=== design 1 ===
**Design 1: metal 1**

Supply wires on this layer in gray.
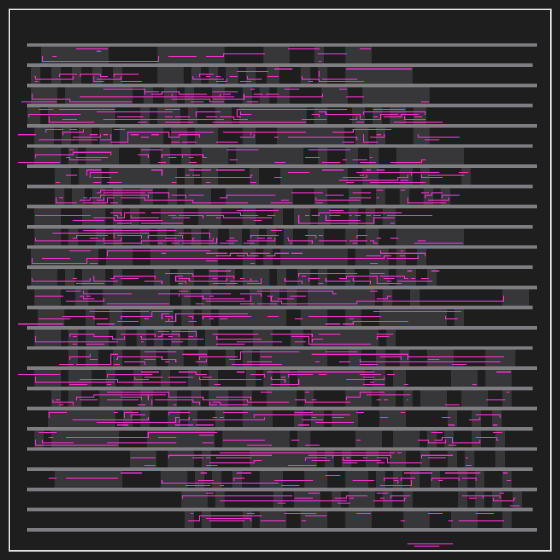
**Design 1: sequential cells grouped by signal name**

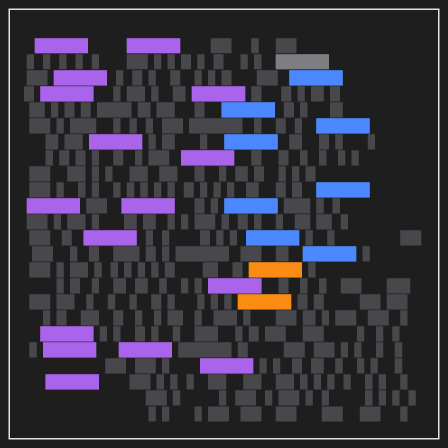
<file path="src/rtl/hazard_sequencer.sv">
`default_nettype none
// ============================================================================
// Module      : hazard_sequencer
// Description : Pipeline hazard sequencer. Resolves load-use, branch-flush and
//               data-memory wait conditions into PC / IF-ID / ID-EX / EX-MEM
//               control, counts stalled cycles and flags over-long memory waits.
// Revision    : 1.0 - initial release
// ============================================================================
module hazard_sequencer (
  input  logic        clk,
  input  logic        rst_n,
  input  logic        ID_EX_memRead,
  input  logic [4:0]  ID_EX_rt,
  input  logic [4:0]  IF_ID_rs,
  input  logic [4:0]  IF_ID_rt,
  input  logic        branch_taken,
  input  logic        mem_req,
  input  logic        mem_ready,
  output logic        PC_write,
  output logic        IF_ID_write,
  output logic        IF_ID_flush,
  output logic        ID_EX_bubble,
  output logic        EX_M_hold,
  output logic [15:0] stall_cycles,
  output logic        mem_timeout
);

  typedef enum logic [1:0] {
    ST_RUN      = 2'd0,
    ST_LU_STALL = 2'd1,
    ST_MEM_WAIT = 2'd2
  } state_t;

  state_t      state_q, state_d;
  logic [7:0]  wait_cnt_q, wait_cnt_d;
  logic [15:0] stall_cycles_q, stall_cycles_d;
  logic        mem_timeout_q, mem_timeout_d;

  logic ld_hz;
  logic mem_st;
  logic in_wait;

  assign ld_hz  = ID_EX_memRead && (ID_EX_rt != 5'd0) &&
                  ((ID_EX_rt == IF_ID_rs) || (ID_EX_rt == IF_ID_rt));
  assign mem_st = mem_req && !mem_ready;

  // A waiting cycle only counts while we are already parked in MEM_WAIT.
  assign in_wait = (state_q == ST_MEM_WAIT) && mem_st;

  // State, wait counter, stall counter and sticky timeout registers.
  always_ff @(posedge clk or negedge rst_n) begin
    if (!rst_n) begin
      state_q        <= ST_RUN;
      wait_cnt_q     <= 8'd0;
      stall_cycles_q <= 16'd0;
      mem_timeout_q  <= 1'b0;
    end else begin
      state_q        <= state_d;
      wait_cnt_q     <= wait_cnt_d;
      stall_cycles_q <= stall_cycles_d;
      mem_timeout_q  <= mem_timeout_d;
    end
  end

  // Next state and control outputs; priority is memory > branch > load-use.
  // MEM_WAIT needs no special branch: once mem_st drops it follows RUN rules.
  always_comb begin
    state_d      = ST_RUN;
    PC_write     = 1'b1;
    IF_ID_write  = 1'b1;
    IF_ID_flush  = 1'b0;
    ID_EX_bubble = 1'b0;
    EX_M_hold    = 1'b0;
    if (mem_st) begin
      PC_write    = 1'b0;
      IF_ID_write = 1'b0;
      EX_M_hold   = 1'b1;
      state_d     = ST_MEM_WAIT;
    end else if (branch_taken) begin
      IF_ID_flush  = 1'b1;
      ID_EX_bubble = 1'b1;
    end else if (ld_hz && (state_q != ST_LU_STALL)) begin
      // Hazard is masked in LU_STALL so the stall never exceeds one cycle.
      PC_write     = 1'b0;
      IF_ID_write  = 1'b0;
      ID_EX_bubble = 1'b1;
      state_d      = ST_LU_STALL;
    end
    // Reset drops any freeze or bubble immediately, without waiting for clk.
    if (!rst_n) begin
      PC_write     = 1'b1;
      IF_ID_write  = 1'b1;
      IF_ID_flush  = 1'b0;
      ID_EX_bubble = 1'b0;
      EX_M_hold    = 1'b0;
    end
  end

  // Wait counter (saturating, cleared outside a wait), timeout and stall count.
  always_comb begin
    wait_cnt_d     = 8'd0;
    mem_timeout_d  = mem_timeout_q;
    stall_cycles_d = stall_cycles_q;
    if (in_wait) begin
      wait_cnt_d = (wait_cnt_q == 8'hFF) ? wait_cnt_q : wait_cnt_q + 8'd1;
      if (wait_cnt_q == 8'hFF) begin
        mem_timeout_d = 1'b1;
      end
    end
    if (!PC_write && (stall_cycles_q != 16'hFFFF)) begin
      stall_cycles_d = stall_cycles_q + 16'd1;
    end
  end

  assign stall_cycles = stall_cycles_q;
  assign mem_timeout  = mem_timeout_q;

endmodule
`default_nettype wire

</file>
<file path="config.mk">
export PLATFORM = sky130hd
export DESIGN_NAME = hazard_sequencer
export DESIGN_NICKNAME = d
export VERILOG_FILES = /design/src/rtl/hazard_sequencer.sv
export SDC_FILE = /design/constraint.sdc
export NUM_CORES = 1
export LEC_CHECK = 0
export ABC_AREA = 1
export CELL_PAD_IN_SITES_DETAIL_PLACEMENT = 1
export CELL_PAD_IN_SITES_GLOBAL_PLACEMENT = 1
export CORE_MARGIN = 2
export CORE_UTILIZATION = 38
export CTS_BUF_LIST = sky130_fd_sc_hd__clkbuf_16
export DETAILED_ROUTE_END_ITERATION = 7
export GPL_TIMING_DRIVEN = 0
export PLACE_DENSITY = 0.95
export REMOVE_ABC_BUFFERS = 1
export SYNTH_ARGS = -nofsm -noshare
export SYNTH_HDL_FRONTEND = slang
export SYNTH_SLANG_ARGS = --single-unit
export TNS_END_PERCENT = 5
</file>
<file path="constraint.sdc">
create_clock -name clk -period 3 [get_ports clk]
set_input_delay 0.6 -clock clk [delete_from_list [all_inputs] [get_ports clk]]
set_output_delay 0.6 -clock clk [all_outputs]
set_load 0.05 [all_outputs]
</file>
==> flow_metrics.py <==
# Auto-generated metrics
metrics = {
    "critical_path": {
        "r2r_cells": 7,
        "setup.worst_path.start_class": "input pin",
        "endpoint_kind": "output pin",
    },
    "final_layout": {
        "nFillCells": 566,
        "num_antenna_cells": 0,
    },
    "status": {
        "status": "finished, final reports clean",
    },
    "logic_synthesis": {
        "ys_sh_xor_pct": 5.86,
    },
    "detailed_routing": {
        "wl_met2_microns": 2860,
        "routedWlPerCell_microns": 15.4,
        "met3_length_microns": 127,
        "final_antenna_net_count": 0,
    },
    "sta": {
        "maxSlewViolCount": 0,
    },
    "grt": {
        "grt_pass1_wl_microns": 9160,
        "gr-max-usage-layer": "met2",
    },
    "die": {
        "core_area_sq_mm": 0.00444,
        "die-width_microns": 72.7,
    },
    "pwr": {
        "power_mw": 1.00,
    },
    "cts": {
        "insertion_delay_ns": 0.27,
    },
}
About 'metal 1' of design 1:
- nets with wire on the layer: 300
- longest straight run: 40.0 microns
- wire length on this layer: 2300 microns
- share of all routed wire: 42%
met1 usage in global routing: 25.3%
via count of the routed design: 1807
Post-Route WL: 5430 microns

About 'sequential cells grouped by signal name' of design 1:
- stall_cycles: purple (placed flops 16)
- wait_cnt_q: blue (placed flops 8)
- state_q: orange (placed flops 2)
Core Util, Final: 52.2%
Seq. cell area: 676 sq um

[metrics by stage]
| stage | setup TNS (ns) | std cells | setup slack, ns | hold slack (ns) | cell area (sq um) |
|---|---|---|---|---|---|
| 6_report | 0 | 352 | 0.116 | 0.260 | 2320 |
| 5_1_grt | 0 | 352 | 0.0251 | 0.294 | 2320 |
| 3_3_place_gp | -7.84 | 347 | -1.29 | 0.452 | 2240 |
| 4_1_cts | -0.113 | 352 | -0.0573 | 0.276 | 2330 |
| 3_5_place_dp | -1.64 | 347 | -0.559 | 0.462 | 2240 |
| 2_1_floorplan | 0 | 253 | 0.0938 | 0.304 | 1760 |
[where the power goes]
part	total (mW)	switching, mW	internal [mW]
logic	0.270	0.175	0.0943
registers	0.416	0.0306	0.385
clock network	0.319	0.137	0.182
[final cells by class]
class	count	area, sq um	share of cell area, %
Multi-Input combinational cell	186	938	40.4
Inverter	40	150	6.47
Clock buffer	3	75.1	3.23
Timing Repair Buffer	43	409	17.6
Tap cell	52	65.1	2.80
Sequential cell	27	676	29.1
Clock inverter	1	7.51	0.323
[sequential cells by signal (all words and copies together) (netlist names)]
| register | flops |
|---|---|
| mem_timeout | 1 |
| stall_cycles | 16 |
| state_q | 2 |
| wait_cnt_q | 8 |

=== design 2 ===
[src/rtl/komandara_k10_pkg.sv]
// Shared types for the K10 M-extension sequencer: op encoding (funct3), FSM states.
package komandara_k10_pkg;

  typedef enum logic [2:0] {
    MD_MUL    = 3'd0,
    MD_MULH   = 3'd1,
    MD_MULHSU = 3'd2,
    MD_MULHU  = 3'd3,
    MD_DIV    = 3'd4,
    MD_DIVU   = 3'd5,
    MD_REM    = 3'd6,
    MD_REMU   = 3'd7
  } md_op_e;

  typedef enum logic [1:0] {
    IDLE = 2'd0,
    MUL  = 2'd1,
    DIV  = 2'd2,
    DONE = 2'd3
  } md_state_e;

  localparam int MD_DIV_STEPS = 32;

  function automatic logic [31:0] abs32(input logic [31:0] v, input logic en);
    return (en && v[31]) ? (32'd0 - v) : v;
  endfunction

endpackage

[src/rtl/k10_div_step.sv]
// One combinational restoring-division step: shift in the next dividend bit, subtract if it fits.
module k10_div_step (
  input  logic [32:0] rem,
  input  logic [31:0] quo,
  input  logic [31:0] divisor,
  output logic [32:0] rem_nxt,
  output logic [31:0] quo_nxt
);

  logic [33:0] shifted;
  logic [33:0] diff;
  logic        fits;

  assign shifted = {rem, quo[31]};
  assign diff    = shifted - {2'b00, divisor};
  assign fits    = ~diff[33];
  assign rem_nxt = fits ? diff[32:0] : shifted[32:0];
  assign quo_nxt = {quo[30:0], fits};

endmodule

[src/rtl/k10_md_seq.sv]
// K10 M-extension sequencer: pipelined multiply, 32-step restoring divide, flush/back-to-back.
// Optional K10_MD_EARLY_OUT_EN: dividend < divisor finishes in one cycle.
module k10_md_seq
  import komandara_k10_pkg::*;
#(
  parameter int MUL_LAT = 2
) (
  input  logic        i_clk,
  input  logic        i_rst_n,
  input  logic        i_valid,
  output logic        o_ready,
  input  logic [2:0]  i_op,
  input  logic [31:0] i_rs1,
  input  logic [31:0] i_rs2,
  input  logic        i_flush,
  output logic        o_busy,
  output logic        o_valid,
  output logic [31:0] o_result
);

  md_state_e   state, state_nxt;
  md_op_e      op_q;
  logic [4:0]  cnt;
  logic [32:0] rem;
  logic [31:0] quo, divisor;
  logic        neg_q, neg_r;
  logic [63:0] prod_pipe [MUL_LAT];

  logic        accept, is_mul, sgn, is_rem, div_zero, ovf, early, special;
  logic        sa, sb;
  logic [31:0] a_abs, b_abs, special_res, mul_res, quo_fix, rem_fix;
  logic [63:0] prod;
  logic [32:0] step_rem;
  logic [31:0] step_quo;

  assign accept   = i_valid && o_ready;
  assign is_mul   = ~i_op[2];
  assign sgn      = i_op[2] & ~i_op[0];
  assign is_rem   = i_op[1];
  assign a_abs    = abs32(i_rs1, sgn);
  assign b_abs    = abs32(i_rs2, sgn);
  assign div_zero = (i_rs2 == 32'd0);
  assign ovf      = sgn && (i_rs1 == 32'h8000_0000) && (i_rs2 == 32'hFFFF_FFFF);
`ifdef K10_MD_EARLY_OUT_EN
  assign early    = (a_abs < b_abs) && !div_zero;
`else
  assign early    = 1'b0;
`endif
  assign special  = div_zero || ovf || early;

  always_comb begin
    special_res = 32'd0;
    if (div_zero)   special_res = is_rem ? i_rs1 : 32'hFFFF_FFFF;
    else if (ovf)   special_res = is_rem ? 32'd0 : 32'h8000_0000;
    else if (early) special_res = is_rem ? i_rs1 : 32'd0;
  end

  // 33x33 signed product, computed on 64-bit extended operands (low 64 bits are exact)
  assign sa   = i_rs1[31] & (i_op != MD_MULHU);
  assign sb   = i_rs2[31] & ((i_op == MD_MUL) || (i_op == MD_MULH));
  assign prod = {{32{sa}}, i_rs1} * {{32{sb}}, i_rs2};

  assign mul_res = (op_q == MD_MUL) ? prod_pipe[MUL_LAT-1][31:0] : prod_pipe[MUL_LAT-1][63:32];

  k10_div_step u_step (
    .rem     (rem),
    .quo     (quo),
    .divisor (divisor),
    .rem_nxt (step_rem),
    .quo_nxt (step_quo)
  );

  assign quo_fix = neg_q ? (32'd0 - step_quo) : step_quo;
  assign rem_fix = neg_r ? (32'd0 - step_rem[31:0]) : step_rem[31:0];

  always_ff @(posedge i_clk or negedge i_rst_n) begin
    if (!i_rst_n) state <= IDLE;
    else          state <= state_nxt;
  end

  always_comb begin
    state_nxt = state;
    o_ready   = ((state == IDLE) || (state == DONE)) && !i_flush;
    o_busy    = (state == MUL) || (state == DIV);
    o_valid   = (state == DONE);
    case (state)
      IDLE, DONE: begin
        if (accept)              state_nxt = is_mul ? MUL : (special ? DONE : DIV);
        else if (state == DONE)  state_nxt = IDLE;
      end
      MUL, DIV: if (cnt == 5'd0) state_nxt = DONE;
      default:  state_nxt = IDLE;
    endcase
    if (i_flush) state_nxt = IDLE;
  end

  always_ff @(posedge i_clk or negedge i_rst_n) begin
    if (!i_rst_n) begin
      op_q     <= MD_MUL;
      cnt      <= 5'd0;
      rem      <= 33'd0;
      quo      <= 32'd0;
      divisor  <= 32'd0;
      neg_q    <= 1'b0;
      neg_r    <= 1'b0;
      o_result <= 32'd0;
      for (int k = 0; k < MUL_LAT; k++) prod_pipe[k] <= 64'd0;
    end else begin
      for (int k = 1; k < MUL_LAT; k++) prod_pipe[k] <= prod_pipe[k-1];
      if (accept) begin
        op_q    <= md_op_e'(i_op);
        cnt     <= is_mul ? 5'(MUL_LAT - 1) : 5'(MD_DIV_STEPS - 1);
        rem     <= 33'd0;
        quo     <= a_abs;
        divisor <= b_abs;
        neg_q   <= sgn & (i_rs1[31] ^ i_rs2[31]);
        neg_r   <= sgn & i_rs1[31];
        prod_pipe[0] <= prod;
        if (!is_mul && special) o_result <= special_res;
      end else if (state == MUL) begin
        if (cnt != 5'd0) cnt <= cnt - 5'd1;
        else             o_result <= mul_res;
      end else if (state == DIV) begin
        rem <= step_rem;
        quo <= step_quo;
        if (cnt != 5'd0) cnt <= cnt - 5'd1;
        else             o_result <= op_q[1] ? rem_fix : quo_fix;
      end
    end
  end

endmodule

[config.mk]
export PLATFORM = sky130hd
export DESIGN_NAME = k10_md_seq
export DESIGN_NICKNAME = d
export VERILOG_FILES = /design/src/rtl/komandara_k10_pkg.sv /design/src/rtl/k10_div_step.sv /design/src/rtl/k10_md_seq.sv
export SDC_FILE = /design/constraint.sdc
export NUM_CORES = 2
export LEC_CHECK = 0
export CORE_UTILIZATION = 55
export DETAILED_ROUTE_END_ITERATION = 10
export HOLD_SLACK_MARGIN = 0.1
export PLACE_DENSITY_LB_ADDON = 0.1
export SYNTH_ARGS = -nofsm -noshare
export SYNTH_HDL_FRONTEND = slang
export SYNTH_SLANG_ARGS = --single-unit
[constraint.sdc]
create_clock -name i_clk -period 5.1 [get_ports i_clk]
set_clock_uncertainty 0.05 [all_clocks]
set_input_delay 1.53 -clock i_clk [delete_from_list [all_inputs] [get_ports i_clk]]
set_output_delay 1.53 -clock i_clk [all_outputs]
set_load 0.05 [all_outputs]
==> flow_metrics.py <==
# Auto-generated metrics
metrics = {
    "placed_design": {
        "post_dp_cell_area_sq_mm": 0.0620,
        "post-place-ws_ns": -4.65,
    },
    "logic_synthesis": {
        "edf_count": 0,
        "area_leaders": "fa_1 42%, dfrtp_1 12%, inv_1 8.7%",
        "synthMuxAreaShare_pct": 1.11,
        "top_logic_kind": "adder cells",
        "yosysTopAreaCellShare_pct": 41.5,
        "ys_area_sq_mm": 0.0543,
        "most_common_cell": "inv_1",
    },
    "die": {
        "die_y_microns": 316,
    },
    "final_layout": {
        "syn2layout_area_growth_pct": 21.3,
        "comb.multi_input.count": 4280,
        "num-nonclk-inverters": 1264,
        "dominant_cells": "logic gates",
    },
    "detailed_routing": {
        "met1_length_microns": 69200,
        "totalWireLength_microns": 182000,
        "num_vias": 45200,
        "routed.top_layer": "met4",
        "initialDrtViolationCount": 3920,
    },
    "min_path": {
        "min-delay-start": "prod_pipe[94]",
        "whs_endpoint": "prod_pipe[30]",
    },
    "critical_path": {
        "required_ns": 5.51,
        "r2r_end": "o_result[28]",
    },
    "cts": {
        "clockRootBuffer": "clkbuf_16",
        "hold_buffers": 0,
    },
    "run": {
        "drv_cap": 0,
    },
    "status": {
        "status": "finished with violations",
        "violations": "negative setup slack",
    },
    "sta": {
        "maxSlewViolCount": 0,
        "setup_viol": 56,
        "setup_slack_ns": -3.52,
    },
    "grt": {
        "grt_pass1_wl_microns": 280000,
        "grt_usage_pct": 37.5,
        "gr-usage-met2_pct": 60.4,
    },
}
[kinds of logic after synthesis]
| group | Yosys count |
|---|---|
| adder cells (fa/ha/maj) | 1381 |
| XOR/XNOR | 213 |
| AND-OR/OR-AND | 797 |
| multiplexers | 59 |
| AND/OR/NAND/NOR | 1830 |
| buffers and inverters | 1639 |
| flip-flops | 269 |
[worst max-delay path: cells and delay by family]
kind,cells,cell delay [ns]
adders and majority gates,9,4.36
AOI/OAI and AO/OA,10,1.61
buffers and inverters,10,0.91
and+or+nand+nor,3,0.43
xor gates and xnor gates,1,0.16
[timing repair]
item                                    CTS  global route
gates resized                           332           209
endpoints found under the setup margin   58            64
pin swaps                               166           189
setup buffers                            73            40
gates cloned                              5             1
[sequential cells by signal, indices dropped and copies added, names as in the netlist]
register	flops
prod_pipe	128
rem	33
divisor	32
o_result	32
quo	32
cnt	5
op_q	3
state	2
neg_q	1
neg_r	1
**Design 2: sequential cells grouped by signal name**

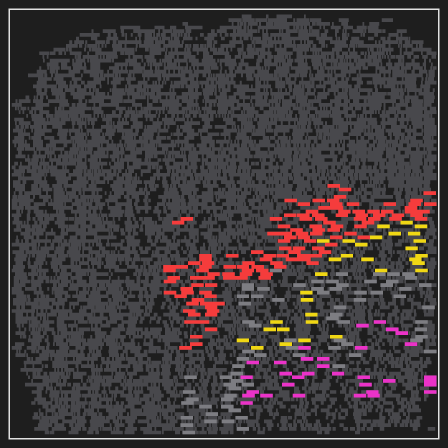
- prod_pipe: red (placed flops 128)
- rem: magenta (placed flops 33)
- o_result: yellow (placed flops 32; where east)
- not colored: 76
Core Util, Final: 67.7%
Seq. cell area: 0.00673 sq mm


=== design 3 ===
**Design 3: met2 routing**

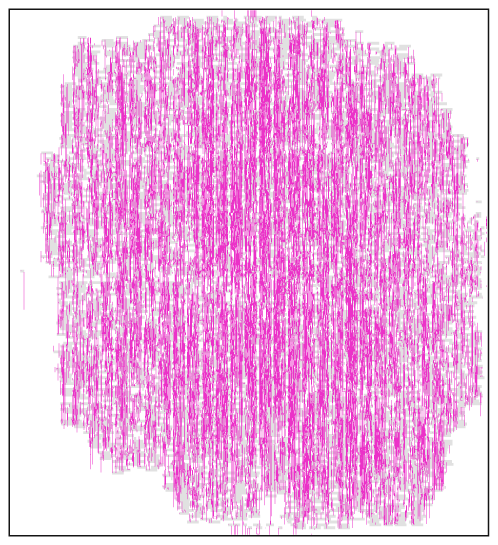
**Design 3: sequential cells grouped by signal name**

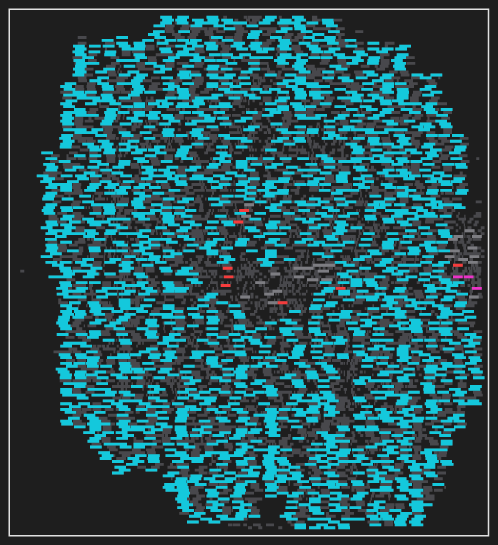
### src/rtl/dram_stream_bridge_if.sv
// Bundle of the stream, core-bus and control signals of dram_stream_bridge.
// slave  : the bridge side (takes stream/core inputs, drives ready/data/status).
// master : the environment side (stream source, core, result sink, controller).
// Signals:
//   start_load, len_m1            sequence request and length-minus-one
//   in_data, in_valid, in_ready   upstream byte stream
//   core_en, coreS                core run enable / core finished flag
//   DRAM_addr, DRAM_dataOut,
//   memREAD, memWRITE, DRAM_dataIn core RAM port
//   out_data, out_valid, out_ready downstream byte stream
//   busy, done                    status
interface dram_stream_bridge_if #(
  parameter int WIDTH = 8
);
  logic             start_load;
  logic [WIDTH-1:0] len_m1;
  logic [WIDTH-1:0] in_data;
  logic             in_valid;
  logic             in_ready;
  logic             core_en;
  logic [WIDTH-1:0] DRAM_addr;
  logic [WIDTH-1:0] DRAM_dataOut;
  logic             memREAD;
  logic             memWRITE;
  logic             coreS;
  logic [WIDTH-1:0] DRAM_dataIn;
  logic [WIDTH-1:0] out_data;
  logic             out_valid;
  logic             out_ready;
  logic             busy;
  logic             done;

  modport slave (
    input  start_load, len_m1, in_data, in_valid,
           DRAM_addr, DRAM_dataOut, memREAD, memWRITE, coreS, out_ready,
    output in_ready, core_en, DRAM_dataIn, out_data, out_valid, busy, done
  );

  modport master (
    output start_load, len_m1, in_data, in_valid,
           DRAM_addr, DRAM_dataOut, memREAD, memWRITE, coreS, out_ready,
    input  in_ready, core_en, DRAM_dataIn, out_data, out_valid, busy, done
  );
endinterface

### src/rtl/dram_stream_bridge.sv
// dram_stream_bridge: owns the core's 2**WIDTH x WIDTH data RAM.
// Sequence: IDLE -> LOAD (fill RAM from the input stream) -> RUN (core owns
// RAM until coreS) -> DUMP_RD/DUMP_OUT (stream RAM out) -> IDLE.
// Ports:
//   Clk  rising-edge clock
//   Rst  asynchronous active-high reset (RAM contents are preserved)
//   bus  dram_stream_bridge_if.slave (stream, core port, control, status)
module dram_stream_bridge #(
  parameter int WIDTH = 8
) (
  input  logic                Clk,
  input  logic                Rst,
  dram_stream_bridge_if.slave bus
);

  typedef enum logic [2:0] {
    IDLE,
    LOAD,
    RUN,
    DUMP_RD,
    DUMP_OUT
  } state_t;

  state_t           state;
  logic [WIDTH-1:0] ptr;
  logic [WIDTH-1:0] len;
  logic             coreEn;
  logic [WIDTH-1:0] dataInReg;
  logic [WIDTH-1:0] outData;
  logic             outValid;
  logic             doneReg;

  logic [WIDTH-1:0] ram [2**WIDTH];

  logic             ramWe;
  logic [WIDTH-1:0] ramWaddr;
  logic [WIDTH-1:0] ramWdata;

  // Single write port shared by the loader and the core; the two owners
  // are never active in the same state.
  always_comb begin
    ramWe    = 1'b0;
    ramWaddr = ptr;
    ramWdata = bus.in_data;
    if (state == LOAD && bus.in_valid) begin
      ramWe = 1'b1;
    end else if (state == RUN && bus.memWRITE) begin
      ramWe    = 1'b1;
      ramWaddr = bus.DRAM_addr;
      ramWdata = bus.DRAM_dataOut;
    end
  end

  // RAM has no reset so its contents survive Rst.
  always_ff @(posedge Clk) begin
    if (ramWe) begin
      ram[ramWaddr] <= ramWdata;
    end
  end

  always_ff @(posedge Clk or posedge Rst) begin
    if (Rst) begin
      state     <= IDLE;
      ptr       <= '0;
      len       <= '0;
      coreEn    <= 1'b0;
      dataInReg <= '0;
      outData   <= '0;
      outValid  <= 1'b0;
      doneReg   <= 1'b0;
    end else begin
      doneReg <= 1'b0;

      // Reads sample the array before this edge's write lands, which gives
      // read-before-write on a same-address read+write.
      if (state == RUN && bus.memREAD) begin
        dataInReg <= ram[bus.DRAM_addr];
      end

      case (state)
        IDLE: begin
          if (bus.start_load) begin
            len   <= bus.len_m1;
            ptr   <= '0;
            state <= LOAD;
          end
        end

        LOAD: begin
          if (bus.in_valid) begin
            if (ptr == len) begin
              ptr    <= '0;
              coreEn <= 1'b1;
              state  <= RUN;
            end else begin
              ptr <= ptr + WIDTH'(1);
            end
          end
        end

        RUN: begin
          if (bus.coreS) begin
            coreEn <= 1'b0;
            state  <= DUMP_RD;
          end
        end

        DUMP_RD: begin
          outData  <= ram[ptr];
          outValid <= 1'b1;
          state    <= DUMP_OUT;
        end

        DUMP_OUT: begin
          if (bus.out_ready) begin
            outValid <= 1'b0;
            // Compare against the latched length rather than len+1 so a
            // full 2**WIDTH transfer needs no extra counter bit.
            if (ptr == len) begin
              doneReg <= 1'b1;
              ptr     <= '0;
              state   <= IDLE;
            end else begin
              ptr   <= ptr + WIDTH'(1);
              state <= DUMP_RD;
            end
          end
        end

        default: state <= IDLE;
      endcase
    end
  end

  assign bus.in_ready    = (state == LOAD);
  assign bus.busy        = (state != IDLE);
  assign bus.core_en     = coreEn;
  assign bus.DRAM_dataIn = dataInReg;
  assign bus.out_data    = outData;
  assign bus.out_valid   = outValid;
  assign bus.done        = doneReg;

endmodule
### src/flat_wrapper.sv
// flat-port wrapper written by rule: the top's interface ports become plain ports
module dram_stream_bridge_flat 
#(
  parameter int WIDTH = 8
)
  (Clk, Rst, bus_start_load, bus_len_m1, bus_in_data, bus_in_valid, bus_DRAM_addr, bus_DRAM_dataOut, bus_memREAD, bus_memWRITE, bus_coreS, bus_out_ready, bus_in_ready, bus_core_en, bus_DRAM_dataIn, bus_out_data, bus_out_valid, bus_busy, bus_done);
  dram_stream_bridge_if #(.WIDTH(WIDTH)) bus_i ();
  input  logic Clk;
  input  logic Rst;
  input wire logic [$bits(bus_i.start_load)-1:0] bus_start_load;
  input wire logic [$bits(bus_i.len_m1)-1:0] bus_len_m1;
  input wire logic [$bits(bus_i.in_data)-1:0] bus_in_data;
  input wire logic [$bits(bus_i.in_valid)-1:0] bus_in_valid;
  input wire logic [$bits(bus_i.DRAM_addr)-1:0] bus_DRAM_addr;
  input wire logic [$bits(bus_i.DRAM_dataOut)-1:0] bus_DRAM_dataOut;
  input wire logic [$bits(bus_i.memREAD)-1:0] bus_memREAD;
  input wire logic [$bits(bus_i.memWRITE)-1:0] bus_memWRITE;
  input wire logic [$bits(bus_i.coreS)-1:0] bus_coreS;
  input wire logic [$bits(bus_i.out_ready)-1:0] bus_out_ready;
  output wire logic [$bits(bus_i.in_ready)-1:0] bus_in_ready;
  output wire logic [$bits(bus_i.core_en)-1:0] bus_core_en;
  output wire logic [$bits(bus_i.DRAM_dataIn)-1:0] bus_DRAM_dataIn;
  output wire logic [$bits(bus_i.out_data)-1:0] bus_out_data;
  output wire logic [$bits(bus_i.out_valid)-1:0] bus_out_valid;
  output wire logic [$bits(bus_i.busy)-1:0] bus_busy;
  output wire logic [$bits(bus_i.done)-1:0] bus_done;
  assign bus_i.start_load = bus_start_load;
  assign bus_i.len_m1 = bus_len_m1;
  assign bus_i.in_data = bus_in_data;
  assign bus_i.in_valid = bus_in_valid;
  assign bus_i.DRAM_addr = bus_DRAM_addr;
  assign bus_i.DRAM_dataOut = bus_DRAM_dataOut;
  assign bus_i.memREAD = bus_memREAD;
  assign bus_i.memWRITE = bus_memWRITE;
  assign bus_i.coreS = bus_coreS;
  assign bus_i.out_ready = bus_out_ready;
  assign bus_in_ready = bus_i.in_ready;
  assign bus_core_en = bus_i.core_en;
  assign bus_DRAM_dataIn = bus_i.DRAM_dataIn;
  assign bus_out_data = bus_i.out_data;
  assign bus_out_valid = bus_i.out_valid;
  assign bus_busy = bus_i.busy;
  assign bus_done = bus_i.done;
  dram_stream_bridge #(.WIDTH(WIDTH)) u_core (.Clk(Clk), .Rst(Rst), .bus(bus_i));
endmodule
### config.mk
export PLATFORM = sky130hd
export DESIGN_NAME = dram_stream_bridge_flat
export DESIGN_NICKNAME = d
export VERILOG_FILES = /design/src/rtl/dram_stream_bridge_if.sv /design/src/rtl/dram_stream_bridge.sv /design/src/flat_wrapper.sv
export SDC_FILE = /design/constraint.sdc
export NUM_CORES = 2
export LEC_CHECK = 0
export CAP_MARGIN = 20
export CORE_ASPECT_RATIO = 1.1
export CORE_MARGIN = 3
export CORE_UTILIZATION = 45
export CTS_BUF_LIST = sky130_fd_sc_hd__clkbuf_4 sky130_fd_sc_hd__clkbuf_8 sky130_fd_sc_hd__clkbuf_16
export DETAILED_ROUTE_END_ITERATION = 8
export PLACE_DENSITY = 0.63
export RECOVER_POWER = 100
export SLEW_MARGIN = 20
export SYNTH_ARGS = -nofsm -noshare
export SYNTH_HDL_FRONTEND = slang
export SYNTH_SLANG_ARGS = --single-unit
### constraint.sdc
create_clock -name Clk -period 5.2 [get_ports Clk]
set_input_delay 1.04 -clock Clk [delete_from_list [all_inputs] [get_ports Clk]]
set_output_delay 1.04 -clock Clk [all_outputs]
set_load 0.02 [all_outputs]
==> flow_metrics.py <==
# Auto-generated metrics
metrics = {
    "detailed_routing": {
        "routedWlPerCell_microns": 39.5,
        "routed.top_layer": "met5",
        "drt-pass1-iter-count": 6,
        "met3_length_microns": 38700,
    },
    "pwr": {
        "p_leak_nw": 34.2,
        "power_density_mw_per_mm2": 451,
    },
    "run": {
        "warning_count": 34,
        "drv_cap": 15,
    },
    "grt": {
        "gr-usage-met1_pct": 40.0,
    },
    "final_layout": {
        "final_nets": 5427,
        "dominant_cells": "registers",
        "comb-cell-share_pct": 30.1,
    },
    "sta": {
        "setup_tns_ns": 0,
        "maxSlewViolCount": 755,
        "max_freq_ghz": 0.207,
    },
    "logic_synthesis": {
        "common_cells": "2048 x edfxtp_1, 1128 x mux4_2, 346 x nor2_1",
        "yosysTopAreaCell": "edfxtp_1",
        "ys_cells": 4932,
        "synthCells": 4932,
        "synth_seq_share_pct": 63.8,
    },
    "status": {
        "violations": "max-capacitance violations, max-slew violations",
        "status": "finished with violations",
    },
    "critical_path": {
        "cp-endpoint": "u_core.ram[88][1]",
        "r2r_cells": 8,
    },
    "die": {
        "die-width_microns": 451,
        "n_tap_cell": 2880,
    },
}
Notes on 'met2 routing' of design 3 above:
- longest straight run: 163 microns
- main direction: vertical
- nets with wire on the layer: 5047
- share of all routed wire: 46%
- wire length on this layer: 154 mm
via count of the routed design: 58400
Post-Route WL: 334000 microns
GRT met2 Usage: 45.8%

Notes on 'sequential cells grouped by signal name' of design 3 above:
- u_core.bus.out_data: red (placed flops 8; where center)
- u_core.ram: cyan (placed flops 2048; where all over the die)
- u_core.state: magenta (placed flops 3)
- not colored: 27
Core Util, Final: 51.5%
sequential power: 19.2 mW
Seq/total area: 56.3%

[logic make-up (layout without fill, tap and decap cells)]
logic type	count (synthesis)	count (layout)	share of synthesized area (%)
adder cells (fa/ha/maj)	1	1	0.0128
other	0	7	0
buffers and inverters	413	1047	2.24
AND/OR/NAND/NOR	699	699	3.03
flip-flops	2086	2086	63.8
multiplexers	1305	1305	27.8
AND-OR/OR-AND	419	419	3.00
XOR/XNOR	9	9	0.0806
[power by group]
part | internal (mW) | total, mW | leakage, nW | switching [mW]
registers | 18.7 | 19.2 | 18.9 | 0.440
logic | 5.99 | 15.4 | 11.9 | 9.38
clock network | 8.70 | 15.4 | 3.45 | 6.72
total | 33.4 | 50.0 | 34.2 | 16.5
[registers in the layout (all words and copies together) (netlist names)]
signal	flops
u_core.state	3
u_core.bus.out_valid	1
u_core.bus.core_en	1
u_core.ram	2048
u_core.bus.DRAM_dataIn	8
u_core.len	8
u_core.ptr	8
u_core.bus.done	1
u_core.bus.out_data	8
[worst register-to-register path, delay by kind of cell (launching register included)]
family          cells  cell delay [ns]
simple gates        4             1.50
compound gates      1             0.40
buf+inv             3             2.09
flops               1             0.52

=== design 4 ===
**Design 4: routing congestion map**

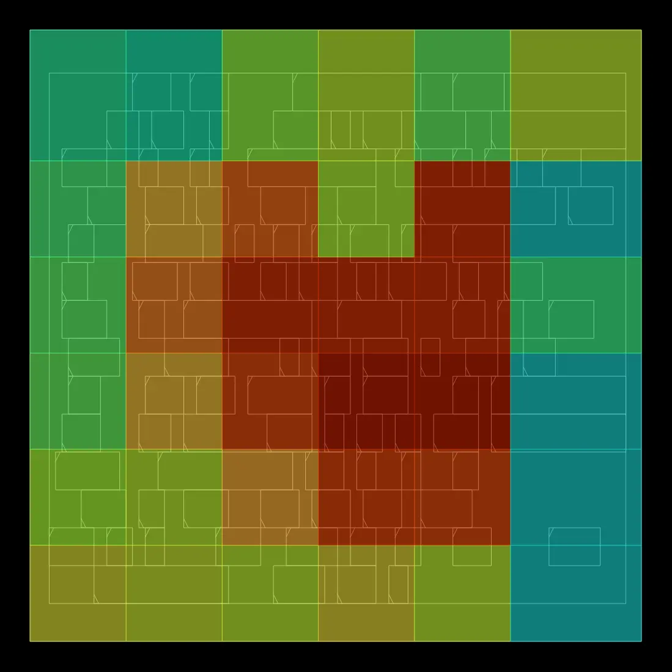
### src/rtl/rr_priority_arbiter.sv
// rtl/rr_priority_arbiter.sv - round-robin arbiter with rotating mask and registered one-hot grant
module rr_priority_arbiter #(
    parameter int N     = 4,
    parameter int IDX_W = $clog2(N)
) (
    input  logic             clk,
    input  logic             rst_n,
    input  logic [N-1:0]     req,
    input  logic             ack,
    output logic [N-1:0]     grant,
    output logic             grant_valid,
    output logic [IDX_W-1:0] grant_idx
);

    typedef enum logic {
        IDLE  = 1'b0,
        GRANT = 1'b1
    } state_t;

    state_t       state;
    state_t       state_nxt;
    logic [N-1:0] grant_nxt;
    logic [N-1:0] mask;
    logic [N-1:0] mask_nxt;
    logic [N-1:0] req_rest;

    // Isolate the lowest set bit; zero stays zero.
    function automatic logic [N-1:0] lowest_bit(input logic [N-1:0] v);
        logic [N-1:0] r;
        logic         found;
        r     = '0;
        found = 1'b0;
        for (int i = 0; i < N; i++) begin
            if (v[i] && !found) begin
                r[i]  = 1'b1;
                found = 1'b1;
            end
        end
        return r;
    endfunction

    // Prefer requesters the mask still favours; otherwise fall back to the lowest requester.
    function automatic logic [N-1:0] arbitrate(input logic [N-1:0] r, input logic [N-1:0] m);
        logic [N-1:0] masked;
        masked = r & m;
        return (masked != '0) ? lowest_bit(masked) : lowest_bit(r);
    endfunction

    // Bits strictly above the one-hot grant; granting the top bit wraps to all-ones.
    function automatic logic [N-1:0] mask_above(input logic [N-1:0] g);
        logic [N-1:0] m;
        logic         seen;
        m    = '0;
        seen = 1'b0;
        for (int i = 0; i < N; i++) begin
            m[i] = seen;
            if (g[i]) begin
                seen = 1'b1;
            end
        end
        return (m == '0) ? '1 : m;
    endfunction

    // Binary index of a one-hot vector; zero when idle.
    function automatic logic [IDX_W-1:0] encode(input logic [N-1:0] g);
        logic [IDX_W-1:0] idx;
        idx = '0;
        for (int i = 0; i < N; i++) begin
            if (g[i]) begin
                idx = IDX_W'(i);
            end
        end
        return idx;
    endfunction

    // State, grant and mask registers; async reset drops the grant immediately.
    always_ff @(posedge clk or negedge rst_n) begin
        if (!rst_n) begin
            state <= IDLE;
            grant <= '0;
            mask  <= '1;
        end else begin
            state <= state_nxt;
            grant <= grant_nxt;
            mask  <= mask_nxt;
        end
    end

    // Next-state logic: issue, hold, advance on ack (back-to-back), or abandon.
    always_comb begin
        state_nxt = state;
        grant_nxt = grant;
        mask_nxt  = mask;
        req_rest  = req & ~grant;
        case (state)
            IDLE: begin
                if (req != '0) begin
                    grant_nxt = arbitrate(req, mask);
                    state_nxt = GRANT;
                end
            end
            GRANT: begin
                if (ack) begin
                    mask_nxt = mask_above(grant);
                    if (req_rest != '0) begin
                        grant_nxt = arbitrate(req_rest, mask_above(grant));
                    end else begin
                        grant_nxt = '0;
                        state_nxt = IDLE;
                    end
                end else if ((req & grant) == '0) begin
                    grant_nxt = '0;
                    state_nxt = IDLE;
                end
            end
            default: begin
                grant_nxt = '0;
                state_nxt = IDLE;
            end
        endcase
    end

    assign grant_valid = (grant != '0);
    assign grant_idx   = encode(grant);

endmodule

### config.mk
export PLATFORM = sky130hd
export DESIGN_NAME = rr_priority_arbiter
export DESIGN_NICKNAME = d
export VERILOG_FILES = /design/src/rtl/rr_priority_arbiter.sv
export SDC_FILE = /design/constraint.sdc
export NUM_CORES = 1
export LEC_CHECK = 0
export ABC_CLOCK_PERIOD_IN_PS = 1700
export CELL_PAD_IN_SITES_DETAIL_PLACEMENT = 1
export CELL_PAD_IN_SITES_GLOBAL_PLACEMENT = 1
export CORE_UTILIZATION = 35
export CTS_CLUSTER_DIAMETER = 60
export DETAILED_ROUTE_END_ITERATION = 16
export PLACE_DENSITY = 0.84
export SETUP_SLACK_MARGIN = 0.15
export SLEW_MARGIN = 25
export SYNTH_ARGS = -nofsm -noshare
export SYNTH_HDL_FRONTEND = slang
export SYNTH_SLANG_ARGS = --single-unit
### constraint.sdc
create_clock -name clk -period 1.7 [get_ports clk]
set_clock_uncertainty 0.15 [all_clocks]
set_input_delay 0.17 -clock clk [delete_from_list [all_inputs] [get_ports clk]]
set_output_delay 0.17 -clock clk [all_outputs]
set_load 0.01 [all_outputs]
==> flow_metrics.py <==
# Auto-generated metrics
metrics = {
    "die": {
        "core_area_sq_mm": 0.00158,
        "fp-utilization_pct": 39.0,
    },
    "grt": {
        "grt_pass1_vias": 766,
        "antenna_found_initial": 0,
        "overflow": 0,
        "grt_pass1_wl_microns": 3750,
    },
    "final_layout": {
        "mi_logic_area_sq_um": 350,
        "nClkBuffers": 4,
        "num_antenna_cells": 0,
        "fin_cells": 118,
        "clockNetworkAreaShare_pct": 2.91,
        "lay_top_cells": "15 x buf_4, 6 x a21oi_1, 5 x nand2_1, 5 x clkdlybuf4s50_1, 5 x dlygate4sd2_1",
        "mostFrequentLayoutCell": "buf_4",
        "nFillCells": 193,
        "comb-cell-share_pct": 38.8,
    },
    "pwr": {
        "p_leak_nw": 0.432,
        "power_switching_mw": 0.698,
        "power_mw": 1.57,
        "p_int_mw": 0.875,
        "pwr-share-clk_pct": 11.5,
        "seqPwrFrac_pct": 29.5,
    },
    "sta": {
        "maxSlewViolCount": 0,
        "finalHoldViolations": 0,
    },
    "cts": {
        "numCtsBuffers": 3,
        "cts_setup_buffers": 2,
    },
    "logic_synthesis": {
        "area_leaders": "dfrtp_1 20%, dfstp_2 17%, a21oi_1 6.5%",
        "ys.flops": 9,
        "ys_sh_xor_pct": 0,
        "ys_sh_simple_pct": 19.3,
        "ys_area_sq_um": 614,
        "most_common_cell": "a21oi_1",
        "async_reset_ff_share_pct": 100,
    },
    "placed_design": {
        "post_dp_cell_area_sq_um": 851,
        "post-place-ws_ns": -0.188,
    },
    "critical_path": {
        "crit_buf_inv": 1,
        "setup.worst_path.start_class": "flop",
        "endpoint_kind": "flop",
    },
    "detailed_routing": {
        "totalWireLength_microns": 2390,
    },
    "status": {
        "status": "finished, final reports clean",
    },
}
Notes on 'routing congestion map' of design 4 above:
met1 usage in global routing: 33.3%
GRT met2 Usage: 47.5%
Core Util, Final: 57.3%
Avg WL per Cell: 20.3 microns
met3 usage: 3.33%

power by group through the flow:
stage	registers (mW)	clock network, mW	logic, mW
final	0.464	0.181	0.928
after global routing	0.473	0.189	0.989
after detailed placement	0.448	0	0.908
after floorplan	0.415	0	0.487
after CTS	0.450	0.182	0.912
after global placement	0.434	0	0.883
per-layer routing:
layer / routed length, microns / share of wire [%] / vias to the layer above
li1: - / - / 331
met2: 1190 / 50 / 38
met4: 72 / 3.0 / 0
met1: 999 / 42 / 369
met3: 129 / 5.4 / 6
met5: 0 / 0 / -
state kept, by name, indices dropped and copies added, names as in the netlist:
name   flops
grant      4
mask       4
state      1
final timing paths:
| path | startpoint | endpoint | cells past startpoint |
|---|---|---|---|
| worst min-delay path | rst_n | grant[2] | 1 |
| worst max register to register | grant[0] | grant[0] | 5 |
| max in group asynchronous | rst_n | mask[1] | 1 |
| worst max-delay path | grant[0] | grant[0] | 5 |
| worst min register to register | mask[3] | mask[3] | 1 |
| min in group clk | req[2] | grant[2] | 3 |
logic make-up (layout without fill, tap and decap cells):
family / count (synthesis) / count (layout)
buffers and inverters: 10 / 40
flip-flops: 9 / 9
AND/OR/NAND/NOR: 23 / 23
AND-OR/OR-AND: 30 / 30

=== design 5 ===
File: src/rtl/pq_request_sequencer.sv
// Command front end for the register-tree max-priority queue: buffers client
// requests, issues them one at a time and returns values removed from the root.
module pq_request_sequencer #(
    parameter int DATA_WIDTH    = 16,
    parameter int QUEUE_SIZE    = 2047,
    parameter int FIFO_DEPTH    = 4,
    parameter int SETTLE_CYCLES = 22
) (
    input  logic                  CLK,
    input  logic                  RSTn,
    input  logic                  s_valid,
    output logic                  s_ready,
    input  logic [1:0]            s_op,
    input  logic [DATA_WIDTH-1:0] s_data,
    output logic                  r_valid,
    input  logic                  r_ready,
    output logic [DATA_WIDTH-1:0] r_data,
    output logic                  err,
    output logic                  pq_wrt,
    output logic                  pq_read,
    output logic [DATA_WIDTH-1:0] pq_data,
    input  logic                  pq_full,
    input  logic                  pq_empty,
    input  logic [DATA_WIDTH-1:0] pq_top
);

    localparam int PTR_W = $clog2(FIFO_DEPTH);
    localparam int CNT_W = $clog2(FIFO_DEPTH + 1);
    localparam int SET_W = $clog2(SETTLE_CYCLES + 1);

    localparam logic [1:0] OP_PUSH = 2'b01;
    localparam logic [1:0] OP_POP  = 2'b10;
    localparam logic [1:0] OP_REPL = 2'b11;

    // The settle gap must cover a full compare-and-swap sweep of the tree;
    // the integrator sizes SETTLE_CYCLES, nothing here enforces it.
    if (SETTLE_CYCLES < 2 * $clog2(QUEUE_SIZE)) begin : g_settle_below_tree_depth
    end

    typedef enum logic [1:0] {IDLE, ISSUE, SETTLE} state_t;

    state_t                state;
    logic [SET_W-1:0]      settle_cnt;

    logic [1:0]            op_mem   [FIFO_DEPTH];
    logic [DATA_WIDTH-1:0] data_mem [FIFO_DEPTH];
    logic [PTR_W-1:0]      wr_ptr;
    logic [PTR_W-1:0]      rd_ptr;
    logic [CNT_W-1:0]      count;

    logic                  wr_en;
    logic                  rd_en;
    logic [1:0]            head_op;
    logic [DATA_WIDTH-1:0] head_data;
    logic                  is_push;
    logic                  is_pop;
    logic                  is_repl;
    logic                  eval;
    logic                  drop;
    logic                  stall;
    logic                  launch;

    assign s_ready   = (count != CNT_W'(FIFO_DEPTH));
    assign wr_en     = s_valid && s_ready;
    assign head_op   = op_mem[rd_ptr];
    assign head_data = data_mem[rd_ptr];
    assign is_push   = (head_op == OP_PUSH);
    assign is_pop    = (head_op == OP_POP);
    assign is_repl   = (head_op == OP_REPL);
    assign eval      = (state == IDLE) && (count != '0);

    // Zero is the tree's empty-slot sentinel, so it can never be stored.
    assign drop   = (head_op == 2'b00)
                 || ((is_push || is_repl) && (head_data == '0))
                 || (is_push && pq_full)
                 || (is_pop && pq_empty);
    assign stall  = (is_pop || is_repl) && r_valid && !r_ready;
    assign launch = eval && !drop && !stall;
    assign rd_en  = eval && (drop || !stall);

    always_ff @(posedge CLK) begin
        if (wr_en) begin
            op_mem[wr_ptr]   <= s_op;
            data_mem[wr_ptr] <= s_data;
        end
    end

    always_ff @(posedge CLK or negedge RSTn) begin
        if (!RSTn) begin
            wr_ptr <= '0;
            rd_ptr <= '0;
            count  <= '0;
        end else begin
            if (wr_en) wr_ptr <= wr_ptr + 1'b1;
            if (rd_en) rd_ptr <= rd_ptr + 1'b1;
            case ({wr_en, rd_en})
                2'b10:   count <= count + 1'b1;
                2'b01:   count <= count - 1'b1;
                default: count <= count;
            endcase
        end
    end

    always_ff @(posedge CLK or negedge RSTn) begin
        if (!RSTn) begin
            state      <= IDLE;
            settle_cnt <= '0;
            err        <= 1'b0;
            pq_wrt     <= 1'b0;
            pq_read    <= 1'b0;
            pq_data    <= '0;
            r_valid    <= 1'b0;
            r_data     <= '0;
        end else begin
            err <= eval && drop;
            if (r_valid && r_ready) r_valid <= 1'b0;

            case (state)
                IDLE: begin
                    if (launch) begin
                        state   <= ISSUE;
                        pq_data <= head_data;
                        pq_wrt  <= is_push || is_repl;
                        // A replace on an empty tree degenerates into a push.
                        pq_read <= is_pop || (is_repl && !pq_empty);
                    end
                end
                ISSUE: begin
                    if (pq_read) begin
                        r_data  <= pq_top;
                        r_valid <= 1'b1;
                    end
                    pq_wrt     <= 1'b0;
                    pq_read    <= 1'b0;
                    settle_cnt <= SET_W'(SETTLE_CYCLES - 1);
                    state      <= SETTLE;
                end
                SETTLE: begin
                    if (settle_cnt == '0) state <= IDLE;
                    else                  settle_cnt <= settle_cnt - 1'b1;
                end
                default: state <= IDLE;
            endcase
        end
    end

endmodule

File: config.mk
export PLATFORM = sky130hd
export DESIGN_NAME = pq_request_sequencer
export DESIGN_NICKNAME = d
export VERILOG_FILES = /design/src/rtl/pq_request_sequencer.sv
export SDC_FILE = /design/constraint.sdc
export NUM_CORES = 1
export LEC_CHECK = 0
export ABC_AREA = 0
export ABC_CLOCK_PERIOD_IN_PS = 4000
export CAP_MARGIN = 15
export CORE_MARGIN = 10
export CORE_UTILIZATION = 54
export CTS_CLUSTER_SIZE = 12
export DETAILED_ROUTE_END_ITERATION = 12
export PLACE_DENSITY = 0.88
export SLEW_MARGIN = 20
export SYNTH_ARGS = -nofsm -noshare
export SYNTH_HDL_FRONTEND = slang
export SYNTH_SLANG_ARGS = --single-unit
File: constraint.sdc
create_clock -name CLK -period 4 [get_ports CLK]
set_input_delay 0.8 -clock CLK [delete_from_list [all_inputs] [get_ports CLK]]
set_output_delay 0.8 -clock CLK [all_outputs]
set_load 0.02 [all_outputs]
==> flow_metrics.py <==
# Auto-generated metrics
metrics = {
    "grt": {
        "grt_usage_pct": 18.0,
    },
    "pwr": {
        "switching_share_pct": 36.0,
        "vdd_ir_drop_max_v": 0.000489,
        "power_mw": 6.04,
        "power_switching_mw": 2.17,
        "p_int_mw": 3.87,
    },
    "cts": {
        "cts_setup_buffers": 0,
        "cts_resized": 0,
        "cts.path.max_buffers": 2,
    },
    "critical_path": {
        "r2r_end": "count[2]",
        "cpMostUsedCell": "xor2_1",
        "critPathTopFamily": "simple AND/OR/NAND/NOR gates",
        "path_max_fanout": 24,
        "crit_buf_inv": 1,
    },
    "final_layout": {
        "mostFrequentLayoutCell": "clkdlybuf4s50_1",
        "regMostFlops": "data_mem",
        "largest_reg_flops": 64,
        "fin_util_pct": 70.3,
    },
    "logic_synthesis": {
        "area_leaders": "edfxtp_1 40%, dfrtp_1 23%, mux4_2 7.5%",
        "most_common_cell": "edfxtp_1",
        "yosys_warnings": 0,
        "synthDistinctLibCells": 54,
        "flop_cell": "edfxtp_1",
        "ys_area_sq_mm": 0.00541,
        "fp_nets": 414,
    },
    "detailed_routing": {
        "final_antenna_net_count": 0,
        "drt-pass1-iter-count": 5,
        "initialDrtViolationCount": 353,
    },
    "status": {
        "status": "finished, final reports clean",
    },
    "die": {
        "die_area_sq_mm": 0.0144,
        "row_count": 36,
        "top_level_ports": 77,
    },
    "run": {
        "warning_count": 30,
    },
    "sta": {
        "fin_crit_ns": 3.55,
    },
}
-- per-layer routing --
layer / part of all wire (%) / routed length [microns] / global-route usage, % / vias to the layer above
met5: 0 / 0 / 0 / -
met2: 46 / 5800 / 27.3 / 204
met4: 1.4 / 171 / 5.35 / 0
li1: - / - / - / 1594
met1: 43 / 5440 / 24.3 / 1779
met3: 8.8 / 1100 / 5.86 / 18
-- final cells by class --
cell class | instances | area (sq um)
Clock buffer | 17 | 414
Multi-Input combinational cell | 208 | 1810
Timing Repair Buffer | 84 | 818
Inverter | 13 | 48.8
Tap cell | 133 | 166
Sequential cell | 122 | 3410
Fill cell | 603 | 2900
Clock inverter | 15 | 204
-- cells by family (layout without fill, tap and decap cells) --
| kind of cell | count (synthesis) | count (layout) | synth area share [%] |
|---|---|---|---|
| mux | 36 | 36 | 11.2 |
| xor+xnor | 6 | 6 | 0.972 |
| compound gates | 40 | 40 | 6.45 |
| fa+ha+maj | 8 | 8 | 1.99 |
| buf+inv | 36 | 129 | 3.49 |
| simple gates | 118 | 118 | 12.8 |
| flops | 122 | 122 | 63.1 |
**Design 5: routing congestion map**

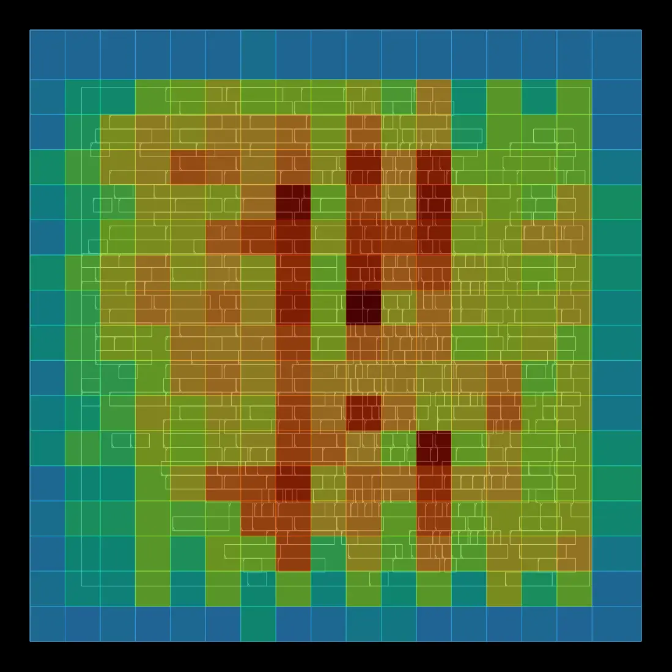
GRT met2 Usage: 27.3%
met1 usage in global routing: 24.3%


=== design 6 ===
## src/rtl/issue_arbiter_pkg.sv

```systemverilog
// -----------------------------------------------------------------------------
// issue_arbiter_pkg
// Shared definitions for the issue arbiter slice:
//   - source tags carried on out_src (alu / mem / term)
//   - FSM state encoding for the arbiter (RUN / FLUSH)
//   - mod3_add helper used for round-robin pointer arithmetic
// The renamed-op width `RENAMED_OP_SZ normally comes from the global defines.
// A fallback value is provided here only so the slice elaborates standalone.
// -----------------------------------------------------------------------------
`ifndef RENAMED_OP_SZ
`define RENAMED_OP_SZ 32
`endif

package issue_arbiter_pkg;

  localparam logic [1:0] ISSUE_SRC_ALU  = 2'd0;
  localparam logic [1:0] ISSUE_SRC_MEM  = 2'd1;
  localparam logic [1:0] ISSUE_SRC_TERM = 2'd2;

  typedef enum logic {
    ARB_RUN   = 1'b0,
    ARB_FLUSH = 1'b1
  } arb_state_e;

  // (a + b) mod 3 for a in 0..3, b in 0..2. A single conditional subtract is
  // enough because the sum never exceeds 5; an illegal a=3 folds onto 0.
  function automatic logic [1:0] mod3_add(input logic [1:0] a, input logic [1:0] b);
    logic [2:0] s;
    s = {1'b0, a} + {1'b0, b};
    if (s >= 3'd3) begin
      s = s - 3'd3;
    end
    return s[1:0];
  endfunction

endpackage

```

## src/rtl/issue_arbiter_rr_pick3.sv

```systemverilog
// -----------------------------------------------------------------------------
// rr_pick3
// Combinational 3-way round-robin picker.
//   req     [2:0]  request vector, bit i = source i has a candidate
//   ptr     [1:0]  highest-priority source this cycle (0..2)
//   gnt     [2:0]  one-hot grant (all zero when no request)
//   gnt_idx [1:0]  index of the granted source (0 when no request)
// Search order is ptr, ptr+1, ptr+2 (all mod 3); first requester wins.
// -----------------------------------------------------------------------------
module rr_pick3
  import issue_arbiter_pkg::*;
(
  input  logic [2:0] req,
  input  logic [1:0] ptr,
  output logic [2:0] gnt,
  output logic [1:0] gnt_idx
);

  // cand[k] is the source examined at search position k.
  logic [1:0] cand [3];
  logic [2:0] hit;

  generate
    for (genvar gi = 0; gi < 3; gi++) begin : g_cand
      assign cand[gi] = mod3_add(ptr, 2'(gi));
      assign hit[gi]  = req[cand[gi]];
    end
  endgenerate

  // Walk positions from last to first so the earliest hit overwrites later ones.
  always_comb begin
    gnt     = '0;
    gnt_idx = '0;
    for (int k = 2; k >= 0; k--) begin
      if (hit[k]) begin
        gnt     = 3'b001 << cand[k];
        gnt_idx = cand[k];
      end
    end
  end

endmodule

```

## src/rtl/issue_arbiter.sv

```systemverilog
// -----------------------------------------------------------------------------
// issue_arbiter
// Shares the single execute dispatch port between the alu, mem and term issue
// buffers. Each cycle at most one ready op is picked round-robin and loaded
// into a one-entry output register together with its source tag.
//
// Ports:
//   clk, rst                 clock, synchronous active-high reset
//   {alu,mem,term}_op        candidate ops (OP_W bits)
//   {alu,mem,term}_op_valid  candidate present
//   {alu,mem,term}_op_ready  grant; op consumed on valid & ready
//   flush                    single-cycle pulse: drop held op, restart arb
//   out_op / out_src         registered granted op and its source tag
//   out_valid / out_ready    output handshake to register-read/execute
//   perf_*_cnt               16-bit saturating counters, ISSUE_ARB_PERF_EN only
//
// Optional feature macro: ISSUE_ARB_PERF_EN (performance counters).
// -----------------------------------------------------------------------------
`ifndef RENAMED_OP_SZ
`define RENAMED_OP_SZ 32
`endif

module issue_arbiter
  import issue_arbiter_pkg::*;
#(
  parameter int OP_W = `RENAMED_OP_SZ
) (
  input  logic            clk,
  input  logic            rst,
  input  logic [OP_W-1:0] alu_op,
  input  logic [OP_W-1:0] mem_op,
  input  logic [OP_W-1:0] term_op,
  input  logic            alu_op_valid,
  input  logic            mem_op_valid,
  input  logic            term_op_valid,
  output logic            alu_op_ready,
  output logic            mem_op_ready,
  output logic            term_op_ready,
  input  logic            flush,
  output logic [OP_W-1:0] out_op,
  output logic [1:0]      out_src,
  output logic            out_valid,
  input  logic            out_ready
`ifdef ISSUE_ARB_PERF_EN
  ,
  output logic [15:0]     perf_alu_cnt,
  output logic [15:0]     perf_mem_cnt,
  output logic [15:0]     perf_term_cnt,
  output logic [15:0]     perf_stall_cnt
`endif
);

  arb_state_e      state_reg, state_next;
  logic [1:0]      rr_ptr_reg;
  logic            out_valid_reg;
  logic [OP_W-1:0] out_op_reg;
  logic [1:0]      out_src_reg;

  logic [OP_W-1:0] op_vec [3];
  logic [2:0]      req;
  logic [2:0]      gnt;
  logic [2:0]      rdy_vec;
  logic [1:0]      gnt_idx;
  logic            load;
  logic            grant;

  assign op_vec[ISSUE_SRC_ALU]  = alu_op;
  assign op_vec[ISSUE_SRC_MEM]  = mem_op;
  assign op_vec[ISSUE_SRC_TERM] = term_op;

  assign req = {term_op_valid, mem_op_valid, alu_op_valid};

  rr_pick3 u_pick (
    .req     (req),
    .ptr     (rr_ptr_reg),
    .gnt     (gnt),
    .gnt_idx (gnt_idx)
  );

  // The output slot may be refilled when empty or being drained this cycle.
  // rst is folded in so no ready escapes while reset is held.
  assign load  = ~rst & (state_reg == ARB_RUN) & ~flush & (~out_valid_reg | out_ready);
  assign grant = load & (|req);

  // gnt is already zero for sources whose valid is low.
  assign rdy_vec       = gnt & {3{load}};
  assign alu_op_ready  = rdy_vec[ISSUE_SRC_ALU];
  assign mem_op_ready  = rdy_vec[ISSUE_SRC_MEM];
  assign term_op_ready = rdy_vec[ISSUE_SRC_TERM];

  assign out_op    = out_op_reg;
  assign out_src   = out_src_reg;
  assign out_valid = out_valid_reg;

  // FLUSH lasts one cycle unless another flush pulse arrives.
  always_comb begin
    state_next = state_reg;
    case (state_reg)
      ARB_RUN:   if (flush) state_next = ARB_FLUSH;
      ARB_FLUSH: state_next = flush ? ARB_FLUSH : ARB_RUN;
      default:   state_next = ARB_RUN;
    endcase
  end

  always_ff @(posedge clk) begin
    if (rst) begin
      state_reg     <= ARB_RUN;
      rr_ptr_reg    <= 2'd0;
      out_valid_reg <= 1'b0;
      out_op_reg    <= '0;
      out_src_reg   <= 2'd0;
    end else begin
      state_reg <= state_next;
      if (flush) begin
        // Any held op is dropped, even if execute accepts it this cycle.
        out_valid_reg <= 1'b0;
        rr_ptr_reg    <= 2'd0;
      end else if (load) begin
        if (grant) begin
          out_op_reg    <= op_vec[gnt_idx];
          out_src_reg   <= gnt_idx;
          out_valid_reg <= 1'b1;
          rr_ptr_reg    <= mod3_add(gnt_idx, 2'd1);
        end else begin
          out_valid_reg <= 1'b0;
        end
      end
    end
  end

`ifdef ISSUE_ARB_PERF_EN
  logic [15:0] perf_src_cnt_reg [3];
  logic [15:0] perf_stall_cnt_reg;

  generate
    for (genvar gi = 0; gi < 3; gi++) begin : g_perf_src
      always_ff @(posedge clk) begin
        if (rst) begin
          perf_src_cnt_reg[gi] <= 16'd0;
        end else if (rdy_vec[gi] && (perf_src_cnt_reg[gi] != 16'hFFFF)) begin
          perf_src_cnt_reg[gi] <= perf_src_cnt_reg[gi] + 16'd1;
        end
      end
    end
  endgenerate

  // A stall is any cycle with a pending candidate that is not granted.
  always_ff @(posedge clk) begin
    if (rst) begin
      perf_stall_cnt_reg <= 16'd0;
    end else if ((|req) && !grant && (perf_stall_cnt_reg != 16'hFFFF)) begin
      perf_stall_cnt_reg <= perf_stall_cnt_reg + 16'd1;
    end
  end

  assign perf_alu_cnt   = perf_src_cnt_reg[ISSUE_SRC_ALU];
  assign perf_mem_cnt   = perf_src_cnt_reg[ISSUE_SRC_MEM];
  assign perf_term_cnt  = perf_src_cnt_reg[ISSUE_SRC_TERM];
  assign perf_stall_cnt = perf_stall_cnt_reg;
`endif

endmodule

```

## config.mk

```make
export PLATFORM = sky130hd
export DESIGN_NAME = issue_arbiter
export DESIGN_NICKNAME = d
export VERILOG_FILES = /design/src/rtl/issue_arbiter_pkg.sv /design/src/rtl/issue_arbiter_rr_pick3.sv /design/src/rtl/issue_arbiter.sv
export SDC_FILE = /design/constraint.sdc
export NUM_CORES = 1
export LEC_CHECK = 0
export ABC_AREA = 0
export CORE_UTILIZATION = 39
export DETAILED_ROUTE_END_ITERATION = 8
export PLACE_DENSITY = 0.95
export SLEW_MARGIN = 20
export SYNTH_ARGS = -nofsm -noshare
export SYNTH_HDL_FRONTEND = slang
export SYNTH_SLANG_ARGS = --single-unit
```

## constraint.sdc

```tcl
create_clock -name clk -period 6.2 [get_ports clk]
set_input_delay 0.93 -clock clk [delete_from_list [all_inputs] [get_ports clk]]
set_output_delay 0.93 -clock clk [all_outputs]
set_load 0.02 [all_outputs]
```

**Design 6: routing congestion map**

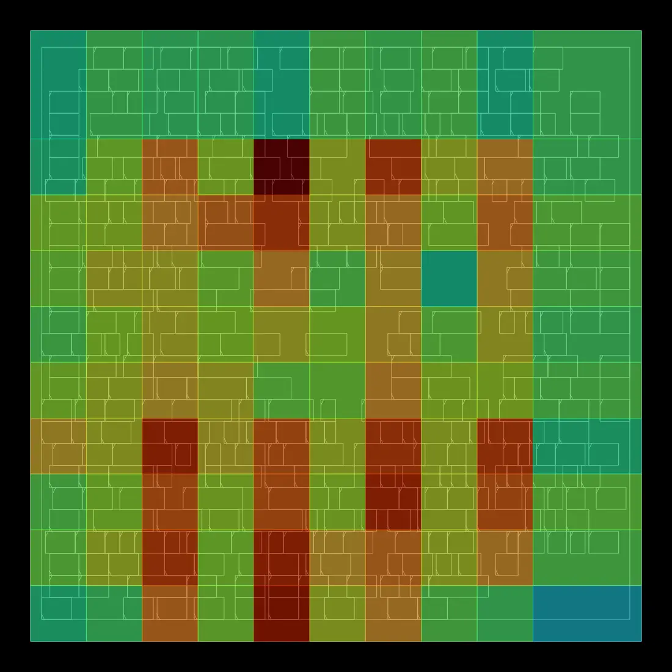
met1 usage in global routing: 26.5%
Total GRT Usage: 23.5%
Avg WL per Cell: 15.9 microns

==> flow_metrics.py <==
# Auto-generated metrics
metrics = {
    "status": {
        "status": "finished, final reports clean",
    },
    "final_layout": {
        "comb.multi_input.count": 154,
        "sh_seq_area_pct": 21.2,
        "num-nonclk-buffers": 141,
        "nClkBuffers": 6,
        "syn2layout_area_growth_pct": 70.0,
        "buf_share_pct": 39.3,
    },
    "critical_path": {
        "path_cells": "clkdlybuf4s50_1 -> or3_4 -> or2_4 -> or3_1 -> clkinv_8 -> clkdlybuf4s50_1",
        "setup.worst_path.start_class": "input pin",
        "rr_startpoint": "rr_ptr_reg[0]",
        "cp_slowest_stage_delay_ns": 0.74,
        "crit_buf_inv": 3,
        "cp_slowest_cell": "or3_1",
    },
    "logic_synthesis": {
        "syn_area_per_cell_sq_um": 9.67,
        "ys.flops": 38,
        "common_cells": "38 x dfxtp_1, 33 x mux2i_1, 20 x a21oi_1, 20 x a22oi_1, 20 x o21ai_0",
        "fp_nets": 324,
    },
    "pwr": {
        "vdd_ir_drop_max_v": 0.000106,
        "power_combinational_mw": 0.201,
    },
    "detailed_routing": {
        "drc": 0,
        "drt-pass1-iter-count": 4,
        "final_antenna_net_count": 0,
    },
    "placed_design": {
        "gp_congestion": 0.791,
        "io_buffers": 140,
        "post-place-ws_ns": 1.45,
        "dp.cells": 410,
    },
    "cts": {
        "path_clk_slew_ns": 0.08,
        "cts_resized": 0,
        "insertion_delay_ns": 0.29,
    },
    "grt": {
        "grt_pass1_wl_microns": 9890,
    },
    "sta": {
        "finalCritPeriodShare_pct": 76.9,
    },
    "die": {
        "fp-utilization_pct": 41.0,
    },
}
## cell usage in the layout, fill, tap and decap left out, types with 5 or more instances in the layout
| master | n |
|---|---|
| nand2_1 | 5 |
| nor2b_1 | 5 |
| clkbuf_8 | 6 |
| o21ai_0 | 20 |
| nor3_1 | 6 |
| o221ai_2 | 9 |
| inv_1 | 6 |
| dfxtp_1 | 38 |
| clkdlybuf4s50_1 | 140 |
| o221ai_1 | 5 |
| mux2i_1 | 33 |
| a22oi_1 | 20 |
| a21oi_1 | 20 |
## path summary, 6_finish.rpt
check                                      to  depth (start not counted)
worst max-delay path            term_op_ready                          6
worst min-delay path               out_src[1]                          2
worst max register to register     out_op[29]                          7
worst min register to register     out_src[1]                          2
## cell families (layout without fill, tap and decap cells)
logic type | after synthesis | after routing | synth area share [%]
buf+inv | 26 | 156 | 8.02
simple gates | 32 | 32 | 8.91
compound gates | 86 | 86 | 29.5
fa+ha+maj | 3 | 3 | 1.78
flops | 38 | 38 | 36.1
mux | 33 | 33 | 15.7
## metal layers
layer  share of wire [%]  GRT usage, %  vias to the layer above
li1                    -             -                     1084
met1                  40          26.5                     1052
met5                   0             0                        -
met2                  53          42.2                       91
met4                 1.3          10.7                        0
met3                 5.5          5.16                       10

=== design 7 ===
**Design 7: metal 1**

Supply wires on this layer in gray.
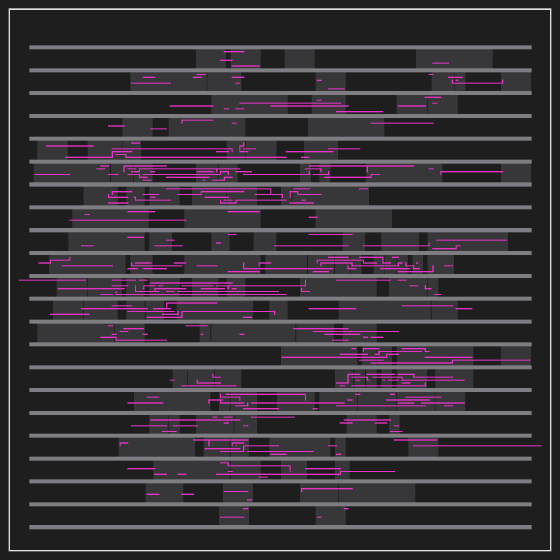
`src/rtl/xilinx_primitive_pkg.sv`:
```
// Shared types and helpers for the Xilinx primitive wrappers.
package xilinx_primitive_pkg;

  // Read-stream adapter control states.
  typedef enum logic [1:0] {
    HOLDOFF,
    IDLE,
    RUN,
    DRAIN
  } rd_stream_state_t;

  // Bits needed to encode values 0..v-1; never returns less than one.
  function automatic int unsigned clog2_safe(input int unsigned v);
    int unsigned r;
    r = 1;
    for (int unsigned i = 1; i < 32; i++) begin
      if ((64'd1 << i) < 64'(v)) r = i + 1;
    end
    return r;
  endfunction

endpackage

```
`src/rtl/xilinx_stream_skid_buf.sv`:
```
// Circular buffer of DEPTH entries with a registered head word and valid flag.
// DEPTH need not be a power of two; pointers wrap explicitly.
module xilinx_stream_skid_buf
  import xilinx_primitive_pkg::*;
#(
  parameter int unsigned DATA_WIDTH = 4,
  parameter int unsigned DEPTH      = 2
) (
  input  logic                              clk,
  input  logic                              rst_n,
  input  logic                              push,
  input  logic [DATA_WIDTH-1:0]             push_data,
  input  logic                              pop,
  output logic                              valid,
  output logic [DATA_WIDTH-1:0]             head,
  output logic [clog2_safe(DEPTH + 1)-1:0]  count
);

  localparam int unsigned PTR_W = clog2_safe(DEPTH);
  localparam int unsigned CNT_W = clog2_safe(DEPTH + 1);

  logic [DATA_WIDTH-1:0] mem [DEPTH];
  logic [PTR_W-1:0]      wr_ptr;
  logic [PTR_W-1:0]      rd_ptr;
  logic [PTR_W-1:0]      wr_ptr_n;
  logic [PTR_W-1:0]      rd_ptr_n;
  logic [CNT_W-1:0]      count_n;
  logic [DATA_WIDTH-1:0] head_n;
  logic                  do_pop;

  function automatic logic [PTR_W-1:0] ptr_inc(input logic [PTR_W-1:0] p);
    return (p == PTR_W'(DEPTH - 1)) ? '0 : p + PTR_W'(1);
  endfunction

  // Next pointers, occupancy and the word that becomes head after this edge.
  always_comb begin
    do_pop   = pop && valid;
    wr_ptr_n = push ? ptr_inc(wr_ptr) : wr_ptr;
    rd_ptr_n = do_pop ? ptr_inc(rd_ptr) : rd_ptr;
    count_n  = count + CNT_W'(push) - CNT_W'(do_pop);
    // A push landing on the new read slot means the buffer was otherwise empty.
    head_n   = (push && (wr_ptr == rd_ptr_n)) ? push_data : mem[rd_ptr_n];
  end

  // Storage, pointers and registered head/valid.
  always_ff @(posedge clk or negedge rst_n) begin
    if (!rst_n) begin
      for (int i = 0; i < int'(DEPTH); i++) mem[i] <= '0;
      wr_ptr <= '0;
      rd_ptr <= '0;
      count  <= '0;
      valid  <= 1'b0;
      head   <= '0;
    end else begin
      if (push) mem[wr_ptr] <= push_data;
      wr_ptr <= wr_ptr_n;
      rd_ptr <= rd_ptr_n;
      count  <= count_n;
      valid  <= (count_n != '0);
      head   <= head_n;
    end
  end

  overflow_chk: assert property (@(posedge clk) disable iff (!rst_n)
    !(push && (count == CNT_W'(DEPTH))));

endmodule

```
`src/rtl/xilinx_fifo_rd_stream.sv`:
```
// Converts the standard-mode BRAM FIFO read port into a valid/ready stream
// using read credits against a small skid buffer.
module xilinx_fifo_rd_stream
  import xilinx_primitive_pkg::*;
#(
  parameter int unsigned DATA_WIDTH   = 4,
  parameter int unsigned READ_LATENCY = 1,
  parameter int unsigned SKID_DEPTH   = READ_LATENCY + 1,
  parameter int unsigned RST_HOLDOFF  = 5
) (
  input  logic                  clk,
  input  logic                  rst_n,
  input  logic                  en,
  input  logic                  fifo_empty,
  input  logic [DATA_WIDTH-1:0] fifo_do,
  input  logic                  fifo_rderr,
  output logic                  fifo_rden,
  output logic                  m_valid,
  input  logic                  m_ready,
  output logic [DATA_WIDTH-1:0] m_data,
  output logic                  idle,
  output logic                  rderr_sticky,
  input  logic                  clr_err
);

  localparam int unsigned CNT_W = clog2_safe(SKID_DEPTH + 1);
  localparam int unsigned SUM_W = CNT_W + 1;
  localparam int unsigned HO_W  = clog2_safe(RST_HOLDOFF);

  rd_stream_state_t        state;
  rd_stream_state_t        state_n;
  logic [HO_W-1:0]         ho_cnt;
  logic [HO_W-1:0]         ho_cnt_n;
  logic [READ_LATENCY-1:0] pipe;
  logic [SUM_W-1:0]        inflight;
  logic [SUM_W-1:0]        used;
  logic [CNT_W-1:0]        occ;
  logic                    pop;
  logic                    push;

  // Credit accounting: a pop this cycle frees its slot for a read issued now.
  always_comb begin
    pop      = m_valid && m_ready;
    push     = pipe[READ_LATENCY-1];
    inflight = SUM_W'($countones(pipe));
    used     = SUM_W'(occ) + inflight - SUM_W'(pop);
  end

  // Next-state, hold-off countdown and read enable.
  always_comb begin
    state_n   = state;
    ho_cnt_n  = ho_cnt;
    fifo_rden = 1'b0;
    case (state)
      HOLDOFF: begin
        // Exit takes the IDLE decision in the same clock so the hold-off is exact.
        if (ho_cnt == '0) state_n = en ? RUN : IDLE;
        else              ho_cnt_n = ho_cnt - HO_W'(1);
      end
      IDLE: begin
        if (en) state_n = RUN;
      end
      RUN: begin
        fifo_rden = !fifo_empty && (used < SUM_W'(SKID_DEPTH));
        if (!en) state_n = DRAIN;
      end
      DRAIN: begin
        if (inflight == '0) state_n = IDLE;
      end
      default: state_n = HOLDOFF;
    endcase
  end

  // Control state, in-flight read pipe and error latch.
  always_ff @(posedge clk or negedge rst_n) begin
    if (!rst_n) begin
      state        <= HOLDOFF;
      ho_cnt       <= HO_W'(RST_HOLDOFF - 1);
      pipe         <= '0;
      rderr_sticky <= 1'b0;
    end else begin
      state  <= state_n;
      ho_cnt <= ho_cnt_n;
      pipe   <= READ_LATENCY'({pipe, fifo_rden});
      if (fifo_rderr)   rderr_sticky <= 1'b1;
      else if (clr_err) rderr_sticky <= 1'b0;
    end
  end

  assign idle = (state == IDLE) && (inflight == '0) && (occ == '0);

  xilinx_stream_skid_buf #(
    .DATA_WIDTH (DATA_WIDTH),
    .DEPTH      (SKID_DEPTH)
  ) u_skid (
    .clk       (clk),
    .rst_n     (rst_n),
    .push      (push),
    .push_data (fifo_do),
    .pop       (pop),
    .valid     (m_valid),
    .head      (m_data),
    .count     (occ)
  );

endmodule

```
`config.mk`:
```
export PLATFORM = sky130hd
export DESIGN_NAME = xilinx_fifo_rd_stream
export DESIGN_NICKNAME = d
export VERILOG_FILES = /design/src/rtl/xilinx_primitive_pkg.sv /design/src/rtl/xilinx_stream_skid_buf.sv /design/src/rtl/xilinx_fifo_rd_stream.sv
export SDC_FILE = /design/constraint.sdc
export NUM_CORES = 1
export LEC_CHECK = 0
export CAP_MARGIN = 20
export CORE_MARGIN = 2
export CORE_UTILIZATION = 35
export DETAILED_ROUTE_END_ITERATION = 16
export GPL_TIMING_DRIVEN = 0
export HOLD_SLACK_MARGIN = 0.06
export PLACE_DENSITY = 0.62
export RECOVER_POWER = 25
export SKIP_CTS_REPAIR_TIMING = 1
export SKIP_LAST_GASP = 1
export SLEW_MARGIN = 10
export SYNTH_ARGS = -nofsm -noshare
export SYNTH_HDL_FRONTEND = slang
export SYNTH_SLANG_ARGS = --single-unit
```
`constraint.sdc`:
```
create_clock -name clk -period 3.13 [get_ports clk]
set_input_delay 0.313 -clock clk [delete_from_list [all_inputs] [get_ports clk]]
set_output_delay 0.313 -clock clk [all_outputs]
set_load 0.03 [all_outputs]
```
==> flow_metrics.py <==
# Auto-generated metrics
metrics = {
    "logic_synthesis": {
        "yosysTopAreaCell": "dfrtp_1",
        "synth_seq_share_pct": 47.3,
        "ys.flops": 24,
        "flop_cell": "dfrtp_1",
        "ys_area_sq_mm": 0.00127,
        "async_reset_ff_share_pct": 100,
        "netlist_area_sq_mm": 0.00127,
    },
    "die": {
        "die_y_microns": 64.3,
        "row_count": 21,
        "core_area_sq_mm": 0.00342,
    },
    "final_layout": {
        "buf_share_pct": 12.2,
        "nFillCells": 328,
        "dominant_cells": "logic gates",
        "sh_seq_area_pct": 38.4,
        "fin_util_pct": 45.9,
        "fin_cells": 174,
    },
    "critical_path": {
        "path_max_fanout": 3,
        "critPathTopFamily": "adder cells",
        "path_cells": "and2_2 -> ha_1 -> nand2b_1 -> fa_1 -> xor2_1 -> nor3_1 -> dlymetal6s2s_1",
        "setup.worst_path.start_class": "flop",
        "cp_slowest_cell": "dfrtp_1",
        "path_class": "reg -> out",
        "crit_buf_inv": 1,
        "cp_data_arrival_time_ns": 2.39,
        "r2r_cells": 6,
    },
    "sta": {
        "fin_crit_ns": 2.71,
        "rsz0062_at_grt": "false",
        "finalCritPeriodShare_pct": 86.5,
        "worstMarginPinSlew_ns": 0.786,
        "whs_ns": 0.390,
        "maxSlewViolCount": 0,
    },
    "status": {
        "status": "finished, final reports clean",
    },
    "detailed_routing": {
        "drc": 0,
    },
    "grt": {
        "grt_pass1_wl_microns": 3770,
        "grt_usage_pct": 11.8,
    },
    "run": {
        "drv_cap": 0,
    },
    "placed_design": {
        "io_buffers": 18,
    },
}
Notes on 'metal 1' of design 7 above:
- longest straight run: 20.2 microns
- main direction: horizontal
- wire length on this layer: 987 microns
- nets with wire on the layer: 133
- share of all routed wire: 46%
via count of the routed design: 801
met1 usage in global routing: 15.9%

## how the worst max path moves through the flow
stage / cells past startpoint / endpoint
CTS: 7 / fifo_rden
global route: 7 / fifo_rden
global placement: 8 / fifo_rden
finish: 7 / fifo_rden
detailed placement: 8 / fifo_rden
floorplan: 6 / fifo_rden
## cell families after synthesis
group,count (synthesis),share of synthesized area (%)
xor+xnor,7,6.29
flops,24,47.3
mux,18,15.0
buf+inv,12,3.84
simple gates,23,10.8
compound gates,10,5.31
fa+ha+maj,11,11.4
## power by group
part | switching (mW) | internal (mW) | leakage, nW
clock network | 0.0921 | 0.129 | 0.0279
logic | 0.352 | 0.355 | 0.427
registers | 0.0920 | 0.441 | 0.286
## per-layer routing
| layer | part of all wire, % | global-route usage, % | vias to the layer above |
|---|---|---|---|
| met3 | 3.7 | 3.87 | 4 |
| met2 | 49 | 18.8 | 15 |
| met4 | 1.5 | 2.13 | 0 |
| met5 | 0 | 0 | - |
| met1 | 46 | 15.9 | 387 |
| li1 | - | - | 395 |
## placed cells by master, fill, tap and decap left out, types with 4 or more instances in the layout
cell              n
clkdlybuf4s50_1  15
inv_1            10
nand2_1           6
mux2_2            9
ha_1             10
dfrtp_1          23
mux2i_1           9
nand2b_1          4

=== design 8 ===
### src/rtl/bcd_pkg.sv
// Shared constants for the BCD counter/display slice: nibble width, top BCD digit
// value and the active-high 7-segment patterns (bit 6 = a ... bit 0 = g).
package bcd_pkg;

    localparam int         NIBBLE_W = 4;
    localparam logic [3:0] BCD_MAX  = 4'd9;

    localparam logic [6:0] SEG_0     = 7'b1111110;
    localparam logic [6:0] SEG_1     = 7'b0110000;
    localparam logic [6:0] SEG_2     = 7'b1101101;
    localparam logic [6:0] SEG_3     = 7'b1111001;
    localparam logic [6:0] SEG_4     = 7'b0110011;
    localparam logic [6:0] SEG_5     = 7'b1011011;
    localparam logic [6:0] SEG_6     = 7'b1011111;
    localparam logic [6:0] SEG_7     = 7'b1110000;
    localparam logic [6:0] SEG_8     = 7'b1111111;
    localparam logic [6:0] SEG_9     = 7'b1111011;
    localparam logic [6:0] SEG_BLANK = 7'b0000000;

endpackage

### src/rtl/bcd_seg_decode.sv
// Combinational BCD nibble to 7-segment decoder; non-BCD codes render blank.
module bcd_seg_decode
    import bcd_pkg::*;
(
    input  logic [NIBBLE_W-1:0] bcd_i,
    output logic [6:0]          seg_o
);

    // NOTE: the default arm gives seg_o a value on every path, so no latch is inferred.
    always_comb begin
        case (bcd_i)
            4'd0:    seg_o = SEG_0;
            4'd1:    seg_o = SEG_1;
            4'd2:    seg_o = SEG_2;
            4'd3:    seg_o = SEG_3;
            4'd4:    seg_o = SEG_4;
            4'd5:    seg_o = SEG_5;
            4'd6:    seg_o = SEG_6;
            4'd7:    seg_o = SEG_7;
            4'd8:    seg_o = SEG_8;
            4'd9:    seg_o = SEG_9;
            default: seg_o = SEG_BLANK;
        endcase
    end

endmodule

### src/rtl/bcd_counter_display.sv
// Multi-digit BCD up/down counter with a time-multiplexed 7-segment scan driver.
// Define BCD_COUNTER_DISPLAY_BLANK_EN to blank leading zeros on digits above 0.
module bcd_counter_display
    import bcd_pkg::*;
#(
    parameter int DIGITS   = 4,
    parameter int SCAN_DIV = 1000
) (
    input  logic                       clk,
    input  logic                       rst,
    input  logic                       clr,
    input  logic                       load,
    input  logic [NIBBLE_W*DIGITS-1:0] load_val,
    input  logic                       en,
    input  logic                       up,
    output logic [NIBBLE_W*DIGITS-1:0] count,
    output logic                       carry,
    output logic [6:0]                 seg,
    output logic [DIGITS-1:0]          dig_sel
);

    localparam int PW = (SCAN_DIV > 1) ? $clog2(SCAN_DIV) : 1;
    localparam int IW = (DIGITS > 1) ? $clog2(DIGITS) : 1;
    localparam logic [PW-1:0] PRESC_LAST = PW'(SCAN_DIV - 1);
    localparam logic [IW-1:0] IDX_LAST   = IW'(DIGITS - 1);

    logic [NIBBLE_W*DIGITS-1:0] count_q, count_d;
    logic                       carry_q, carry_d;
    logic [PW-1:0]              presc_q, presc_d;
    logic [IW-1:0]              idx_q, idx_d;
    logic [6:0]                 seg_q, seg_d;
    logic [DIGITS-1:0]          dig_sel_q, dig_sel_d;

    logic [NIBBLE_W-1:0]        mux_digit;
    logic [6:0]                 dec_seg;
    logic                       blank;

    // Counter next state: clear beats load beats count; the ripple flag carries
    // the +1/-1 from digit to digit and survives past the top digit only on a wrap.
    always_comb begin
        logic                ripple;
        logic [NIBBLE_W-1:0] nib;
        count_d = count_q;
        carry_d = 1'b0;
        ripple  = 1'b1;
        nib     = '0;
        if (clr) begin
            count_d = '0;
        end else if (load) begin
            for (int i = 0; i < DIGITS; i++) begin
                nib = load_val[i*NIBBLE_W +: NIBBLE_W];
                count_d[i*NIBBLE_W +: NIBBLE_W] = (nib > BCD_MAX) ? '0 : nib;
            end
        end else if (en) begin
            for (int i = 0; i < DIGITS; i++) begin
                nib = count_q[i*NIBBLE_W +: NIBBLE_W];
                if (ripple) begin
                    if (up) begin
                        if (nib == BCD_MAX) begin
                            count_d[i*NIBBLE_W +: NIBBLE_W] = '0;
                        end else begin
                            count_d[i*NIBBLE_W +: NIBBLE_W] = nib + 4'd1;
                            ripple = 1'b0;
                        end
                    end else begin
                        if (nib == '0) begin
                            count_d[i*NIBBLE_W +: NIBBLE_W] = BCD_MAX;
                        end else begin
                            count_d[i*NIBBLE_W +: NIBBLE_W] = nib - 4'd1;
                            ripple = 1'b0;
                        end
                    end
                end
            end
            carry_d = ripple;
        end
    end

    always_comb begin
        presc_d = presc_q + PW'(1);
        idx_d   = idx_q;
        if (presc_q == PRESC_LAST) begin
            presc_d = '0;
            idx_d   = (idx_q == IDX_LAST) ? '0 : idx_q + IW'(1);
        end
    end

    assign mux_digit = count_q[NIBBLE_W*int'(idx_q) +: NIBBLE_W];

    bcd_seg_decode u_seg_decode (
        .bcd_i (mux_digit),
        .seg_o (dec_seg)
    );

`ifdef BCD_COUNTER_DISPLAY_BLANK_EN
    // upper_zero[i] is set when digits i..DIGITS-1 are all zero.
    logic [DIGITS:0] upper_zero;
    always_comb begin
        upper_zero[DIGITS] = 1'b1;
        for (int i = DIGITS - 1; i >= 0; i--) begin
            upper_zero[i] = upper_zero[i+1] && (count_q[i*NIBBLE_W +: NIBBLE_W] == '0);
        end
    end
    assign blank = (idx_q != '0) && upper_zero[idx_q];
`else
    assign blank = 1'b0;
`endif

    assign seg_d     = blank ? SEG_BLANK : dec_seg;
    assign dig_sel_d = DIGITS'(1) << idx_q;

    // NOTE: sequential state uses non-blocking assignments so every register
    // samples pre-edge values, which is what makes seg/dig_sel lag by one cycle.
    always_ff @(posedge clk or posedge rst) begin
        if (rst) begin
            count_q   <= '0;
            carry_q   <= 1'b0;
            presc_q   <= '0;
            idx_q     <= '0;
            seg_q     <= SEG_BLANK;
            dig_sel_q <= '0;
        end else begin
            count_q   <= count_d;
            carry_q   <= carry_d;
            presc_q   <= presc_d;
            idx_q     <= idx_d;
            seg_q     <= seg_d;
            dig_sel_q <= dig_sel_d;
        end
    end

    assign count   = count_q;
    assign carry   = carry_q;
    assign seg     = seg_q;
    assign dig_sel = dig_sel_q;

endmodule

### config.mk
export PLATFORM = sky130hd
export DESIGN_NAME = bcd_counter_display
export DESIGN_NICKNAME = d
export VERILOG_FILES = /design/src/rtl/bcd_pkg.sv /design/src/rtl/bcd_seg_decode.sv /design/src/rtl/bcd_counter_display.sv
export SDC_FILE = /design/constraint.sdc
export NUM_CORES = 1
export LEC_CHECK = 0
export ABC_AREA = 1
export CORE_MARGIN = 10
export CORE_UTILIZATION = 58
export CTS_CLUSTER_DIAMETER = 50
export DETAILED_ROUTE_END_ITERATION = 6
export PLACE_DENSITY = 0.86
export SYNTH_ARGS = -nofsm -noshare
export SYNTH_HDL_FRONTEND = slang
export SYNTH_SLANG_ARGS = --single-unit
### constraint.sdc
create_clock -name clk -period 5.7 [get_ports clk]
set_clock_uncertainty 0.15 [all_clocks]
set_input_delay 0.855 -clock clk [delete_from_list [all_inputs] [get_ports clk]]
set_output_delay 0.855 -clock clk [all_outputs]
set_load 0.03 [all_outputs]
**Design 8: metal 1**

Supply wires on this layer in gray.
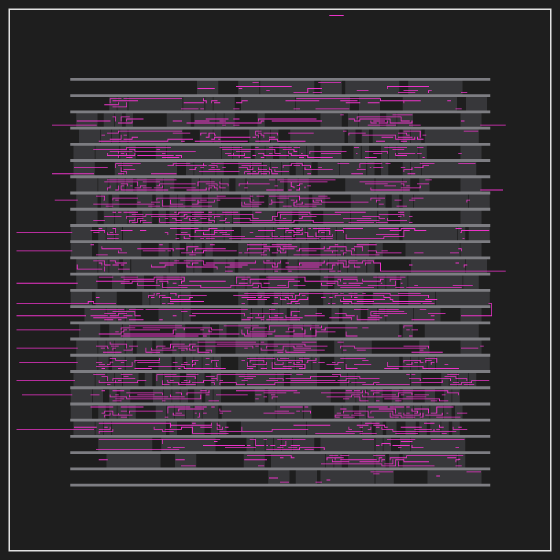
- nets with wire on the layer: 448
- share of all routed wire: 41%
- wire length on this layer: 3060 microns
- longest straight run: 20.9 microns
Post-Route WL: 7410 microns
via count of the routed design: 2894
met1 usage in global routing: 21.4%

==> flow_metrics.py <==
# Auto-generated metrics
metrics = {
    "final_layout": {
        "num-nonclk-inverters": 60,
        "comb-cell-share_pct": 45.5,
        "final_nets": 495,
        "regArea_sq_mm": 0.00100,
        "nClkBuffers": 6,
        "clockNetworkAreaShare_pct": 3.06,
    },
    "pwr": {
        "vdd_ir_drop_max_v": 0.000173,
        "power_mw": 0.817,
    },
    "logic_synthesis": {
        "yosys_warnings": 0,
        "flop_cell": "dfrtp_1",
        "synthMuxAreaShare_pct": 0,
        "top_logic_kind": "simple AND/OR/NAND/NOR gates",
        "ys_area_sq_mm": 0.00288,
        "ys.flops": 40,
    },
    "run": {
        "drv_cap": 0,
    },
    "min_path": {
        "min-delay-start": "presc_q[9]",
        "hold_class": "reg -> reg",
    },
    "detailed_routing": {
        "routed.top_layer": "met4",
        "final_antenna_net_count": 0,
        "initialDrtViolationCount": 252,
    },
    "sta": {
        "finalHoldViolations": 0,
    },
    "critical_path": {
        "cp_slowest_stage_delay_ns": 0.92,
        "r2r_end": "seg[1]",
        "path_max_fanout": 16,
    },
    "status": {
        "status": "finished, final reports clean",
    },
    "grt": {
        "gr-usage-met2_pct": 31.9,
        "grt_util_met3_pct": 5.40,
    },
    "cts": {
        "cts.path.max_buffers": 2,
    },
    "placed_design": {
        "post-place-ws_ns": 2.77,
    },
}
**Design 8: port wiring**

Scale bar: 20 microns.
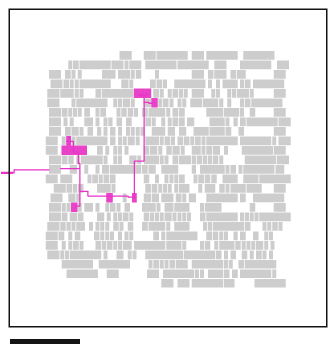
- load: magenta (bits 1; direction input; end cells 9; buffers 1; wire 96.9 microns)
Port Buf Inserts: 49
IO Count: 50

-- worst max path at each step --
stage,end,slack (ns),cells after the start,startpoint
2_1_floorplan,seg[3],3.72,10,count[0]
3_3_place_gp,count[15],2.83,10,up
3_5_place_dp,count[14],2.77,10,up
4_1_cts,count[14],3.08,10,up
5_1_grt,count[12],2.94,11,up
6_report,count[14],3.07,10,up
-- registers in the layout, summed over array words and instances (netlist names) --
signal,count
carry,1
count,16
dig_sel,4
idx_q,2
presc_q,10
seg,7
-- power breakdown --
part / total, mW / internal [mW] / switching (mW) / leakage [nW]
Sequential: 0.334 / 0.303 / 0.0310 / 0.504
Combinational: 0.253 / 0.0970 / 0.156 / 1.19
Clock: 0.230 / 0.130 / 0.0999 / 0.0552
Total: 0.817 / 0.530 / 0.286 / 1.75
-- per-stage QoR --
step / util (%) / std cells / hold WS (ns)
global route: 73.6 / 526 / 0.391
finish: 73.6 / 526 / 0.367
floorplan: - / 408 / 0.326
CTS: 73.6 / 526 / 0.370
global placement: 71.3 / 518 / 0.348
detailed placement: 71.3 / 518 / 0.359


==> gallery <==
Sequential cells grouped by signal name.
shot_01.png
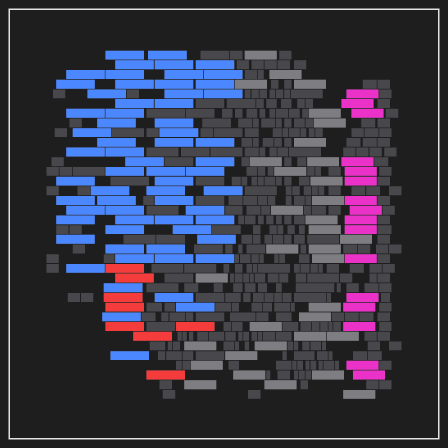
shot_02.png
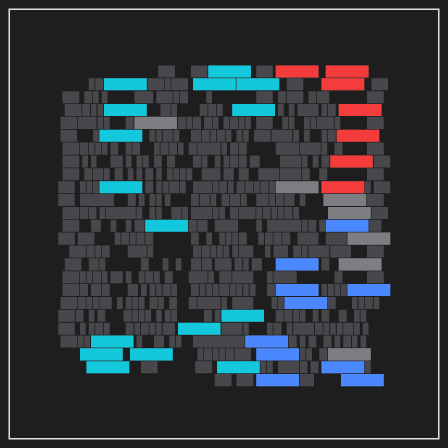
shot_03.png
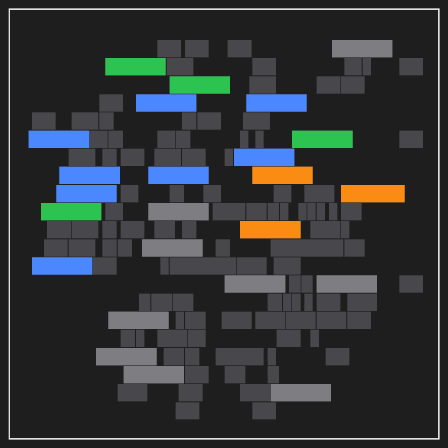
shot_04.png
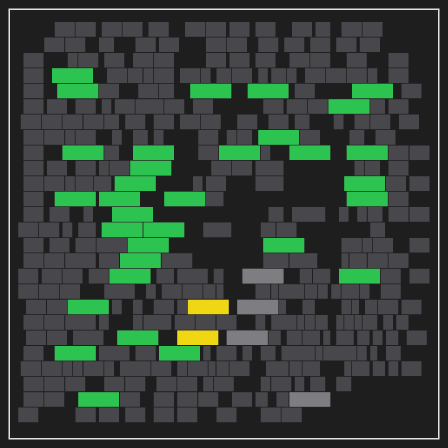
Design 8 is shot_02.png.
Design 5 is shot_01.png.
Design 6 is shot_04.png.
Design 7 is shot_03.png.
Of these, fewest cells: shot_03.png
Of these, fewest sequential cells: shot_03.png


==> notes/layouts.md <==
Pictures saved along the way, in no particular order.

Port wiring.
panel A
Scale bar: 10 microns.
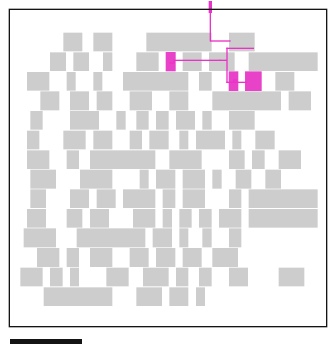
panel B
Scale bar: 20 microns.
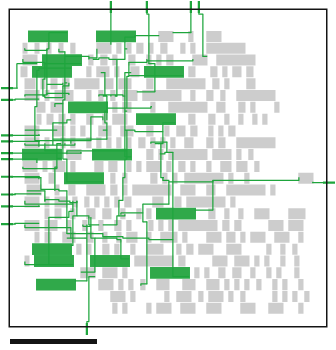
panel C
Scale bar: 20 microns.
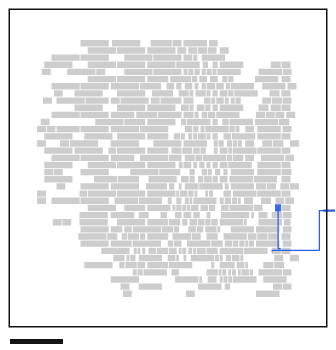
panel D
Scale bar: 20 microns.
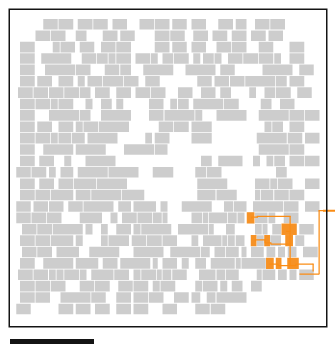
panel E
Scale bar: 20 microns.
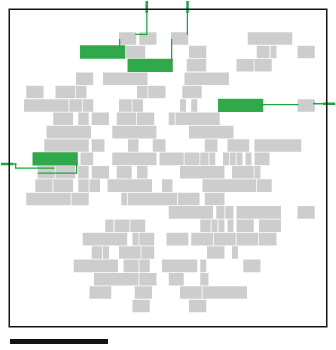
panel F
Scale bar: 100 microns.
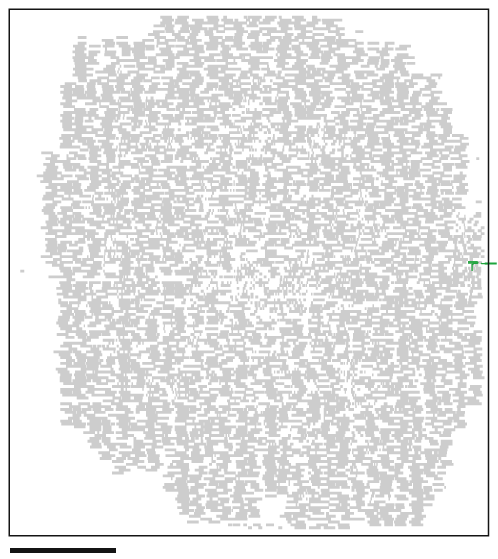
Panel E is design 7.
Panel A is design 4.
Panel C is design 5.
Panel B is design 1.
Panel F is design 3.
Panel D is design 6.
The one with the smallest die is panel A.
The one with the largest die is panel F.

Power and IR drop assume default switching activity.
